==================== block 1
Figure 1. Wiring heat map (block 1).
11 x 16 tiles, from dark purple (low) to yellow (high), scaled to the fullest tile. Values are wire area over tile area, all layers added.
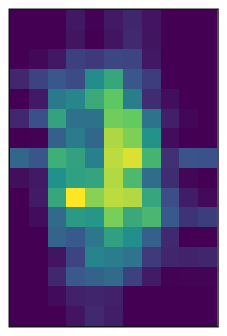

[config.mk]
export PLATFORM = sky130hd
export DESIGN_NAME = sat_counter
export DESIGN_NICKNAME = d
export VERILOG_FILES = /design/src/rtl/lfsr_parity_checker_sat_counter.sv
export SDC_FILE = /design/constraint.sdc
export NUM_CORES = 1
export LEC_CHECK = 0
export ABC_AREA = 1
export CORE_ASPECT_RATIO = 1.75
export CORE_MARGIN = 8
export CORE_UTILIZATION = 45
export DETAILED_ROUTE_END_ITERATION = 8
export GPL_TIMING_DRIVEN = 0
export PLACE_DENSITY_LB_ADDON = 0.25
export SETUP_SLACK_MARGIN = 0.2
export SKIP_LAST_GASP = 1
export SYNTH_ARGS = -nofsm -noshare
export SYNTH_HDL_FRONTEND = slang
export SYNTH_SLANG_ARGS = --single-unit
[constraint.sdc]
create_clock -name clk -period 2.8 [get_ports clk]
set_clock_uncertainty 0.1 [all_clocks]
set_input_delay 0.56 -clock clk [delete_from_list [all_inputs] [get_ports clk]]
set_output_delay 0.56 -clock clk [all_outputs]
set_load 0.02 [all_outputs]
[src/rtl/lfsr_parity_checker_sat_counter.sv]
// Saturating up-counter with synchronous clear.
// Clear has priority over increment.
module sat_counter #(
   parameter int W = 16
) (
   input  logic         clk,
   input  logic         rst,
   input  logic         inc,
   input  logic         clr,
   output logic [W-1:0] count
);

   always_ff @(posedge clk or posedge rst) begin
      if (rst) begin
         count <= '0;
      end else if (clr) begin
         count <= '0;
      end else if (inc && (count != {W{1'b1}})) begin
         count <= count + 1'b1;
      end
   end

endmodule

==================== block 2
[config.mk]
export PLATFORM = sky130hd
export DESIGN_NAME = spi_master_reader
export DESIGN_NICKNAME = d
export VERILOG_FILES = /design/src/rtl/spi_master_reader.sv
export SDC_FILE = /design/constraint.sdc
export NUM_CORES = 1
export LEC_CHECK = 0
export CAP_MARGIN = 20
export CORE_MARGIN = 2
export CORE_UTILIZATION = 43
export DETAILED_ROUTE_END_ITERATION = 12
export PLACE_DENSITY = 0.74
export RECOVER_POWER = 25
export SLEW_MARGIN = 10
export SYNTH_ARGS = -nofsm -noshare
export SYNTH_HDL_FRONTEND = slang
export SYNTH_SLANG_ARGS = --single-unit
[constraint.sdc]
create_clock -name clk -period 3.3 [get_ports clk]
set_input_delay 0.33 -clock clk [delete_from_list [all_inputs] [get_ports clk]]
set_output_delay 0.33 -clock clk [all_outputs]
set_load 0.05 [all_outputs]
[src/rtl/spi_master_reader.sv]
// SPI mode-0 read master: shifts out an address, then clocks in a data word.
// Chip select frames each transaction, and a guaranteed CS-high gap separates frames.
module spi_master_reader #(
    parameter int CLK_DIV = 4,
    parameter int ADDR_W  = 8,
    parameter int DATA_W  = 32
) (
    input  logic              clk,
    input  logic              reset_n,
    input  logic              start,
    input  logic [ADDR_W-1:0] addr,
    output logic              busy,
    output logic              done,
    output logic [DATA_W-1:0] rdata,
    output logic              spi_clk,
    output logic              spi_cs,
    output logic              spi_mosi,
    input  logic              spi_miso
);

    localparam int                 FRAME_BITS = ADDR_W + DATA_W;
    localparam int                 CNT_W      = $clog2(FRAME_BITS);
    localparam logic [CNT_W-1:0]   LAST_BIT   = CNT_W'(FRAME_BITS - 1);
    localparam logic [7:0]         DIV_RELOAD = 8'(CLK_DIV - 1);

    typedef enum logic [2:0] {IDLE, SETUP, XFER, HOLD, GAP} state_t;

    state_t            state;
    logic [7:0]        div_cnt;
    logic [CNT_W-1:0]  bit_cnt;
    logic [ADDR_W-1:0] addr_sr;
    logic [DATA_W-1:0] rx_sr;
    logic              miso_meta;
    logic              miso_sync;

    always_ff @(posedge clk or negedge reset_n) begin
        if (!reset_n) begin
            miso_meta <= 1'b0;
            miso_sync <= 1'b0;
        end else begin
            miso_meta <= spi_miso;
            miso_sync <= miso_meta;
        end
    end

    always_ff @(posedge clk or negedge reset_n) begin
        if (!reset_n) begin
            state    <= IDLE;
            div_cnt  <= '0;
            bit_cnt  <= '0;
            addr_sr  <= '0;
            rx_sr    <= '0;
            busy     <= 1'b0;
            done     <= 1'b0;
            rdata    <= '0;
            spi_clk  <= 1'b0;
            spi_cs   <= 1'b1;
            spi_mosi <= 1'b0;
        end else begin
            // NOTE: default-low here makes done a single-cycle pulse without extra state.
            done <= 1'b0;
            case (state)
                IDLE: begin
                    if (start) begin
                        addr_sr  <= addr;
                        spi_mosi <= addr[ADDR_W-1];
                        spi_cs   <= 1'b0;
                        busy     <= 1'b1;
                        div_cnt  <= DIV_RELOAD;
                        bit_cnt  <= '0;
                        state    <= SETUP;
                    end
                end
                SETUP: begin
                    if (div_cnt == '0) begin
                        spi_clk <= 1'b1;
                        div_cnt <= DIV_RELOAD;
                        state   <= XFER;
                    end else begin
                        div_cnt <= div_cnt - 8'd1;
                    end
                end
                XFER: begin
                    // First clk of the high half: the synchronizer now holds the bit
                    // the slave launched on the previous falling edge.
                    if (spi_clk && div_cnt == DIV_RELOAD)
                        rx_sr <= {rx_sr[DATA_W-2:0], miso_sync};
                    if (div_cnt != '0) begin
                        div_cnt <= div_cnt - 8'd1;
                    end else begin
                        div_cnt <= DIV_RELOAD;
                        if (spi_clk) begin
                            spi_clk  <= 1'b0;
                            spi_mosi <= addr_sr[ADDR_W-2];
                            addr_sr  <= {addr_sr[ADDR_W-2:0], 1'b0};
                        end else if (bit_cnt == LAST_BIT) begin
                            state <= HOLD;
                        end else begin
                            spi_clk <= 1'b1;
                            bit_cnt <= bit_cnt + 1'b1;
                        end
                    end
                end
                HOLD: begin
                    if (div_cnt == '0) begin
                        spi_cs  <= 1'b1;
                        done    <= 1'b1;
                        rdata   <= rx_sr;
                        div_cnt <= DIV_RELOAD;
                        state   <= GAP;
                    end else begin
                        div_cnt <= div_cnt - 8'd1;
                    end
                end
                GAP: begin
                    if (div_cnt == '0) begin
                        busy  <= 1'b0;
                        state <= IDLE;
                    end else begin
                        div_cnt <= div_cnt - 8'd1;
                    end
                end
                default: state <= IDLE;
            endcase
        end
    end

endmodule
==================== block 3
### src/rtl/fetch_seq.sv
// Fetch/issue sequencer: owns the PC, fetches one word per request/grant/response
// round trip, holds it for issue, handles redirects and halts on illegal encodings.
// Optional performance counters are enabled by defining FETCH_SEQ_PERF_EN.
module fetch_seq #(
    parameter int              PC_W     = 32,
    parameter logic [PC_W-1:0] RESET_PC = '0,
    parameter int              PC_INC   = 4
) (
    input  logic            clk_i,
    input  logic            rst_i,
    input  logic            start_i,
    output logic            imem_req_o,
    output logic [PC_W-1:0] imem_addr_o,
    input  logic            imem_gnt_i,
    input  logic            imem_rvalid_i,
    input  logic [31:0]     imem_rdata_i,
    output logic [31:0]     instr_o,
    input  logic            dec_exception_i,
    output logic            issue_valid_o,
    input  logic            issue_ready_i,
    output logic [PC_W-1:0] issue_pc_o,
    input  logic            redirect_i,
    input  logic [PC_W-1:0] redirect_pc_i,
    output logic            busy_o,
    output logic            halted_o,
    output logic [PC_W-1:0] exc_pc_o
`ifdef FETCH_SEQ_PERF_EN
    ,
    output logic [31:0]     issued_cnt_o,
    output logic [15:0]     drop_cnt_o
`endif
);

    typedef enum logic [2:0] {
        S_IDLE,
        S_REQ,
        S_WAIT,
        S_ISSUE,
        S_HALT
    } state_t;

    state_t            state_reg, state_next;
    logic [PC_W-1:0]   pc_reg, pc_next;
    logic              drop_reg, drop_next;
    logic [31:0]       instr_reg, instr_next;
    logic [PC_W-1:0]   exc_pc_reg, exc_pc_next;
    logic              handshake;

    assign handshake = (state_reg == S_ISSUE) && !dec_exception_i && issue_ready_i;

    always_ff @(posedge clk_i) begin
        if (rst_i) begin
            state_reg  <= S_IDLE;
            pc_reg     <= RESET_PC;
            drop_reg   <= 1'b0;
            instr_reg  <= '0;
            exc_pc_reg <= '0;
        end else begin
            state_reg  <= state_next;
            pc_reg     <= pc_next;
            drop_reg   <= drop_next;
            instr_reg  <= instr_next;
            exc_pc_reg <= exc_pc_next;
        end
    end

    always_comb begin
        state_next  = state_reg;
        pc_next     = pc_reg;
        drop_next   = drop_reg;
        instr_next  = instr_reg;
        exc_pc_next = exc_pc_reg;
        case (state_reg)
            S_IDLE: begin
                if (start_i) state_next = S_REQ;
            end
            S_REQ: begin
                if (redirect_i) pc_next = redirect_pc_i;
                if (imem_gnt_i) begin
                    // A grant coinciding with a redirect belongs to the old address.
                    if (redirect_i) drop_next = 1'b1;
                    state_next = S_WAIT;
                end
            end
            S_WAIT: begin
                if (redirect_i) begin
                    pc_next = redirect_pc_i;
                    if (imem_rvalid_i) begin
                        drop_next  = 1'b0;
                        state_next = S_REQ;
                    end else begin
                        drop_next = 1'b1;
                    end
                end else if (imem_rvalid_i) begin
                    if (drop_reg) begin
                        drop_next  = 1'b0;
                        state_next = S_REQ;
                    end else begin
                        instr_next = imem_rdata_i;
                        state_next = S_ISSUE;
                    end
                end
            end
            S_ISSUE: begin
                // Exception beats redirect; redirect beats the sequential increment.
                if (dec_exception_i) begin
                    exc_pc_next = pc_reg;
                    state_next  = S_HALT;
                end else if (redirect_i) begin
                    pc_next    = redirect_pc_i;
                    state_next = S_REQ;
                end else if (issue_ready_i) begin
                    pc_next    = pc_reg + PC_W'(PC_INC);
                    state_next = S_REQ;
                end
            end
            S_HALT: begin
                state_next = S_HALT;
            end
            default: begin
                state_next = S_IDLE;
            end
        endcase
    end

    assign imem_req_o    = (state_reg == S_REQ);
    assign imem_addr_o   = pc_reg;
    assign issue_pc_o    = pc_reg;
    assign instr_o       = instr_reg;
    assign issue_valid_o = (state_reg == S_ISSUE) && !dec_exception_i;
    assign busy_o        = (state_reg != S_IDLE) && (state_reg != S_HALT);
    assign halted_o      = (state_reg == S_HALT);
    assign exc_pc_o      = exc_pc_reg;

`ifdef FETCH_SEQ_PERF_EN
    logic [31:0] issued_cnt_reg;
    logic [15:0] drop_cnt_reg;
    logic        drop_evt;

    // Discarded response words plus held instructions thrown away by a redirect.
    assign drop_evt = ((state_reg == S_WAIT) && imem_rvalid_i && (drop_reg || redirect_i)) ||
                      ((state_reg == S_ISSUE) && !dec_exception_i && redirect_i && !issue_ready_i);

    always_ff @(posedge clk_i) begin
        if (rst_i) begin
            issued_cnt_reg <= '0;
            drop_cnt_reg   <= '0;
        end else begin
            if (handshake) issued_cnt_reg <= issued_cnt_reg + 32'd1;
            if (drop_evt && (drop_cnt_reg != 16'hFFFF)) drop_cnt_reg <= drop_cnt_reg + 16'd1;
        end
    end

    assign issued_cnt_o = issued_cnt_reg;
    assign drop_cnt_o   = drop_cnt_reg;
`endif

endmodule

### config.mk
export PLATFORM = sky130hd
export DESIGN_NAME = fetch_seq
export DESIGN_NICKNAME = d
export VERILOG_FILES = /design/src/rtl/fetch_seq.sv
export SDC_FILE = /design/constraint.sdc
export NUM_CORES = 1
export LEC_CHECK = 0
export CORE_UTILIZATION = 30
export DETAILED_ROUTE_END_ITERATION = 10
export SETUP_SLACK_MARGIN = 0.02
export SYNTH_ARGS = -nofsm -noshare
export SYNTH_HDL_FRONTEND = slang
export SYNTH_SLANG_ARGS = --single-unit
export TNS_END_PERCENT = 20
### constraint.sdc
create_clock -name clk_i -period 2.53 [get_ports clk_i]
set_clock_uncertainty 0.05 [all_clocks]
set_input_delay 0.253 -clock clk_i [delete_from_list [all_inputs] [get_ports clk_i]]
set_output_delay 0.253 -clock clk_i [all_outputs]
set_load 0.02 [all_outputs]
==================== block 4
File: src/rtl/fp_operand_driver.sv
// fp_operand_driver: strobe/acknowledge initiator for a two-operand,
// one-result floating-point core. Takes an operand pair from the command
// port, hands A and B to the core, collects Z and presents it upstream.
// Optional abort of stalled core transactions: define FP_DRIVER_TIMEOUT_EN.
module fp_operand_driver #(
  parameter int unsigned TIMEOUT_CYCLES = 1024
) (
  input  logic        clk,
  input  logic        rst,
  input  logic [31:0] cmd_a,
  input  logic [31:0] cmd_b,
  input  logic        cmd_stb,
  output logic        cmd_ack,
  output logic [31:0] output_a,
  output logic        output_a_stb,
  input  logic        output_a_ack,
  output logic [31:0] output_b,
  output logic        output_b_stb,
  input  logic        output_b_ack,
  input  logic [31:0] input_z,
  input  logic        input_z_stb,
  output logic        input_z_ack,
  output logic [31:0] result_z,
  output logic        result_err,
  output logic        result_stb,
  input  logic        result_ack
);

  typedef enum logic [1:0] {IDLE, SEND, WAIT_Z, PRESENT} state_t;

  state_t      state, state_n;
  logic        cmd_ack_n;
  logic [31:0] output_a_n, output_b_n, result_z_n;
  logic        output_a_stb_n, output_b_stb_n, input_z_ack_n;
  logic        result_err_n, result_stb_n;
  logic        a_xfer, b_xfer, z_xfer;

  assign a_xfer = output_a_stb && output_a_ack;
  assign b_xfer = output_b_stb && output_b_ack;
  assign z_xfer = input_z_stb && input_z_ack;

`ifdef FP_DRIVER_TIMEOUT_EN
  localparam int unsigned CW = $clog2(TIMEOUT_CYCLES + 1);
  logic [CW-1:0] tmo_cnt, tmo_cnt_n;
  logic          tmo_hit, abort_now;

  assign tmo_hit = (tmo_cnt == CW'(TIMEOUT_CYCLES - 1));
`endif

  // Next-state and next-output logic; every register holds unless changed
  always_comb begin
    state_n        = state;
    cmd_ack_n      = cmd_ack;
    output_a_n     = output_a;
    output_b_n     = output_b;
    output_a_stb_n = output_a_stb;
    output_b_stb_n = output_b_stb;
    input_z_ack_n  = input_z_ack;
    result_z_n     = result_z;
    result_err_n   = result_err;
    result_stb_n   = result_stb;
`ifdef FP_DRIVER_TIMEOUT_EN
    tmo_cnt_n      = '0;
    abort_now      = 1'b0;
`endif
    case (state)
      IDLE: begin
        cmd_ack_n = 1'b1;
        if (cmd_stb && cmd_ack) begin
          output_a_n     = cmd_a;
          output_b_n     = cmd_b;
          cmd_ack_n      = 1'b0;
          output_a_stb_n = 1'b1;
          output_b_stb_n = 1'b1;
          state_n        = SEND;
        end
      end
      SEND: begin
        output_a_stb_n = output_a_stb && !a_xfer;
        output_b_stb_n = output_b_stb && !b_xfer;
        if (!output_a_stb_n && !output_b_stb_n) begin
          input_z_ack_n = 1'b1;
          state_n       = WAIT_Z;
        end
`ifdef FP_DRIVER_TIMEOUT_EN
        else if (a_xfer || b_xfer)
          tmo_cnt_n = '0;
        else if (tmo_hit)
          abort_now = 1'b1;
        else
          tmo_cnt_n = tmo_cnt + 1'b1;
`endif
      end
      WAIT_Z: begin
        if (z_xfer) begin
          result_z_n    = input_z;
          result_err_n  = 1'b0;
          input_z_ack_n = 1'b0;
          result_stb_n  = 1'b1;
          state_n       = PRESENT;
        end
`ifdef FP_DRIVER_TIMEOUT_EN
        else if (tmo_hit)
          abort_now = 1'b1;
        else
          tmo_cnt_n = tmo_cnt + 1'b1;
`endif
      end
      PRESENT: begin
        if (result_stb && result_ack) begin
          result_stb_n = 1'b0;
          state_n      = IDLE;
        end
      end
      default: state_n = IDLE;
    endcase
`ifdef FP_DRIVER_TIMEOUT_EN
    if (abort_now) begin
      output_a_stb_n = 1'b0;
      output_b_stb_n = 1'b0;
      input_z_ack_n  = 1'b0;
      result_z_n     = 32'h7FC0_0000;
      result_err_n   = 1'b1;
      result_stb_n   = 1'b1;
      state_n        = PRESENT;
    end
`endif
  end

  // State and output registers; reset clears everything mid-transaction
  always_ff @(posedge clk) begin
    if (rst) begin
      state        <= IDLE;
      cmd_ack      <= 1'b0;
      output_a     <= '0;
      output_b     <= '0;
      output_a_stb <= 1'b0;
      output_b_stb <= 1'b0;
      input_z_ack  <= 1'b0;
      result_z     <= '0;
      result_err   <= 1'b0;
      result_stb   <= 1'b0;
    end else begin
      state        <= state_n;
      cmd_ack      <= cmd_ack_n;
      output_a     <= output_a_n;
      output_b     <= output_b_n;
      output_a_stb <= output_a_stb_n;
      output_b_stb <= output_b_stb_n;
      input_z_ack  <= input_z_ack_n;
      result_z     <= result_z_n;
      result_err   <= result_err_n;
      result_stb   <= result_stb_n;
    end
  end

`ifdef FP_DRIVER_TIMEOUT_EN
  // Stall counter, restarted on state entry and on each operand handshake
  always_ff @(posedge clk) begin
    if (rst)
      tmo_cnt <= '0;
    else
      tmo_cnt <= tmo_cnt_n;
  end
`endif

endmodule
File: config.mk
export PLATFORM = sky130hd
export DESIGN_NAME = fp_operand_driver
export DESIGN_NICKNAME = d
export VERILOG_FILES = /design/src/rtl/fp_operand_driver.sv
export SDC_FILE = /design/constraint.sdc
export NUM_CORES = 1
export LEC_CHECK = 0
export ABC_AREA = 1
export ABC_CLOCK_PERIOD_IN_PS = 1700
export CAP_MARGIN = 20
export CORE_ASPECT_RATIO = 1.75
export CORE_MARGIN = 3
export CORE_UTILIZATION = 40
export CTS_CLUSTER_DIAMETER = 200
export DETAILED_ROUTE_END_ITERATION = 16
export HOLD_SLACK_MARGIN = 0.06
export PLACE_DENSITY_LB_ADDON = 0.15
export SYNTH_ARGS = -nofsm -noshare
export SYNTH_HDL_FRONTEND = slang
export SYNTH_SLANG_ARGS = --single-unit
File: constraint.sdc
create_clock -name clk -period 1.7 [get_ports clk]
set_input_delay 0.34 -clock clk [delete_from_list [all_inputs] [get_ports clk]]
set_output_delay 0.34 -clock clk [all_outputs]
set_load 0.01 [all_outputs]
==================== block 5
<file path="src/rtl/hazard_pkg.sv">
// Shared definitions for the hazard scoreboard slice: Tnew/Tuse encodings,
// default MDU latencies and the default-geometry scoreboard entry.
package hazard_pkg;

  typedef enum logic [1:0] {
    T0 = 2'd0,
    T1 = 2'd1,
    T2 = 2'd2
  } tval_e;

  localparam int unsigned DEF_MULT_LAT = 5;
  localparam int unsigned DEF_DIV_LAT  = 10;

  // Entry layout for the default build (TW=2, DEPTH=3 -> 2-bit age).
  typedef struct packed {
    logic       vld;
    logic [1:0] tnew;
    logic [1:0] age;
  } sb_entry_t;

endpackage

</file>
<file path="src/rtl/hazard_scoreboard_if.sv">
// D-stage hazard interface: D-stage/issue/MDU request signals toward the
// scoreboard and the stall/busy replies. Stats ports appear only when
// HAZARD_STATS_EN is defined.
interface hazard_scoreboard_if #(
  parameter int unsigned AW   = 5,
  parameter int unsigned NSRC = 2,
  parameter int unsigned TW   = 2
);

  logic                 d_valid;
  logic [NSRC*AW-1:0]   src_addr;
  logic [NSRC*TW-1:0]   src_tuse;
  logic [NSRC-1:0]      src_used;
  logic                 d_hilo;
  logic                 iss_we;
  logic [AW-1:0]        iss_dst;
  logic [TW-1:0]        iss_tnew;
  logic                 md_start;
  logic                 md_div;
  logic                 flush;
  logic                 stall;
  logic                 hilo_busy;
`ifdef HAZARD_STATS_EN
  logic [31:0]          stall_cnt;
  logic [31:0]          hilo_stall_cnt;

  modport master (
    output d_valid, src_addr, src_tuse, src_used, d_hilo,
    output iss_we, iss_dst, iss_tnew, md_start, md_div, flush,
    input  stall, hilo_busy, stall_cnt, hilo_stall_cnt
  );

  modport slave (
    input  d_valid, src_addr, src_tuse, src_used, d_hilo,
    input  iss_we, iss_dst, iss_tnew, md_start, md_div, flush,
    output stall, hilo_busy, stall_cnt, hilo_stall_cnt
  );
`else
  modport master (
    output d_valid, src_addr, src_tuse, src_used, d_hilo,
    output iss_we, iss_dst, iss_tnew, md_start, md_div, flush,
    input  stall, hilo_busy
  );

  modport slave (
    input  d_valid, src_addr, src_tuse, src_used, d_hilo,
    input  iss_we, iss_dst, iss_tnew, md_start, md_div, flush,
    output stall, hilo_busy
  );
`endif

endinterface

</file>
<file path="src/rtl/hazard_scoreboard_mdu_busy_ctr.sv">
// MDU busy counter: loads the mult or div latency on a start, counts down
// to zero otherwise; busy while non-zero. A clear forces it idle.
module mdu_busy_ctr
  import hazard_pkg::*;
#(
  parameter int unsigned MULT_LAT = DEF_MULT_LAT,
  parameter int unsigned DIV_LAT  = DEF_DIV_LAT
) (
  input  logic clk,
  input  logic rst_n,
  input  logic start,
  input  logic is_div,
  input  logic clear,
  output logic busy
);

  localparam int unsigned MAXL = (DIV_LAT > MULT_LAT) ? DIV_LAT : MULT_LAT;
  localparam int unsigned CW   = $clog2(MAXL + 1);

  logic [CW-1:0] cnt;

  // Load on start (restart reloads), otherwise count down and hold at zero.
  always_ff @(posedge clk or negedge rst_n) begin
    if (!rst_n) begin
      cnt <= '0;
    end else if (clear) begin
      cnt <= '0;
    end else if (start) begin
      cnt <= is_div ? CW'(DIV_LAT) : CW'(MULT_LAT);
    end else if (cnt != '0) begin
      cnt <= cnt - 1'b1;
    end
  end

  assign busy = (cnt != '0);

endmodule

</file>
<file path="src/rtl/hazard_scoreboard.sv">
// Per-register Tnew scoreboard and stall generator for the D stage of the
// in-order D->E->M->W pipeline, plus HI/LO interlock via mdu_busy_ctr.
// Optional stall statistics counters under HAZARD_STATS_EN.
module hazard_scoreboard
  import hazard_pkg::*;
#(
  parameter int unsigned NREG     = 32,
  parameter int unsigned AW       = 5,
  parameter int unsigned NSRC     = 2,
  parameter int unsigned TW       = 2,
  parameter int unsigned DEPTH    = 3,
  parameter int unsigned MULT_LAT = DEF_MULT_LAT,
  parameter int unsigned DIV_LAT  = DEF_DIV_LAT
) (
  input logic               clk,
  input logic               rst_n,
  hazard_scoreboard_if.slave bus
);

  localparam int unsigned AGEW = $clog2(DEPTH + 1);

  typedef struct packed {
    logic            vld;
    logic [TW-1:0]   tnew;
    logic [AGEW-1:0] age;
  } entry_t;

  // Register 0 is never tracked, so the array starts at 1.
  entry_t          sb [1:NREG-1];
  logic [NSRC-1:0] op_stall;
  logic            hilo_busy;
  logic            hilo_stall;
  logic            stall;
  logic            issue;

  mdu_busy_ctr #(
    .MULT_LAT (MULT_LAT),
    .DIV_LAT  (DIV_LAT)
  ) u_mdu (
    .clk    (clk),
    .rst_n  (rst_n),
    .start  (bus.md_start),
    .is_div (bus.md_div),
    .clear  (bus.flush),
    .busy   (hilo_busy)
  );

  // Operand hazard: tracked producer still needs more cycles than the reader allows.
  always_comb begin
    op_stall = '0;
    for (int unsigned i = 0; i < NSRC; i++) begin
      for (int unsigned r = 1; r < NREG; r++) begin
        if (bus.d_valid && bus.src_used[i] &&
            (bus.src_addr[i*AW +: AW] == AW'(r)) &&
            sb[r].vld && (sb[r].tnew > bus.src_tuse[i*TW +: TW])) begin
          op_stall[i] = 1'b1;
        end
      end
    end
  end

  assign hilo_stall    = bus.d_valid & bus.d_hilo & (hilo_busy | bus.md_start);
  assign stall         = (|op_stall) | hilo_stall;
  assign issue         = bus.d_valid & ~stall & ~bus.flush;
  assign bus.stall     = stall;
  assign bus.hilo_busy = hilo_busy;

  // Scoreboard update: a new issue to a register replaces its entry (also
  // beating a same-edge retire); every other live entry ages and counts Tnew down.
  always_ff @(posedge clk or negedge rst_n) begin
    if (!rst_n) begin
      for (int unsigned r = 1; r < NREG; r++) sb[r] <= '0;
    end else if (bus.flush) begin
      for (int unsigned r = 1; r < NREG; r++) sb[r] <= '0;
    end else begin
      for (int unsigned r = 1; r < NREG; r++) begin
        if (issue && bus.iss_we && (bus.iss_dst == AW'(r))) begin
          sb[r] <= '{vld: 1'b1, tnew: bus.iss_tnew, age: '0};
        end else if (sb[r].vld) begin
          if (sb[r].age == AGEW'(DEPTH - 1)) begin
            sb[r] <= '0;
          end else begin
            sb[r].tnew <= (sb[r].tnew == TW'(T0)) ? sb[r].tnew : sb[r].tnew - 1'b1;
            sb[r].age  <= sb[r].age + 1'b1;
          end
        end
      end
    end
  end

`ifdef HAZARD_STATS_EN
  logic [31:0] stall_cnt;
  logic [31:0] hilo_stall_cnt;

  // Free-running stalled-cycle counters; wrap naturally, untouched by flush.
  always_ff @(posedge clk or negedge rst_n) begin
    if (!rst_n) begin
      stall_cnt      <= '0;
      hilo_stall_cnt <= '0;
    end else begin
      if (stall)      stall_cnt      <= stall_cnt + 32'd1;
      if (hilo_stall) hilo_stall_cnt <= hilo_stall_cnt + 32'd1;
    end
  end

  assign bus.stall_cnt      = stall_cnt;
  assign bus.hilo_stall_cnt = hilo_stall_cnt;
`endif

endmodule
</file>
<file path="src/flat_wrapper.sv">
// flat-port wrapper written by rule: the top's interface ports become plain ports
module hazard_scoreboard_flat import hazard_pkg::*;
#(
  parameter int unsigned NREG     = 32,
  parameter int unsigned AW       = 5,
  parameter int unsigned NSRC     = 2,
  parameter int unsigned TW       = 2,
  parameter int unsigned DEPTH    = 3,
  parameter int unsigned MULT_LAT = DEF_MULT_LAT,
  parameter int unsigned DIV_LAT  = DEF_DIV_LAT
)
  (clk, rst_n, bus_d_valid, bus_src_addr, bus_src_tuse, bus_src_used, bus_d_hilo, bus_iss_we, bus_iss_dst, bus_iss_tnew, bus_md_start, bus_md_div, bus_flush, bus_stall, bus_hilo_busy);
  hazard_scoreboard_if #(.AW(AW), .NSRC(NSRC), .TW(TW)) bus_i ();
  input logic clk;
  input logic rst_n;
  input wire logic [$bits(bus_i.d_valid)-1:0] bus_d_valid;
  input wire logic [$bits(bus_i.src_addr)-1:0] bus_src_addr;
  input wire logic [$bits(bus_i.src_tuse)-1:0] bus_src_tuse;
  input wire logic [$bits(bus_i.src_used)-1:0] bus_src_used;
  input wire logic [$bits(bus_i.d_hilo)-1:0] bus_d_hilo;
  input wire logic [$bits(bus_i.iss_we)-1:0] bus_iss_we;
  input wire logic [$bits(bus_i.iss_dst)-1:0] bus_iss_dst;
  input wire logic [$bits(bus_i.iss_tnew)-1:0] bus_iss_tnew;
  input wire logic [$bits(bus_i.md_start)-1:0] bus_md_start;
  input wire logic [$bits(bus_i.md_div)-1:0] bus_md_div;
  input wire logic [$bits(bus_i.flush)-1:0] bus_flush;
  output wire logic [$bits(bus_i.stall)-1:0] bus_stall;
  output wire logic [$bits(bus_i.hilo_busy)-1:0] bus_hilo_busy;
  assign bus_i.d_valid = bus_d_valid;
  assign bus_i.src_addr = bus_src_addr;
  assign bus_i.src_tuse = bus_src_tuse;
  assign bus_i.src_used = bus_src_used;
  assign bus_i.d_hilo = bus_d_hilo;
  assign bus_i.iss_we = bus_iss_we;
  assign bus_i.iss_dst = bus_iss_dst;
  assign bus_i.iss_tnew = bus_iss_tnew;
  assign bus_i.md_start = bus_md_start;
  assign bus_i.md_div = bus_md_div;
  assign bus_i.flush = bus_flush;
  assign bus_stall = bus_i.stall;
  assign bus_hilo_busy = bus_i.hilo_busy;
  hazard_scoreboard #(.NREG(NREG), .AW(AW), .NSRC(NSRC), .TW(TW), .DEPTH(DEPTH), .MULT_LAT(MULT_LAT), .DIV_LAT(DIV_LAT)) u_core (.clk(clk), .rst_n(rst_n), .bus(bus_i));
endmodule
</file>
<file path="config.mk">
export PLATFORM = sky130hd
export DESIGN_NAME = hazard_scoreboard_flat
export DESIGN_NICKNAME = d
export VERILOG_FILES = /design/src/rtl/hazard_pkg.sv /design/src/rtl/hazard_scoreboard_if.sv /design/src/rtl/hazard_scoreboard_mdu_busy_ctr.sv /design/src/rtl/hazard_scoreboard.sv /design/src/flat_wrapper.sv
export SDC_FILE = /design/constraint.sdc
export NUM_CORES = 1
export LEC_CHECK = 0
export CORE_MARGIN = 8
export CORE_UTILIZATION = 25
export CTS_BUF_LIST = sky130_fd_sc_hd__clkbuf_8
export DETAILED_ROUTE_END_ITERATION = 10
export GPL_TIMING_DRIVEN = 0
export PLACE_DENSITY = 0.4
export SYNTH_ARGS = -nofsm -noshare
export SYNTH_HDL_FRONTEND = slang
export SYNTH_SLANG_ARGS = --single-unit
</file>
<file path="constraint.sdc">
create_clock -name clk -period 3.2 [get_ports clk]
set_input_delay 0.48 -clock clk [delete_from_list [all_inputs] [get_ports clk]]
set_output_delay 0.48 -clock clk [all_outputs]
set_load 0.05 [all_outputs]
</file>
Figure 2. Zoomed window (block 4).
Region (21, 22) to (61, 62) µm. Cells in grey, sequential cells in the stronger grey; small squares are vias.
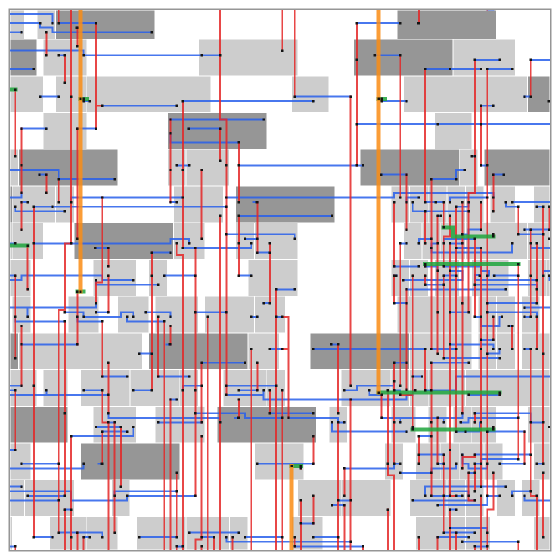
Green marks M3. Orange marks M4. Red marks M2. Blue marks M1.
116 logic cells have their middle in the window. Sequential cells in the window: 14. Netlist names of flops here include `output_a` (10), `state` (2). Most frequent: nand2_1 (21), dfxtp_1 (14), clkdlybuf4s50_1 (12).

==> results_dict.tcl, block 4 <==
# implementation run metrics
set metrics [dict create \
    antenna_left 0 \
    drive_gt1_share_pct 19.4 \
    insertion_delay_ns 0.34 \
    route.met3.wl_um 983 \
    clk_pin_slew_ns 0.06 \
    powerSeq_mw 2.87 \
    hold_buffers 0 \
    endpoint "input_z_ack" \
    hold_path_class "in2reg" \
    cts_setup_buffers 0 \
    flops 103 \
    cts_max_level 3 \
    clk_path_buf_depth 2 \
    post-route-util_pct 64.9 \
    coreArea_um2 9970 \
    clock-sinks 103 \
    power_frac_comb_pct 32.0 \
    grt_use_met2_pct 36.5 \
    die_w_um 82.6 \
    fin_area_um2 6470 \
    cp_num_cells 1 \
    cts_resized 0 \
    path_buffers 1 \
    top_power_group "registers" \
    synthCells 481 \
    num_rows 48 \
    buf_share_pct 33.4 \
    rsz0062_at_grt "no" \
    seq_power_share_pct 40.7 \
    slowest_stage "clkdlybuf4s50_1" \
    status "finished clean" \
    fp_nets 588 \
    cp-startpoint "input_z_ack" \
    die_y_um 140 \
    reg2reg_to "result_z[27]" \
]
[block 4: cells by family (layout without fill, tap and decap cells)]
| logic type | after synthesis | in the layout | synth area share, % |
|---|---|---|---|
| fa+ha+maj | 4 | 4 | 1.22 |
| other cells | 1 | 1 | 0.0912 |
| simple gates | 224 | 224 | 24.0 |
| flops | 103 | 103 | 50.2 |
| buf+inv | 42 | 238 | 6.88 |
| compound gates | 107 | 107 | 17.7 |
[block 4: stage by stage]
step	TNS [ns]	setup slack [ns]	power, mW
after floorplan	0	0.366	4.26
after global placement	0	0.0650	5.12
after detailed placement	-0.0102	-0.0102	5.19
after CTS	0	0.0265	7.14
after global routing	0	0.00186	7.45
final	0	0.0562	7.06
[block 4: Yosys cell counts, drive strengths merged]
library cell	number	area (µm²)
conb	1	3.75
nand2	207	902
nor2	11	41.3
inv	10	37.5
buf	22	208
ha	4	50.1
nand3	4	30.0
nand3b	1	7.51
or2	1	6.26
o21a	1	7.51
a21oi	101	693
dfxtp	103	2060
clkbuf	10	37.5
o21ai	5	25.0
[block 4: registers in the layout (all words and copies together) (netlist names)]
register,cells
input_z_ack,1
output_b_stb,1
output_b,32
output_a,32
result_stb,1
state,2
output_a_stb,1
cmd_ack,1
result_z,32
Figure 3. Met3 routing (block 5).
Bar = 50 µm.
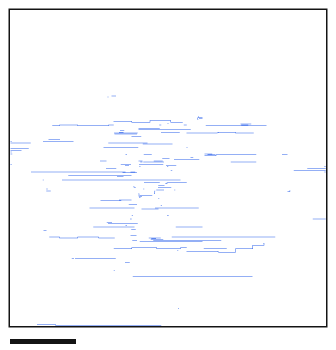
93 nets have wire on it. The longest straight run is 89.9 µm.
routed vias: 11191
final wirelength: 46800 µm

==> results_dict.tcl, block 5 <==
# implementation run metrics
set metrics [dict create \
    hold_slack_ns 0.476 \
    dp_worst_setup_slack_ns -2.34 \
    post-route-drc-count 0 \
    status "finished, violations left" \
    slowest_stage "clkdlybuf4s50_1" \
    io_buffers 31 \
    wl_met2_um 21400 \
    fin_cells 2238 \
    grt_pass1_wl_um 69300 \
    setup_slack_ns -0.270 \
    path_delay_family "buffers and inverters" \
    setup_viol 83 \
    syn_to_final_growth_pct 27.1 \
    synth_seq_share_pct 32.3 \
    dpl.cell_count 2133 \
    period_used_pct 108 \
    grt_overflow 0 \
    cts_root_buffer "clkbuf_8" \
    synth_chip_area_um2 12300 \
    place_area_um2 13500 \
    flop_area_um2 3980 \
    synthTopLogicFamily "simple AND/OR/NAND/NOR gates" \
    diodes 1 \
    seq_share_pct 25.5 \
    cpPeakStageDelay_ns 0.59 \
    violations "setup timing" \
    netlist.area_leader.share_pct 32.3 \
    path_buffers 5 \
    p_leak_nw 6.44 \
    drive_gt1_share_pct 20.3 \
    hold_buffers 1 \
]
[block 5: worst paths after layout]
path                       cells after the start  slack (ns)            start             endpoint
setup / recovery                              11       -0.27  bus_src_addr[7]            bus_stall
hold / removal                                 2        0.48            rst_n  u_core.u_mdu.cnt[2]
max in group asynchronous                      3        1.75            rst_n        u_core.sb[98]
setup reg to reg                              13       -0.20   u_core.sb[103]        u_core.sb[47]
min in group clk                               2        0.61   u_core.sb[102]       u_core.sb[102]
hold reg to reg                                2        0.61   u_core.sb[102]       u_core.sb[102]
[block 5: report_power, final]
group / switching [mW] / internal [mW]
registers: 0.0193 / 2.03
logic: 0.549 / 0.339
clock network: 0.859 / 0.631
[block 5: metal layers]
metal	vias to the layer above	global-route usage, %
met5	-	0
met4	0	3.54
met2	213	26.3
met3	40	2.58
li1	5385	-
met1	5553	23.0
[block 5: placed cells by master (no fill, tap or decap), drive strengths merged, types with 37 or more instances in the layout]
master	instances
nor2	102
mux2i	38
inv	102
o2111ai	45
nand3	42
ha	156
nand2b	37
a21oi	111
nand2	155
mux2	57
nor3	102
dfrtp	159
buf	91
clkbuf	70
nor2b	74
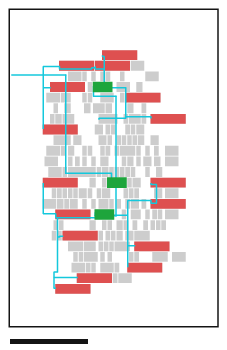
Figure 4: block 1, clock network drawn from the DEF.
Bar = 20 µm.
Cyan marks clock wires, length 264 µm. Green marks clock-net drivers, count 3. Red marks flip-flops, count 16.
There are 4 routed clock nets.

Notes on Figure 1 above:
18% of the tiles are over half the peak. The mean over all tiles is 0.11. 34% of the tiles are nearly empty. The densest ninth of the die: centre. The emptiest ninth of the die: upper right.

==> results_dict.tcl, block 1 <==
# implementation run metrics
set metrics [dict create \
    max_cap_violations 0 \
    peakVddDrop_mv 0.257 \
    hold_path_class "reg2reg" \
    synthTopCellsByArea "dfrtp_1 37%, nand2_1 22%, nand4_1 6.4%" \
    post-route-drc-count 0 \
    regMostFlops "count" \
    clk_pin_slew_ns 0.07 \
    worst_pin_slew_ns 0.623 \
    p_leak_nw 0.685 \
    seq_power_share_pct 48.5 \
    cp-start-kind "flip-flop" \
    cts_buffers 3 \
    top_power_group "registers" \
    p_per_area_nw_per_um2 359 \
    layout_top_cell "nand2_1" \
    hold_end "count[0]" \
    status "finished clean" \
    slew_headroom_pct 58.4 \
    grt_pass1_wl_um 4720 \
    clkPwrFrac_pct 43.2 \
    cp-end-kind "primary output" \
    aoi_share_pct 1.39 \
    post-route-util_pct 59.1 \
    synthTopLogicFamily "simple AND/OR/NAND/NOR gates" \
    critPathKind "reg2out" \
    num_rows 23 \
    syn_to_final_growth_pct 25.5 \
    netlist_area_um2 1080 \
    synthArstFlopShare_pct 100 \
    drive_gt1_share_pct 8.24 \
    cts_max_level 1 \
    top_layer_used "met4" \
    hold_depth 2 \
    r2r_slack_ns 0.91 \
    reg2reg_depth 9 \
    gr-usage-met1_pct 14.5 \
    power_frac_comb_pct 8.4 \
    cts_resized 0 \
    wirelength_um 2810 \
]
==> block 1: worst reg2reg max path, cell delays in order (launching register included) <==
cell	delay [ns]
dfrtp_1	0.42
ha_1	0.25
nand2_2	0.13
nor2_8	0.06
nand2_4	0.08
nor2_4	0.04
nor2_2	0.23
buf_2	0.29
nand4_1	0.14
nand2_1	0.09
==> block 1: area by class of cell <==
| class | instances | area (µm²) |
|---|---|---|
| inverter | 18 | 67.6 |
| multi-input combinational | 122 | 596 |
| tap | 25 | 31.3 |
| sequential | 16 | 400 |
| buffer | 3 | 20.0 |
| timing repair buffer | 19 | 190 |
| clock buffer | 4 | 55.1 |
| fill | 231 | 942 |
==> block 1: how the worst max path moves through the flow <==
stage	to	startpoint	cells after the start
after floorplan	count[12]	count[1]	10
after global placement	count[3]	clr	5
after global routing	count[2]	count[2]	1
after detailed placement	count[7]	clr	5
after CTS	count[2]	count[2]	1
final	count[7]	count[7]	1
==> block 1: metrics by stage <==
stage               setup WS, ns  instances
global route               0.734        207
finish                     0.770        207
global placement           0.722        203
detailed placement         0.702        203
floorplan                   1.05        159
CTS                        0.770        207
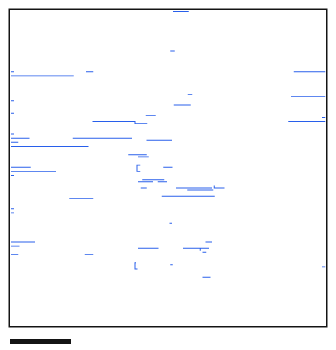
Figure 5: block 2, met3 routing.
Bar = 20 µm.
The layer holds 3.7% of the routed length. 37 nets have wire on it.

==> results_dict.tcl, block 2 <==
# implementation run metrics
set metrics [dict create \
    flops 95 \
    fin_total_pwr_mw 3.01 \
    synthTopCellsByArea "dfrtp_1 55%, mux2_2 18%, mux2_1 2.1%" \
    fmax_mhz 394 \
    tool_warnings 28 \
    coreArea_um2 9680 \
    status "finished clean" \
    clock-sinks 95 \
    signal_buffers 54 \
    post-route-drc-count 0 \
    synth_seq_share_pct 55.8 \
    route.met3.wl_um 294 \
    hold_path_class "in2async" \
    cp_num_cells 5 \
    fin_area_um2 5050 \
    critPathKind "reg2reg" \
    m1WireLength_um 3760 \
    first_iter_violations 189 \
]
## block 2: cells in the final DEF (no fill, tap or decap), types with 2 or more instances in the layout
cell type / count
a21oi_1: 12
mux2_1: 8
o311ai_0: 2
or4b_1: 2
ha_1: 4
o31ai_1: 5
o21ai_0: 9
nor4_1: 4
nand3_1: 9
o211ai_1: 3
buf_4: 6
or4_1: 3
a31oi_1: 3
clkdlybuf4s50_1: 46
nor3_1: 4
mux2_2: 69
nor2_1: 11
nand2_1: 12
o221ai_1: 2
or3b_2: 3
dfrtp_1: 94
or2_2: 4
xnor2_1: 3
a32oi_1: 3
clkbuf_8: 10
and3_1: 3
nor3b_1: 2
or3_1: 3
inv_1: 7
## block 2: worst register-to-register path: stages, from the launching register on
cell	delay [ns]
dfrtp_1	0.56
nor3b_2	0.23
buf_4	0.24
and4b_1	0.24
nand3_2	0.61
mux2_2	0.55
## block 2: power groups by stage
stage               logic (mW)  registers, mW  clock network [mW]
CTS                      0.732           1.52               0.778
detailed placement       0.726           1.54                   0
finish                   0.731           1.52               0.755
floorplan                0.588           1.49                   0
global route             0.811           1.54               0.815
global placement         0.712           1.52                   0
Figure 6. Clock network drawn from the DEF (block 3).
Bar = 50 µm.
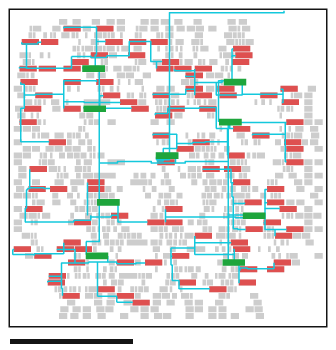
Green marks clock-net drivers, count 9. Cyan marks clock wires, length 1370 µm. Red marks flip-flops, count 100.
There are 10 routed clock nets. Position of the flops: widely spread.

==> results_dict.tcl, block 3 <==
# implementation run metrics
set metrics [dict create \
    first_iter_violations 228 \
    cts_setup_buffers 0 \
    status "finished clean" \
    fp_nets 709 \
    tool_warnings 26 \
    via_per_inst 5.03 \
    critPathRequiredTime_ns 2.23 \
    synthCells 636 \
    antenna_left 0 \
    antenna_found_initial 0 \
    dr.pass1.iters 4 \
    period_used_pct 92.3 \
    cts_max_level 3 \
    cp-end-kind "primary output" \
    p_per_area_nw_per_um2 682 \
    layout.nets 884 \
    power_frac_comb_pct 34.0 \
]
[block 3: kinds of logic (layout without fill, tap and decap cells)]
family          count (synthesis)  count (layout)  share of synthesized area (%)
mux                             2               2                          0.442
flops                         100             100                           41.6
simple gates                  275             275                           26.7
fa+ha+maj                       1               1                          0.260
buf+inv                        90             270                           9.68
compound gates                168             168                           21.2
[block 3: layer usage]
layer | share of wire (%) | global-route usage [%] | vias to the layer above
met5 | 0 | 0 | -
met4 | 2.6 | 9.13 | 0
met3 | 5.4 | 3.28 | 30
met2 | 47 | 30.8 | 206
met1 | 45 | 25.2 | 2410
li1 | - | - | 2521
[block 3: final timing paths]
kind	from	end	slack (ns)
setup / recovery	state_reg[0]	halted_o	0.20
hold / removal	rst_i	imem_addr_o[1]	0.09
setup reg to reg	imem_addr_o[2]	imem_addr_o[30]	0.35
hold reg to reg	instr_o[13]	instr_o[13]	0.40
[block 3: final cells by class]
| cell class | instances | area (µm²) |
|---|---|---|
| timing repair buffer | 243 | 2350 |
| multi-input combinational | 446 | 2370 |
| fill | 1510 | 8100 |
| clock inverter | 3 | 46.3 |
| tap | 211 | 264 |
| sequential | 100 | 2000 |
| inverter | 11 | 41.3 |
| clock buffer | 13 | 250 |

==================== block 6
Figure 7. Clock network drawn from the DEF (block 6).
Bar = 20 µm.
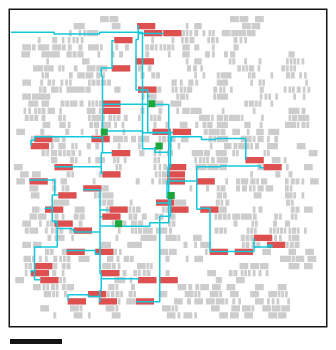

**src/rtl/pong_game_engine_if.sv**
```systemverilog
// Control inputs and registered object state exchanged between the pong engine
// and its neighbours (VGA timing, buttons, renderer).
interface pong_game_engine_if;
  logic        GameOn;
  logic        GameStartdb;
  logic        Bar_up;
  logic        Bar_down;
  logic [16:0] HCount;
  logic [16:0] VCount;
  logic [10:0] BallX;
  logic [10:0] BallY;
  logic [10:0] PaddleY;
  logic [7:0]  Score;
  logic [1:0]  Lives;
  logic [1:0]  GameState;
  logic        FrameTick;

  modport slave (
    input  GameOn, GameStartdb, Bar_up, Bar_down, HCount, VCount,
    output BallX, BallY, PaddleY, Score, Lives, GameState, FrameTick
  );

  modport master (
    output GameOn, GameStartdb, Bar_up, Bar_down, HCount, VCount,
    input  BallX, BallY, PaddleY, Score, Lives, GameState, FrameTick
  );
endinterface

```
**src/rtl/pong_game_engine.sv**
```systemverilog
// Pong game state and physics: commits ball, paddle, score and lives once per
// frame at the start of vertical blanking; serve/play/over sequencing in an FSM.
module pong_game_engine #(
  parameter int H_ACTIVE     = 1024,
  parameter int V_ACTIVE     = 768,
  parameter int BALL_SIZE    = 16,
  parameter int BALL_SPEED   = 4,
  parameter int PADDLE_X     = 32,
  parameter int PADDLE_W     = 12,
  parameter int PADDLE_H     = 96,
  parameter int PADDLE_STEP  = 8,
  parameter int LIVES_INIT   = 3,
  parameter int SERVE_FRAMES = 60
) (
  input  logic               CLK_65MHz,
  input  logic               Clear,
  pong_game_engine_if.slave  bus
);

  typedef enum logic [1:0] {
    S_IDLE  = 2'b00,
    S_SERVE = 2'b01,
    S_PLAY  = 2'b10,
    S_OVER  = 2'b11
  } state_t;

  localparam int CW = $clog2(SERVE_FRAMES + 1);

  localparam logic [10:0] C_X0   = 11'((H_ACTIVE - BALL_SIZE) / 2);
  localparam logic [10:0] C_Y0   = 11'((V_ACTIVE - BALL_SIZE) / 2);
  localparam logic [10:0] C_P0   = 11'((V_ACTIVE - PADDLE_H) / 2);
  localparam logic [10:0] C_XMAX = 11'(H_ACTIVE - BALL_SIZE);
  localparam logic [10:0] C_YMAX = 11'(V_ACTIVE - BALL_SIZE);
  localparam logic [10:0] C_PMAX = 11'(V_ACTIVE - PADDLE_H);
  localparam logic [10:0] C_FACE = 11'(PADDLE_X + PADDLE_W);
  localparam logic [11:0] C_H    = 12'(H_ACTIVE);
  localparam logic [11:0] C_V    = 12'(V_ACTIVE);
  localparam logic [11:0] C_SIZE = 12'(BALL_SIZE);
  localparam logic [11:0] C_SPD  = 12'(BALL_SPEED);
  localparam logic [11:0] C_PH   = 12'(PADDLE_H);
  localparam logic [11:0] C_STEP = 12'(PADDLE_STEP);
  localparam logic [11:0] C_F12  = 12'(PADDLE_X + PADDLE_W);
  localparam logic [1:0]  C_LIV  = 2'(LIVES_INIT);
  localparam logic [CW-1:0] C_SLAST = CW'(SERVE_FRAMES - 1);

  state_t        r_state, w_state_nxt;
  logic [10:0]   r_ball_x, r_ball_y, r_paddle_y;
  logic [10:0]   w_x_nxt, w_y_nxt, w_p_nxt;
  logic          r_dx, r_dy, w_dx_nxt, w_dy_nxt;   // dx: 1=right, dy: 1=down
  logic [7:0]    r_score, w_score_nxt;
  logic [1:0]    r_lives, w_lives_nxt;
  logic [CW-1:0] r_cnt, w_cnt_nxt;
  logic          r_start_prev, r_frame_tick;

  logic          w_tick, w_start_edge;
  logic [11:0]   w_bx, w_by, w_py;
  logic [10:0]   w_vy, w_pad;
  logic          w_vdy, w_wall, w_hit, w_miss;

  assign w_tick       = (bus.HCount == 17'd0) && (bus.VCount == 17'(V_ACTIVE));
  assign w_start_edge = bus.GameStartdb & ~r_start_prev;

  // 12-bit views so edge tests never wrap
  assign w_bx = {1'b0, r_ball_x};
  assign w_by = {1'b0, r_ball_y};
  assign w_py = {1'b0, r_paddle_y};

  assign w_wall = r_dx && (w_bx + C_SIZE + C_SPD > C_H);
  assign w_hit  = !r_dx && (w_bx >= C_F12) && (w_bx - C_SPD < C_F12)
                  && (w_by + C_SIZE > w_py) && (w_by < w_py + C_PH);
  assign w_miss = !r_dx && (w_bx < C_SPD);

  always_comb begin
    w_vy  = r_ball_y;
    w_vdy = r_dy;
    if (!r_dy && (w_by < C_SPD)) begin
      w_vy  = 11'd0;
      w_vdy = 1'b1;
    end else if (r_dy && (w_by + C_SIZE + C_SPD > C_V)) begin
      w_vy  = C_YMAX;
      w_vdy = 1'b0;
    end else if (r_dy) begin
      w_vy = 11'(w_by + C_SPD);
    end else begin
      w_vy = 11'(w_by - C_SPD);
    end
  end

  always_comb begin
    w_pad = r_paddle_y;
    if (bus.Bar_up && !bus.Bar_down)
      w_pad = (w_py < C_STEP) ? 11'd0 : 11'(w_py - C_STEP);
    else if (bus.Bar_down && !bus.Bar_up)
      w_pad = (w_py + C_STEP > {1'b0, C_PMAX}) ? C_PMAX : 11'(w_py + C_STEP);
  end

  always_comb begin
    w_state_nxt = r_state;
    w_x_nxt     = r_ball_x;
    w_y_nxt     = r_ball_y;
    w_p_nxt     = r_paddle_y;
    w_dx_nxt    = r_dx;
    w_dy_nxt    = r_dy;
    w_score_nxt = r_score;
    w_lives_nxt = r_lives;
    w_cnt_nxt   = r_cnt;
    if (!bus.GameOn) begin
      w_state_nxt = S_IDLE;
      w_x_nxt     = C_X0;
      w_y_nxt     = C_Y0;
      w_p_nxt     = C_P0;
      w_dx_nxt    = 1'b1;
      w_dy_nxt    = 1'b1;
      w_lives_nxt = 2'd0;
      w_cnt_nxt   = '0;
    end else begin
      case (r_state)
        S_IDLE, S_OVER: begin
          if (w_start_edge) begin
            w_state_nxt = S_SERVE;
            w_score_nxt = 8'd0;
            w_lives_nxt = C_LIV;
            w_cnt_nxt   = '0;
            w_x_nxt     = C_X0;
            w_y_nxt     = C_Y0;
            w_dx_nxt    = 1'b1;
            w_dy_nxt    = 1'b1;
          end
        end
        S_SERVE: begin
          if (w_tick) begin
            w_p_nxt = w_pad;
            if (r_cnt == C_SLAST) w_state_nxt = S_PLAY;
            else                  w_cnt_nxt   = r_cnt + 1'b1;
          end
        end
        S_PLAY: begin
          if (w_tick) begin
            w_p_nxt  = w_pad;
            w_y_nxt  = w_vy;
            w_dy_nxt = w_vdy;
            if (w_wall) begin
              w_x_nxt  = C_XMAX;
              w_dx_nxt = 1'b0;
            end else if (w_hit) begin
              w_x_nxt     = C_FACE;
              w_dx_nxt    = 1'b1;
              w_score_nxt = (r_score == 8'hFF) ? r_score : r_score + 8'd1;
            end else if (w_miss) begin
              w_lives_nxt = r_lives - 2'd1;
              if (r_lives == 2'd1) begin
                // last life: freeze against the left edge
                w_state_nxt = S_OVER;
                w_x_nxt     = 11'd0;
              end else begin
                w_state_nxt = S_SERVE;
                w_cnt_nxt   = '0;
                w_x_nxt     = C_X0;
                w_y_nxt     = C_Y0;
                w_dx_nxt    = 1'b1;
                w_dy_nxt    = 1'b1;
              end
            end else if (r_dx) begin
              w_x_nxt = 11'(w_bx + C_SPD);
            end else begin
              w_x_nxt = 11'(w_bx - C_SPD);
            end
          end
        end
        default: w_state_nxt = S_IDLE;
      endcase
    end
  end

  always_ff @(posedge CLK_65MHz) begin
    if (Clear) begin
      r_state      <= S_IDLE;
      r_ball_x     <= C_X0;
      r_ball_y     <= C_Y0;
      r_paddle_y   <= C_P0;
      r_dx         <= 1'b1;
      r_dy         <= 1'b1;
      r_score      <= 8'd0;
      r_lives      <= 2'd0;
      r_cnt        <= '0;
      r_start_prev <= 1'b0;
      r_frame_tick <= 1'b0;
    end else begin
      r_state      <= w_state_nxt;
      r_ball_x     <= w_x_nxt;
      r_ball_y     <= w_y_nxt;
      r_paddle_y   <= w_p_nxt;
      r_dx         <= w_dx_nxt;
      r_dy         <= w_dy_nxt;
      r_score      <= w_score_nxt;
      r_lives      <= w_lives_nxt;
      r_cnt        <= w_cnt_nxt;
      r_start_prev <= bus.GameStartdb;
      r_frame_tick <= w_tick;
    end
  end

  assign bus.BallX     = r_ball_x;
  assign bus.BallY     = r_ball_y;
  assign bus.PaddleY   = r_paddle_y;
  assign bus.Score     = r_score;
  assign bus.Lives     = r_lives;
  assign bus.GameState = r_state;
  assign bus.FrameTick = r_frame_tick;

endmodule

```
**src/flat_wrapper.sv**
```systemverilog
// flat-port wrapper written by rule: the top's interface ports become plain ports
module pong_game_engine_flat 
#(
  parameter int H_ACTIVE     = 1024,
  parameter int V_ACTIVE     = 768,
  parameter int BALL_SIZE    = 16,
  parameter int BALL_SPEED   = 4,
  parameter int PADDLE_X     = 32,
  parameter int PADDLE_W     = 12,
  parameter int PADDLE_H     = 96,
  parameter int PADDLE_STEP  = 8,
  parameter int LIVES_INIT   = 3,
  parameter int SERVE_FRAMES = 60
)
  (CLK_65MHz, Clear, bus_GameOn, bus_GameStartdb, bus_Bar_up, bus_Bar_down, bus_HCount, bus_VCount, bus_BallX, bus_BallY, bus_PaddleY, bus_Score, bus_Lives, bus_GameState, bus_FrameTick);
  pong_game_engine_if bus_i ();
  input  logic CLK_65MHz;
  input  logic Clear;
  input wire logic [$bits(bus_i.GameOn)-1:0] bus_GameOn;
  input wire logic [$bits(bus_i.GameStartdb)-1:0] bus_GameStartdb;
  input wire logic [$bits(bus_i.Bar_up)-1:0] bus_Bar_up;
  input wire logic [$bits(bus_i.Bar_down)-1:0] bus_Bar_down;
  input wire logic [$bits(bus_i.HCount)-1:0] bus_HCount;
  input wire logic [$bits(bus_i.VCount)-1:0] bus_VCount;
  output wire logic [$bits(bus_i.BallX)-1:0] bus_BallX;
  output wire logic [$bits(bus_i.BallY)-1:0] bus_BallY;
  output wire logic [$bits(bus_i.PaddleY)-1:0] bus_PaddleY;
  output wire logic [$bits(bus_i.Score)-1:0] bus_Score;
  output wire logic [$bits(bus_i.Lives)-1:0] bus_Lives;
  output wire logic [$bits(bus_i.GameState)-1:0] bus_GameState;
  output wire logic [$bits(bus_i.FrameTick)-1:0] bus_FrameTick;
  assign bus_i.GameOn = bus_GameOn;
  assign bus_i.GameStartdb = bus_GameStartdb;
  assign bus_i.Bar_up = bus_Bar_up;
  assign bus_i.Bar_down = bus_Bar_down;
  assign bus_i.HCount = bus_HCount;
  assign bus_i.VCount = bus_VCount;
  assign bus_BallX = bus_i.BallX;
  assign bus_BallY = bus_i.BallY;
  assign bus_PaddleY = bus_i.PaddleY;
  assign bus_Score = bus_i.Score;
  assign bus_Lives = bus_i.Lives;
  assign bus_GameState = bus_i.GameState;
  assign bus_FrameTick = bus_i.FrameTick;
  pong_game_engine #(.H_ACTIVE(H_ACTIVE), .V_ACTIVE(V_ACTIVE), .BALL_SIZE(BALL_SIZE), .BALL_SPEED(BALL_SPEED), .PADDLE_X(PADDLE_X), .PADDLE_W(PADDLE_W), .PADDLE_H(PADDLE_H), .PADDLE_STEP(PADDLE_STEP), .LIVES_INIT(LIVES_INIT), .SERVE_FRAMES(SERVE_FRAMES)) u_core (.CLK_65MHz(CLK_65MHz), .Clear(Clear), .bus(bus_i));
endmodule
```
**config.mk**
```make
export PLATFORM = sky130hd
export DESIGN_NAME = pong_game_engine_flat
export DESIGN_NICKNAME = d
export VERILOG_FILES = /design/src/rtl/pong_game_engine_if.sv /design/src/rtl/pong_game_engine.sv /design/src/flat_wrapper.sv
export SDC_FILE = /design/constraint.sdc
export NUM_CORES = 1
export LEC_CHECK = 0
export ABC_AREA = 1
export CELL_PAD_IN_SITES_DETAIL_PLACEMENT = 0
export CELL_PAD_IN_SITES_GLOBAL_PLACEMENT = 2
export CORE_MARGIN = 1
export CORE_UTILIZATION = 32
export CTS_BUF_LIST = sky130_fd_sc_hd__clkbuf_4
export DETAILED_ROUTE_END_ITERATION = 6
export MAX_ROUTING_LAYER = met4
export PLACE_DENSITY_LB_ADDON = 0.1
export SYNTH_ARGS = -nofsm -noshare
export SYNTH_HDL_FRONTEND = slang
export SYNTH_SLANG_ARGS = --single-unit
```
**constraint.sdc**
```tcl
create_clock -name CLK_65MHz -period 7.4 [get_ports CLK_65MHz]
set_input_delay 1.11 -clock CLK_65MHz [delete_from_list [all_inputs] [get_ports CLK_65MHz]]
set_output_delay 1.11 -clock CLK_65MHz [all_outputs]
set_load 0.01 [all_outputs]
```
==================== block 7
--- src/rtl/jtag_tap_sampled.sv ---
`default_nettype none
// ============================================================================
// Module   : jtag_tap_sampled
// Purpose  : Oversampled IEEE 1149.1 TAP controller. TCK/TMS/TDI/TRSTN are
//            synchronized into clk, TCK edges are detected, and the TAP FSM,
//            IR, IDCODE, BYPASS and DBG data registers all run on clk.
// Revision : 1.0 - initial release
// ============================================================================
module jtag_tap_sampled #(
   parameter int                     IR_WIDTH     = 5,
   parameter logic [31:0]            IDCODE_VALUE = 32'h1000_0A6D,
   parameter int                     DBG_DR_WIDTH = 32,
   parameter logic [IR_WIDTH-1:0]    INSN_IDCODE  = 'h01,
   parameter logic [IR_WIDTH-1:0]    INSN_DBG     = 'h10,
   parameter logic [IR_WIDTH-1:0]    INSN_BYPASS  = 'h1F
) (
   input  logic                     clk,
   input  logic                     rstn,
   input  logic                     tck,
   input  logic                     tms,
   input  logic                     tdi,
   input  logic                     trstn,
   output logic                     tdo,
   output logic                     tdo_en,
   output logic [3:0]               tap_state,
   output logic [IR_WIDTH-1:0]      ir,
   output logic                     dbg_capture,
   input  logic [DBG_DR_WIDTH-1:0]  dbg_capture_data,
   output logic                     dbg_update,
   output logic [DBG_DR_WIDTH-1:0]  dbg_update_data
);

   typedef enum logic [3:0] {
      TLR   = 4'hF, RTI   = 4'hC, SELDR = 4'h7, CAPDR = 4'h6,
      SHDR  = 4'h2, EX1DR = 4'h1, PADR  = 4'h3, EX2DR = 4'h0,
      UPDR  = 4'h5, SELIR = 4'h4, CAPIR = 4'hE, SHIR  = 4'hA,
      EX1IR = 4'h9, PAIR  = 4'hB, EX2IR = 4'h8, UPIR  = 4'hD
   } tap_state_t;

   // synchronizer and edge-detect flops
   logic tck_s1, tck_s2, tck_s3;
   logic tms_s1, tms_s2;
   logic tdi_s1, tdi_s2;
   logic trstn_s1, trstn_s2;
   logic tck_rise, tck_fall;

   tap_state_t state, state_next, prev_state;

   logic [IR_WIDTH-1:0]     ir_sr;
   logic [31:0]             idcode_sr;
   logic                    bypass_sr;
   logic [DBG_DR_WIDTH-1:0] dbg_sr;

   logic sel_idcode, sel_dbg, rise_ok, tdo_next;

   // two-flop synchronizers; trstn idles high so its flops reset to 1
   always_ff @(posedge clk or negedge rstn) begin
      if (!rstn) begin
         tck_s1   <= 1'b0; tck_s2   <= 1'b0; tck_s3 <= 1'b0;
         tms_s1   <= 1'b0; tms_s2   <= 1'b0;
         tdi_s1   <= 1'b0; tdi_s2   <= 1'b0;
         trstn_s1 <= 1'b1; trstn_s2 <= 1'b1;
      end else begin
         tck_s1   <= tck;   tck_s2   <= tck_s1;  tck_s3 <= tck_s2;
         tms_s1   <= tms;   tms_s2   <= tms_s1;
         tdi_s1   <= tdi;   tdi_s2   <= tdi_s1;
         trstn_s1 <= trstn; trstn_s2 <= trstn_s1;
      end
   end

   assign tck_rise   = tck_s2 & ~tck_s3;
   assign tck_fall   = ~tck_s2 & tck_s3;
   // a rising edge coinciding with test reset is discarded: TLR wins
   assign rise_ok    = tck_rise & trstn_s2;
   assign sel_idcode = (ir == INSN_IDCODE);
   assign sel_dbg    = (ir == INSN_DBG);
   assign tap_state  = state;

   // TAP state register, plus previous state for capture-strobe detection
   always_ff @(posedge clk or negedge rstn) begin
      if (!rstn) begin
         state      <= TLR;
         prev_state <= TLR;
      end else begin
         state      <= state_next;
         prev_state <= state;
      end
   end

   // IEEE 1149.1 next-state logic, advanced on each synced TCK rise
   always_comb begin
      state_next = state;
      if (!trstn_s2) begin
         state_next = TLR;
      end else if (tck_rise) begin
         case (state)
            TLR:     state_next = tms_s2 ? TLR   : RTI;
            RTI:     state_next = tms_s2 ? SELDR : RTI;
            SELDR:   state_next = tms_s2 ? SELIR : CAPDR;
            CAPDR:   state_next = tms_s2 ? EX1DR : SHDR;
            SHDR:    state_next = tms_s2 ? EX1DR : SHDR;
            EX1DR:   state_next = tms_s2 ? UPDR  : PADR;
            PADR:    state_next = tms_s2 ? EX2DR : PADR;
            EX2DR:   state_next = tms_s2 ? UPDR  : SHDR;
            UPDR:    state_next = tms_s2 ? SELDR : RTI;
            SELIR:   state_next = tms_s2 ? TLR   : CAPIR;
            CAPIR:   state_next = tms_s2 ? EX1IR : SHIR;
            SHIR:    state_next = tms_s2 ? EX1IR : SHIR;
            EX1IR:   state_next = tms_s2 ? UPIR  : PAIR;
            PAIR:    state_next = tms_s2 ? EX2IR : PAIR;
            EX2IR:   state_next = tms_s2 ? UPIR  : SHIR;
            UPIR:    state_next = tms_s2 ? SELDR : RTI;
            default: state_next = TLR;
         endcase
      end
   end

   // capture and shift of IR and the selected DR, in the state being left
   always_ff @(posedge clk or negedge rstn) begin
      if (!rstn) begin
         ir_sr     <= '0;
         idcode_sr <= '0;
         bypass_sr <= 1'b0;
         dbg_sr    <= '0;
      end else if (rise_ok) begin
         case (state)
            CAPIR: ir_sr <= {{(IR_WIDTH-1){1'b0}}, 1'b1};
            SHIR:  ir_sr <= {tdi_s2, ir_sr[IR_WIDTH-1:1]};
            CAPDR: begin
               if (sel_idcode)   idcode_sr <= IDCODE_VALUE;
               else if (sel_dbg) dbg_sr    <= dbg_capture_data;
               else              bypass_sr <= 1'b0;
            end
            SHDR: begin
               if (sel_idcode)   idcode_sr <= {tdi_s2, idcode_sr[31:1]};
               else if (sel_dbg) dbg_sr    <= {tdi_s2, dbg_sr[DBG_DR_WIDTH-1:1]};
               else              bypass_sr <= tdi_s2;
            end
            default: ;
         endcase
      end
   end

   // serial output source for the current shift state
   always_comb begin
      tdo_next = 1'b0;
      if (state == SHIR) begin
         tdo_next = ir_sr[0];
      end else if (state == SHDR) begin
         if (sel_idcode)   tdo_next = idcode_sr[0];
         else if (sel_dbg) tdo_next = dbg_sr[0];
         else              tdo_next = bypass_sr;
      end
   end

   // falling-edge actions: tdo launch, IR update, DBG update strobe;
   // any entry into TLR reloads the IDCODE instruction and idles tdo
   always_ff @(posedge clk or negedge rstn) begin
      if (!rstn) begin
         tdo             <= 1'b0;
         tdo_en          <= 1'b0;
         ir              <= INSN_IDCODE;
         dbg_update      <= 1'b0;
         dbg_update_data <= '0;
      end else begin
         dbg_update <= 1'b0;
         if (!trstn_s2) begin
            tdo    <= 1'b0;
            tdo_en <= 1'b0;
         end else if (tck_fall) begin
            tdo    <= tdo_next;
            tdo_en <= (state == SHIR) || (state == SHDR);
            if (state == UPIR) ir <= ir_sr;
            if (state == UPDR && sel_dbg) begin
               dbg_update_data <= dbg_sr;
               dbg_update      <= 1'b1;
            end
         end
         if (state_next == TLR) ir <= INSN_IDCODE;
      end
   end

   // one-clk capture request in the cycle after CapDR is entered under DBG
   always_ff @(posedge clk or negedge rstn) begin
      if (!rstn) dbg_capture <= 1'b0;
      else       dbg_capture <= (state == CAPDR) && (prev_state != CAPDR) && sel_dbg;
   end

endmodule
`default_nettype wire

--- config.mk ---
export PLATFORM = sky130hd
export DESIGN_NAME = jtag_tap_sampled
export DESIGN_NICKNAME = d
export VERILOG_FILES = /design/src/rtl/jtag_tap_sampled.sv
export SDC_FILE = /design/constraint.sdc
export NUM_CORES = 1
export LEC_CHECK = 0
export CAP_MARGIN = 25
export CORE_MARGIN = 1
export CORE_UTILIZATION = 54
export DETAILED_ROUTE_END_ITERATION = 10
export PLACE_DENSITY = 0.76
export SETUP_SLACK_MARGIN = 0.4
export SYNTH_ARGS = -nofsm -noshare
export SYNTH_HDL_FRONTEND = slang
export SYNTH_SLANG_ARGS = --single-unit
export TNS_END_PERCENT = 100
--- constraint.sdc ---
create_clock -name clk -period 2.7 [get_ports clk]
set_clock_uncertainty 0.1 [all_clocks]
set_input_delay 0.675 -clock clk [delete_from_list [all_inputs] [get_ports clk]]
set_output_delay 0.675 -clock clk [all_outputs]
set_load 0.1 [all_outputs]
==================== block 8
**src/rtl/ad_seq_ctrl.sv**
```systemverilog
// Sequences a WIDTH-bit add over an external 2-bit slice, LSB pair first; done one cycle after N=WIDTH/2 RUN edges.
// start is ignored while busy (no queuing); `AD_SEQ_SUB_EN adds op_sub for a - b.
module ad_seq_ctrl #(
    parameter int WIDTH = 8
) (
    input  logic             clk,
    input  logic             rst_n,
    input  logic             start,
    input  logic [WIDTH-1:0] a,
    input  logic [WIDTH-1:0] b,
    input  logic             cin,
`ifdef AD_SEQ_SUB_EN
    input  logic             op_sub,
`endif
    output logic             busy,
    output logic             done,
    output logic [WIDTH-1:0] sum,
    output logic             cout,
    output logic [1:0]       slice_a,
    output logic [1:0]       slice_b,
    output logic             slice_ci,
    input  logic [1:0]       slice_s,
    input  logic             slice_co
);

    localparam int N  = WIDTH / 2;
    localparam int IW = (N > 1) ? $clog2(N) : 1;
    localparam logic [IW-1:0] LAST_IDX = IW'(N - 1);

    typedef enum logic [1:0] {
        S_IDLE,
        S_RUN,
        S_DONE
    } state_t;

    state_t           r_state;
    state_t           w_state_nxt;
    logic [WIDTH-1:0] r_a_sh;
    logic [WIDTH-1:0] r_b_sh;
    logic [WIDTH-1:0] r_acc;
    logic [WIDTH-1:0] r_sum;
    logic             r_cout;
    logic             r_carry;
    logic [IW-1:0]    r_idx;

    logic             w_accept;
    logic             w_last;
    logic [WIDTH-1:0] w_b_load;
    logic             w_carry_load;
    logic [WIDTH-1:0] w_acc_nxt;

`ifdef AD_SEQ_SUB_EN
    // Subtraction as a + ~b + 1; the incoming carry is deliberately dropped.
    assign w_b_load     = op_sub ? ~b : b;
    assign w_carry_load = op_sub ? 1'b1 : cin;
`else
    assign w_b_load     = b;
    assign w_carry_load = cin;
`endif

    assign w_last    = (r_idx == LAST_IDX);
    assign w_acc_nxt = (r_acc >> 2) | (WIDTH'(slice_s) << (WIDTH - 2));
    assign sum       = r_sum;
    assign cout      = r_cout;

    always_ff @(posedge clk or negedge rst_n) begin
        if (!rst_n) begin
            r_state <= S_IDLE;
        end else begin
            r_state <= w_state_nxt;
        end
    end

    // Slice inputs are forced to zero outside RUN so nothing loops through the slice.
    always_comb begin
        w_state_nxt = r_state;
        w_accept    = 1'b0;
        busy        = 1'b0;
        done        = 1'b0;
        slice_a     = 2'b00;
        slice_b     = 2'b00;
        slice_ci    = 1'b0;
        case (r_state)
            S_IDLE: begin
                if (start) begin
                    w_accept    = 1'b1;
                    w_state_nxt = S_RUN;
                end
            end
            S_RUN: begin
                busy     = 1'b1;
                slice_a  = r_a_sh[1:0];
                slice_b  = r_b_sh[1:0];
                slice_ci = r_carry;
                if (w_last) begin
                    w_state_nxt = S_DONE;
                end
            end
            S_DONE: begin
                done = 1'b1;
                if (start) begin
                    w_accept    = 1'b1;
                    w_state_nxt = S_RUN;
                end else begin
                    w_state_nxt = S_IDLE;
                end
            end
            default: begin
                w_state_nxt = S_IDLE;
            end
        endcase
    end

    always_ff @(posedge clk or negedge rst_n) begin
        if (!rst_n) begin
            r_a_sh  <= '0;
            r_b_sh  <= '0;
            r_acc   <= '0;
            r_sum   <= '0;
            r_cout  <= 1'b0;
            r_carry <= 1'b0;
            r_idx   <= '0;
        end else if (w_accept) begin
            r_a_sh  <= a;
            r_b_sh  <= w_b_load;
            r_carry <= w_carry_load;
            r_idx   <= '0;
        end else if (r_state == S_RUN) begin
            r_a_sh  <= r_a_sh >> 2;
            r_b_sh  <= r_b_sh >> 2;
            r_acc   <= w_acc_nxt;
            r_carry <= slice_co;
            if (w_last) begin
                r_sum  <= w_acc_nxt;
                r_cout <= slice_co;
            end else begin
                r_idx <= r_idx + 1'b1;
            end
        end
    end

endmodule

```
**config.mk**
```make
export PLATFORM = sky130hd
export DESIGN_NAME = ad_seq_ctrl
export DESIGN_NICKNAME = d
export VERILOG_FILES = /design/src/rtl/ad_seq_ctrl.sv
export SDC_FILE = /design/constraint.sdc
export NUM_CORES = 1
export LEC_CHECK = 0
export CORE_MARGIN = 5
export CORE_UTILIZATION = 50
export CTS_BUF_LIST = sky130_fd_sc_hd__clkbuf_16
export CTS_CLUSTER_DIAMETER = 200
export DETAILED_ROUTE_END_ITERATION = 6
export GPL_ROUTABILITY_DRIVEN = 0
export PLACE_DENSITY = 0.85
export SLEW_MARGIN = 0
export SYNTH_ARGS = -nofsm -noshare
export SYNTH_HDL_FRONTEND = slang
export SYNTH_SLANG_ARGS = --single-unit
```
**constraint.sdc**
```tcl
create_clock -name clk -period 1.45 [get_ports clk]
set_input_delay 0.3625 -clock clk [delete_from_list [all_inputs] [get_ports clk]]
set_output_delay 0.3625 -clock clk [all_outputs]
set_load 0.03 [all_outputs]
```
==================== block 9
===== src/rtl/clk_div_prog.sv =====
// clk_div_prog: runtime-programmable integer clock divider with pulse and 50% square outputs.
module clk_div_prog #(
  parameter int CNT_W        = 8,
  parameter int DEFAULT_DIV  = 4,
  parameter bit DEFAULT_MODE = 1'b0
) (
  input  logic             clk,
  input  logic             rst,
  input  logic             en,
  input  logic             load,
  input  logic [CNT_W-1:0] div_i,
  input  logic             mode_i,
  output logic             clk_out,
  output logic             period_tick,
  output logic [CNT_W-1:0] div_cur,
  output logic             mode_cur,
  output logic             cfg_err
);
  localparam logic [CNT_W-1:0] DEF_DIV = CNT_W'(DEFAULT_DIV);
  localparam logic [CNT_W-1:0] ONE = CNT_W'(1);
  logic [CNT_W-1:0] cnt_q, cnt_d, div_q, div_d, sh_div_q, sh_div_d, half;
  logic mode_q, mode_d, sh_mode_q, sh_mode_d, pend_q, pend_d;
  logic p_q, p_d, n_q, tick_q, err_q, load_ok, wrap, apply, odd;
  always_comb begin
    load_ok   = load & (div_i > ONE);
    wrap      = en & (cnt_q == div_q - ONE);
    apply     = (pend_q | load_ok) & (wrap | ~en);
    odd       = mode_q & div_q[0];
    half      = (div_q >> 1) + {{(CNT_W-1){1'b0}}, div_q[0]};
    cnt_d     = (en & ~wrap) ? cnt_q + ONE : '0;
    p_d       = en & (mode_q ? (cnt_q < half) : (cnt_q == '0));
    sh_div_d  = load_ok ? div_i : sh_div_q;
    sh_mode_d = load_ok ? mode_i : sh_mode_q;
    pend_d    = ~apply & (pend_q | load_ok);
    div_d     = apply ? sh_div_d : div_q;
    mode_d    = apply ? sh_mode_d : mode_q;
  end
  always_ff @(posedge clk or posedge rst) begin
    if (rst) begin
      cnt_q     <= '0;
      div_q     <= DEF_DIV;
      mode_q    <= DEFAULT_MODE;
      sh_div_q  <= DEF_DIV;
      sh_mode_q <= DEFAULT_MODE;
      pend_q    <= 1'b0;
      p_q       <= 1'b0;
      tick_q    <= 1'b0;
      err_q     <= 1'b0;
    end else begin
      cnt_q     <= cnt_d;
      div_q     <= div_d;
      mode_q    <= mode_d;
      sh_div_q  <= sh_div_d;
      sh_mode_q <= sh_mode_d;
      pend_q    <= pend_d;
      p_q       <= p_d;
      tick_q    <= wrap;
      err_q     <= load & ~load_ok;
    end
  end
  // Half-cycle delayed copy of p; p & n trims the high phase by half a clock for odd N.
  always_ff @(negedge clk or posedge rst) begin
    if (rst) n_q <= 1'b0;
    else n_q <= odd & p_q;
  end
  assign clk_out     = p_q & (n_q | ~odd);
  assign period_tick = tick_q;
  assign div_cur     = div_q;
  assign mode_cur    = mode_q;
  assign cfg_err     = err_q;
endmodule


===== config.mk =====
export PLATFORM = sky130hd
export DESIGN_NAME = clk_div_prog
export DESIGN_NICKNAME = d
export VERILOG_FILES = /design/src/rtl/clk_div_prog.sv
export SDC_FILE = /design/constraint.sdc
export NUM_CORES = 1
export LEC_CHECK = 0
export CAP_MARGIN = 5
export CORE_MARGIN = 3
export CORE_UTILIZATION = 47
export DETAILED_ROUTE_END_ITERATION = 16
export GPL_ROUTABILITY_DRIVEN = 0
export PLACE_DENSITY = 0.67
export SYNTH_ARGS = -nofsm -noshare
export SYNTH_HDL_FRONTEND = slang
export SYNTH_SLANG_ARGS = --single-unit

===== constraint.sdc =====
create_clock -name clk -period 2.76 [get_ports clk]
set_input_delay 0.414 -clock clk [delete_from_list [all_inputs] [get_ports clk]]
set_output_delay 0.414 -clock clk [all_outputs]
set_load 0.02 [all_outputs]

Figure 8. Met3 routing (block 6).
Bar = 20 µm.
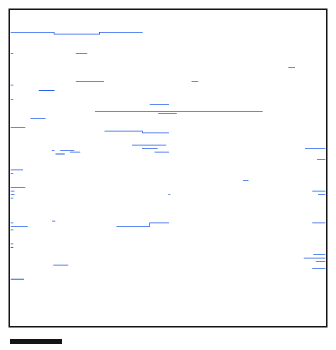
The wires run mostly horizontal. The layer carries 330 µm of wire. The layer holds 2.4% of the routed length. 42 nets have wire on it.

About Figure 7:
Red marks flip-flops, count 50. Green marks clock-net drivers, count 5. Cyan marks clock wires, length 842 µm.
There are 6 routed clock nets.
Insertion Delay late pin: 0.42 ns
skew final: 0.0202 ns
Clk. pwr: 0.153 mW

==> results_dict.tcl, block 6 <==
# implementation run metrics
set metrics [dict create \
    status "finished clean" \
    synth.distinct_cells 52 \
    hold_depth 2 \
    gp_congestion 0.845 \
    layout_top_cells "154 x nand2_1, 80 x clkdlybuf4s50_1, 72 x inv_1" \
    hold_slack_ns 0.497 \
    hold_path_class "reg2reg" \
    path_max_fanout 22 \
    slew_headroom_pct 57.3 \
    mux_share_pct 0 \
    ios 86 \
    clk_path_buf_depth 2 \
    path_cells "clkdlybuf4s50_1 -> nor2_1 -> nor3b_1 -> nand3_1 -> o21ai_2 -> nand2_2 -> clkinv_2 -> nand3_4 -> nand2_4 -> nand2_1 -> a21oi_1" \
    cp-start-kind "input pin" \
    cts_tree "built" \
    met3_usage_pct 2.15 \
    tool_warnings 38 \
    hold_viol 0 \
    layout_top_cell "nand2_1" \
    top_layer_used "met4" \
    ys_ff 50 \
    fp_util_pct 33.0 \
    fin_cells 950 \
    slowest_stage "clkdlybuf4s50_1" \
    synthTopCellsByArea "dfxtp_1 22%, nand2_1 13%, ha_1 9.8%" \
    chipArea_um2 14800 \
    reg2reg_to "u_core.bus.Score[6]" \
    via_per_inst 4.94 \
    clock-sinks 50 \
    cts_resized 0 \
    num_rows 43 \
    grt-busiest-layer "met2" \
    coreArea_um2 13900 \
    max_cap_violations 0 \
]
block 6: how the worst max path moves through the flow:
stage                              start                   end  slack (ns)  depth (start not counted)
after floorplan           bus_VCount[15]  u_core.bus.BallX[10]        4.92                         10
final                     bus_VCount[15]   u_core.bus.Score[6]        4.27                         11
after global routing       bus_VCount[6]   u_core.bus.Score[6]        4.05                         12
after global placement    bus_VCount[15]   u_core.bus.Score[2]        3.90                         11
after detailed placement  bus_VCount[15]   u_core.bus.Score[6]        3.81                         11
after CTS                 bus_VCount[15]   u_core.bus.Score[6]        4.27                         11
block 6: final cells by class:
type                            count  area (µm²)  area share [%]
Multi-Input combinational cell    547        3160            56.7
Sequential cell                    50        1000            18.0
Timing Repair Buffer               80         801            14.4
Inverter                           85         323            5.79
Tap cell                          180         225            4.04
Clock buffer                        5        37.5           0.673
Clock inverter                      3        28.8           0.516
block 6: power by group:
part           leakage, nW  internal (mW)  switching, mW
clock               0.0377         0.0415          0.112
sequential           0.406          0.281         0.0265
combinational         2.00         0.0930          0.141
total                 2.45          0.416          0.280
block 6: kinds of logic after synthesis:
kind of cell    count (synthesis)
simple gates                  348
compound gates                126
buf+inv                       105
flops                          50
fa+ha+maj                      36
xor+xnor                       32
other cells                     1
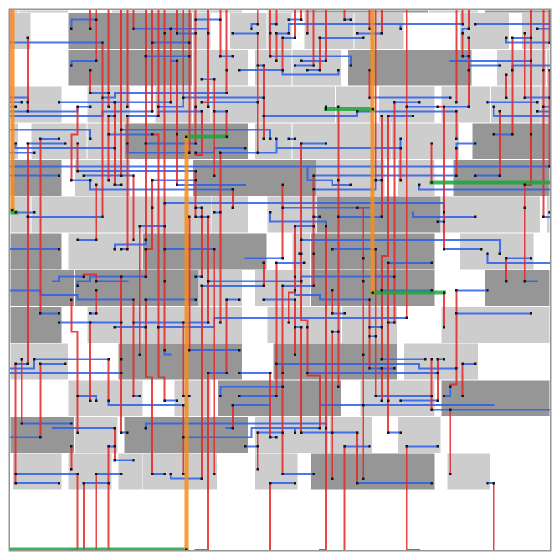
Figure 9: block 8, zoomed window.
Region (15, 1) to (55, 41) µm. Cells in grey, sequential cells in the stronger grey; small squares are vias.
Orange marks M4. Blue marks M1. Red marks M2. Green marks M3.
Sequential cells in the window: 21. Netlist names of flops here include `sum` (8), `r_acc` (5), `r_a_sh` (3). 79 logic cells have their middle in the window. Most frequent: dfrtp_1 (21).

==> results_dict.tcl, block 8 <==
# implementation run metrics
set metrics [dict create \
    cts_resized 23 \
    largest_class "registers" \
    p_leak_nw 1.20 \
    grt_pass1_vias 1365 \
    coreArea_um2 3390 \
    grt_overflow 0 \
    setup_viol 7 \
    endpoint "slice_a[1]" \
    grt_pass1_wl_um 6470 \
    tool_warnings 28 \
    clk_path_buf_depth 2 \
    first_iter_violations 37 \
    clockBufferCount 5 \
    power.internal_mw 3.47 \
    antenna_found_initial 0 \
    setup_slack_ns -0.160 \
    cts_max_level 2 \
    fmax_mhz 621 \
    antenna_left 0 \
    buf_share_pct 21.6 \
    status "finished, violations left" \
    critPathRequiredTime_ns 1.09 \
    fillCellCount 213 \
    min_period_ns 1.61 \
    setup_tns_ns -1.02 \
    cts_tree "built" \
    reg2reg_depth 4 \
    violations "setup timing" \
    synth.distinct_cells 24 \
    syn_area_per_cell_um2 13.6 \
]
-- block 8: metrics by stage --
stage	worst slack (ns)	power, mW
finish	-0.160	5.45
global route	-0.185	5.75
CTS	-0.141	5.30
detailed placement	-0.0533	4.22
global placement	-0.0263	4.11
floorplan	0.0436	3.41
-- block 8: cell usage after synthesis --
cell / count / area share, %
mux2_2: 3 / 1.9
nand2b_1: 1 / 0.35
nand4bb_1: 1 / 0.63
buf_6: 1 / 0.63
o211ai_1: 1 / 0.42
mux2_1: 4 / 2.5
nor2b_2: 1 / 0.49
inv_1: 2 / 0.42
o21ai_0: 4 / 1.1
o311ai_1: 1 / 0.49
buf_2: 4 / 1.1
or4b_1: 1 / 0.56
nor2b_1: 1 / 0.35
o221ai_1: 1 / 0.49
and2_1: 5 / 1.8
ha_1: 1 / 0.70
mux2_4: 9 / 7.6
nor2_1: 1 / 0.21
dfrtp_1: 36 / 51
nand3_1: 4 / 1.1
mux2i_1: 43 / 24
buf_4: 4 / 1.7
nand3b_1: 1 / 0.42
nand2_1: 1 / 0.21
-- block 8: registers in the layout (all words and copies together) (netlist names) --
name	count
r_carry	1
r_idx	2
r_a_sh	8
r_acc	6
cout	1
r_b_sh	8
sum	8
r_state	2
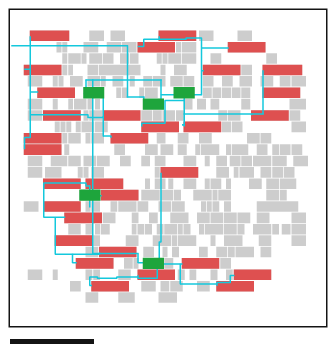
Figure 10: block 9, clock network drawn from the DEF.
Bar = 20 µm.
Red marks flip-flops, count 31. Cyan marks clock wires, length 420 µm. Green marks clock-net drivers, count 5.
Position of the flops: widely spread.
Clk network pwr share: 13.7%
Insertion Delay late pin: 0.29 ns

==> results_dict.tcl, block 9 <==
# implementation run metrics
set metrics [dict create \
    status "finished, violations left" \
    violations "setup timing" \
    grt_overflow 0 \
    cp-startpoint "n_q" \
    num_rows 24 \
    post-route-drc-count 0 \
    power_frac_comb_pct 58.7 \
    top_layer_used "met4" \
    dp_worst_setup_slack_ns -0.122 \
    max_cap_violations 0 \
    fillCellCount 408 \
    via_count 1910 \
    wire_per_inst_um 16.2 \
    power.internal_mw 1.39 \
    synth.distinct_cells 48 \
    coreArea_um2 4500 \
    setup_viol 1 \
    mi_logic_area_um2 1360 \
    synthArstFlopShare_pct 100 \
    synthTopCellsByArea "dfrtp_1 31%, ha_1 6.6%, nand2_1 5.0%" \
    rsz0062_at_grt "yes" \
    cts_root_buffer "clkbuf_8" \
    grtUsageTotal_pct 20.4 \
    path_max_fanout 1 \
    cts_buffers 5 \
    swShare_pct 44.3 \
    cts_max_level 2 \
    grt-busiest-layer "met1" \
    seq_power_share_pct 27.6 \
    fp_nets 273 \
    place_area_um2 2570 \
    fp_util_pct 50.4 \
    die_w_um 75.5 \
    post-synth-top-count-cell "nand2_1" \
    fin_area_um2 2660 \
    layout_top_cell "nand2_1" \
    hold_depth 2 \
    peakVddDrop_mv 0.313 \
    diodes 0 \
    top_area_cell "dfrtp_1" \
    m1WireLength_um 2610 \
    setup_slack_ns -0.0199 \
]
## block 9: power groups by stage
stage,logic [mW],registers [mW],clock network [mW]
final,1.46,0.689,0.341
after floorplan,0.988,0.733,0
after CTS,1.46,0.689,0.353
after global routing,1.61,0.703,0.369
after detailed placement,1.45,0.697,0
after global placement,1.43,0.695,0
## block 9: layout make-up
class	instances	area share, %
Multi-Input combinational cell	188	51.0
Sequential cell	31	29.3
Timing Repair Buffer	38	13.0
Clock buffer	7	2.87
Tap cell	52	2.45
Inverter	8	1.13
Clock inverter	1	0.188
## block 9: tightest hold or removal path, stage by stage, from the launching register on
cell and delay, ns:
dfstp_2 0.36, nand2_1 0.05, nand2_1 0.05
## block 9: logic make-up (layout without fill, tap and decap cells)
| kind of cell | count (synthesis) | in the layout | synth area share [%] |
|---|---|---|---|
| multiplexers | 3 | 3 | 1.43 |
| AND/OR/NAND/NOR | 97 | 97 | 23.3 |
| buffers and inverters | 29 | 54 | 6.55 |
| XOR/XNOR | 20 | 20 | 7.71 |
| adder cells (fa/ha/maj) | 12 | 12 | 6.61 |
| flip-flops | 31 | 31 | 34.3 |
| AND-OR/OR-AND | 56 | 56 | 20.2 |
Figure 11. Zoomed window (block 7).
Region (31, 10) to (71, 50) µm. Cells in grey, sequential cells in the stronger grey; small squares are vias.
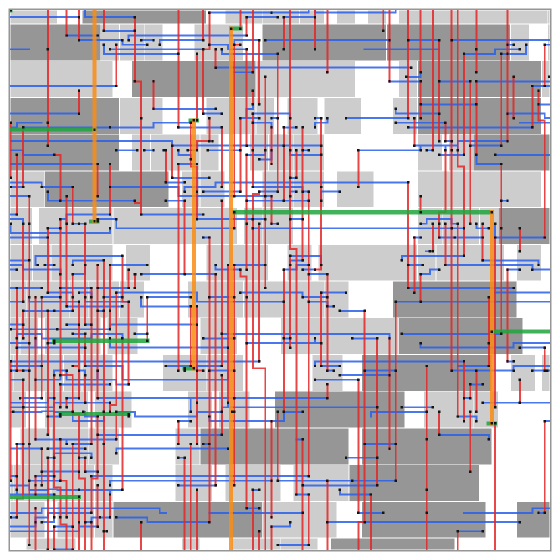
Red marks M2. Blue marks M1. Orange marks M4. Green marks M3.
Sequential cells in the window: 19. Netlist names of flops here include `idcode_sr` (7), `prev_state` (4), `ir` (2). 106 logic cells have their middle in the window. Most frequent: dfrtp_1 (11), nand2_1 (9).

Figure 12. Met3 routing (block 7).
Bar = 20 µm.
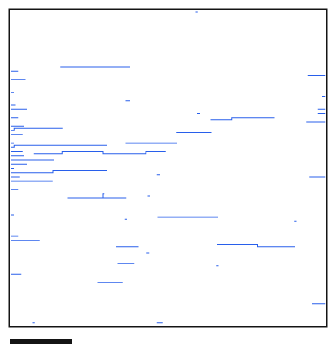
The wires run mostly horizontal. 39 nets have wire on it. The layer carries 392 µm of wire.

==> results_dict.tcl, block 7 <==
# implementation run metrics
set metrics [dict create \
    clkPwrFrac_pct 51.8 \
    cp-start-kind "flip-flop" \
    wire_per_inst_um 15.4 \
    p_leak_nw 3.14 \
    wl_met2_um 5220 \
    slew_headroom_pct 62.4 \
    fillCellCount 674 \
    ios 83 \
    clk_pin_slew_ns 0.06 \
    cts_tree "built" \
    cts_max_level 4 \
    comb_cells 291 \
    top_layer_used "met4" \
    chipArea_um2 10300 \
    setup_tns_ns 0 \
    antenna_found_initial 0 \
    largest_class "registers" \
    io_buffers 82 \
    path_cells "buf_6" \
    status "finished clean" \
    powerSeq_mw 1.97 \
    comb_share_pct 28.0 \
    met3_usage_pct 7.11 \
    inverters 19 \
    syn_to_final_growth_pct 28.3 \
    gr-usage-met1_pct 30.3 \
    die_y_um 102 \
    mi_logic_area_um2 1930 \
    buf_share_pct 12.7 \
    coreArea_um2 9420 \
    mux_share_pct 13.9 \
    worst_pin_slew_ns 0.564 \
    first_iter_violations 141 \
    setup_viol 0 \
    rsz0062_at_grt "no" \
    grt_pass1_vias 3594 \
    path_delay_family "flip-flops" \
    swShare_pct 21.4 \
    grt_use_met2_pct 35.0 \
    ys_ff 128 \
    cts_root_buffer "clkbuf_8" \
    wirelength_um 10600 \
    path_max_fanout 12 \
    synthArstFlopShare_pct 100 \
    critPathRequiredTime_ns 1.92 \
]
==> block 7: worst paths after layout <==
check	to	slack, ns	cells past startpoint
worst max-delay path	tap_state[0]	0.45	1
worst min register to register	tck_s2	0.25	0
max in group asynchronous	tap_state[1]	1.29	3
min in group asynchronous	idcode_sr[7]	0.55	2
worst max register to register	dbg_update_data[2]	0.57	5
worst min-delay path	tck_s2	0.25	0
==> block 7: state kept, by name, indices dropped and copies added (netlist names), 4 cells and up <==
signal,count
dbg_sr,32
dbg_update_data,32
idcode_sr,32
ir,5
ir_sr,5
prev_state,4
tap_state,4
==> block 7: metrics by stage <==
stage | hold slack, ns | cells | utilization [%]
3_5_place_dp | 0.235 | 658 | 66.0
4_1_cts | 0.248 | 691 | 72.8
5_1_grt | 0.249 | 693 | 73.0
2_1_floorplan | 0.231 | 464 | -
6_report | 0.247 | 693 | 73.0
3_3_place_gp | 0.233 | 658 | 66.0
==> block 7: timing repair <==
action                                  in CTS  in global routing
resized                                      4                  3
setup buffers                                0                  2
hold buffers                                 1                  0
endpoints found under the setup margin       4                  3
endpoints found under the hold margin       27                  0

==> layout pictures side by side <==
Placed standard cells.
shot_01.png
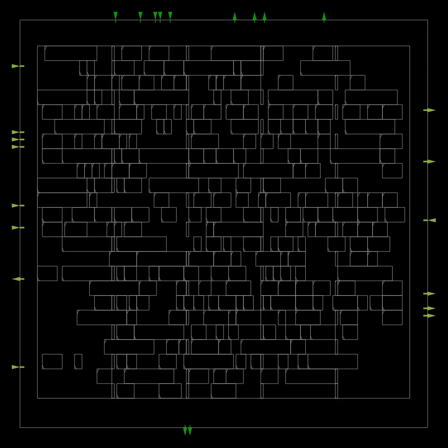
shot_02.png
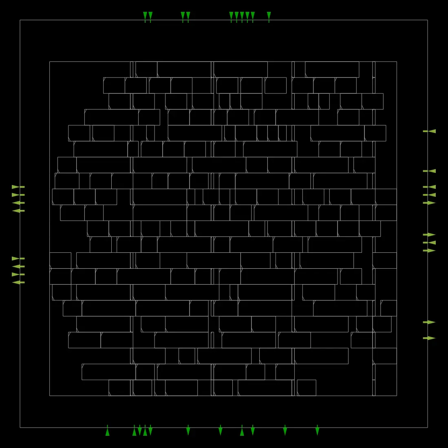
shot_03.png
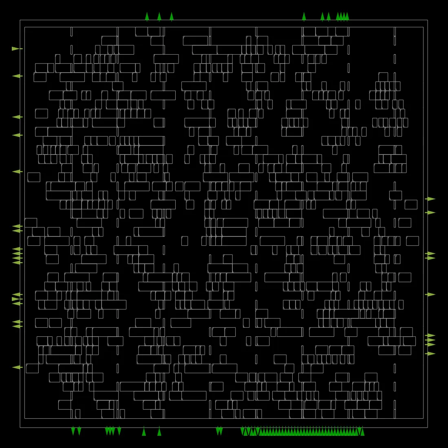
shot_04.png
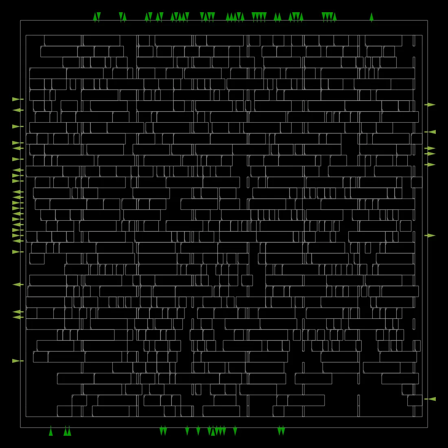
For block 8, see shot_02.png.
For block 6, see shot_03.png.
For block 9, see shot_01.png.
For block 7, see shot_04.png.
The one with the most sequential cells is shot_04.png.



==> notes/layouts.md <==
Pictures saved along the way, in no particular order.

Metal layers overlaid.
panel A
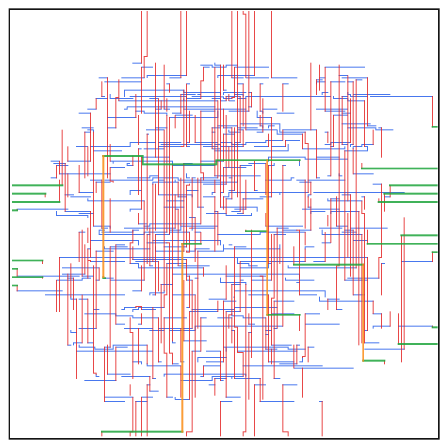
panel B
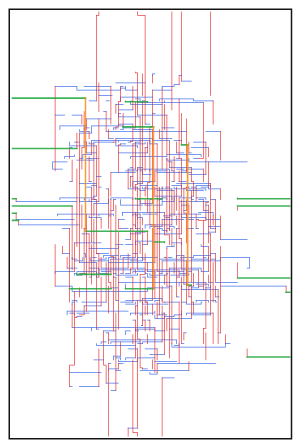
panel C
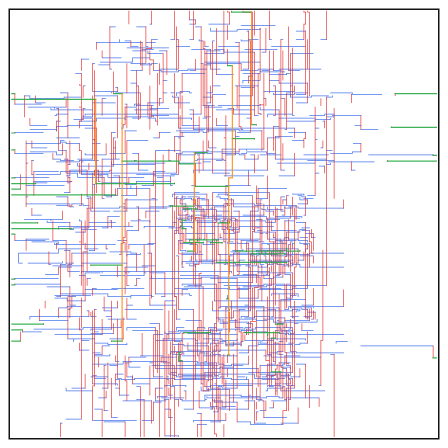
panel D
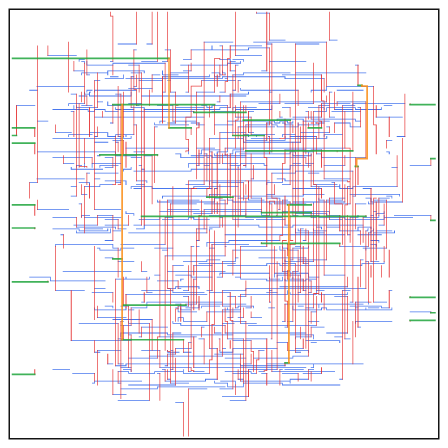
panel E
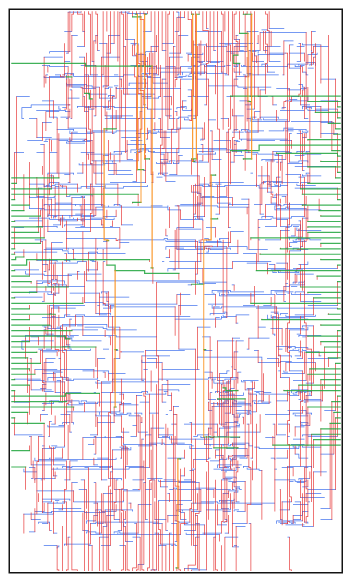
panel F
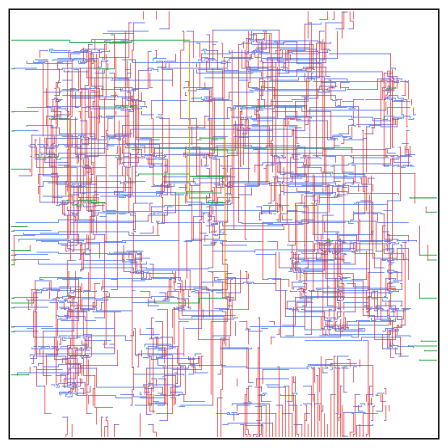
Block 2 is panel C.
Block 1 is panel B.
Block 8 is panel A.
Block 6 is panel F.
Block 9 is panel D.
Block 4 is panel E.

Key to panel A:
Blue marks M1, wire length 1570 µm. Orange marks M4, wire length 91.1 µm. Red marks M2, wire length 2100 µm. Green marks M3, wire length 170 µm.


==> screenshots <==
Zoomed window.
image #1
Region (18, 3) to (58, 43) µm. Cells in grey, sequential cells in the stronger grey; small squares are vias.
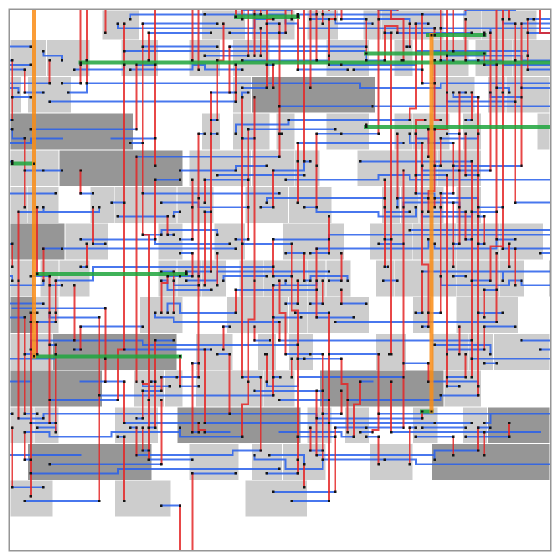
image #2
Region (41, 17) to (81, 57) µm. Cells in grey, sequential cells in the stronger grey; small squares are vias.
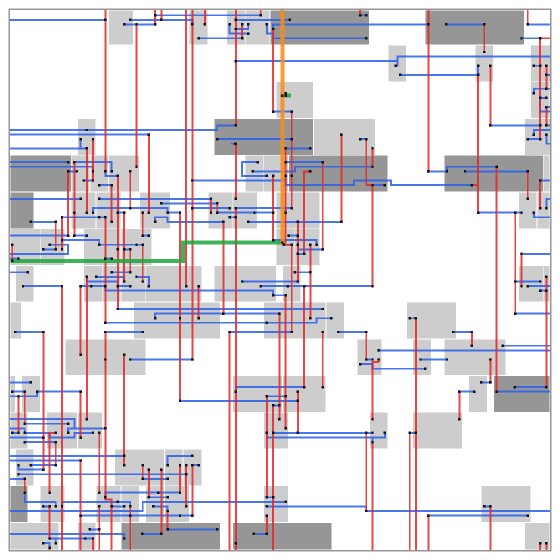
image #3
Region (44, 19) to (84, 59) µm. Cells in grey, sequential cells in the stronger grey; small squares are vias.
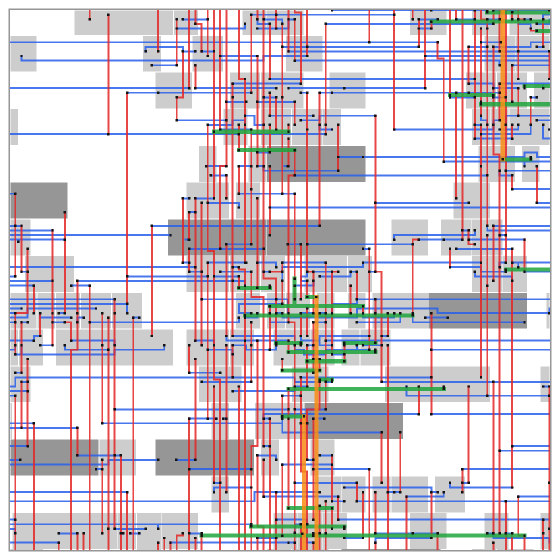
image #4
Region (99, 51) to (139, 91) µm. Cells in grey, sequential cells in the stronger grey; small squares are vias.
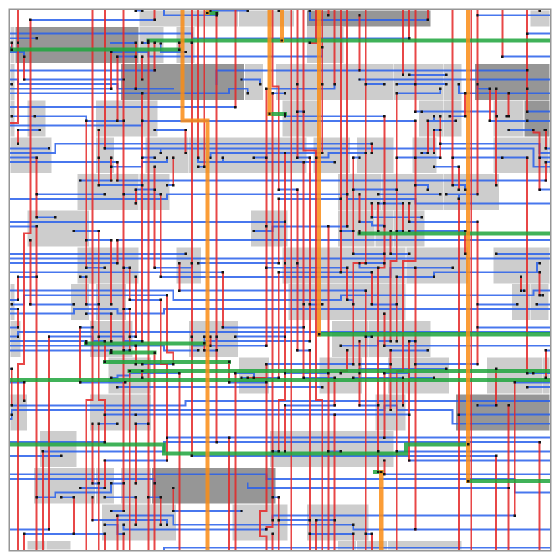
image #5
Region (32, 11) to (72, 51) µm. Cells in grey, sequential cells in the stronger grey; small squares are vias.
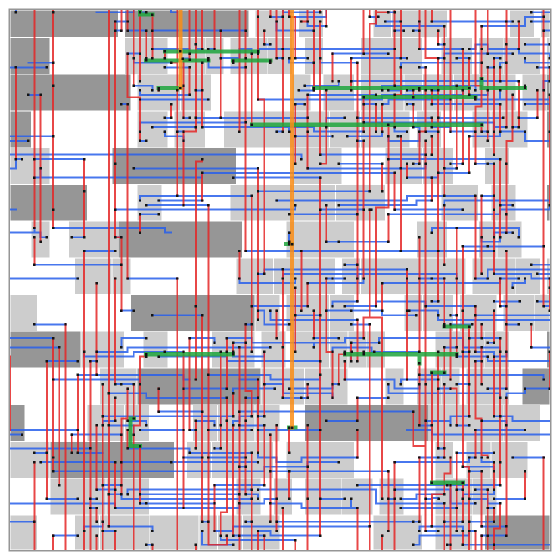
| from | picture |
|---|---|
| block 9 | image #1 |
| block 2 | image #5 |
| block 5 | image #4 |
| block 3 | image #3 |
| block 6 | image #2 |

No activity file was given, so power comes from the tool's default toggle rates.
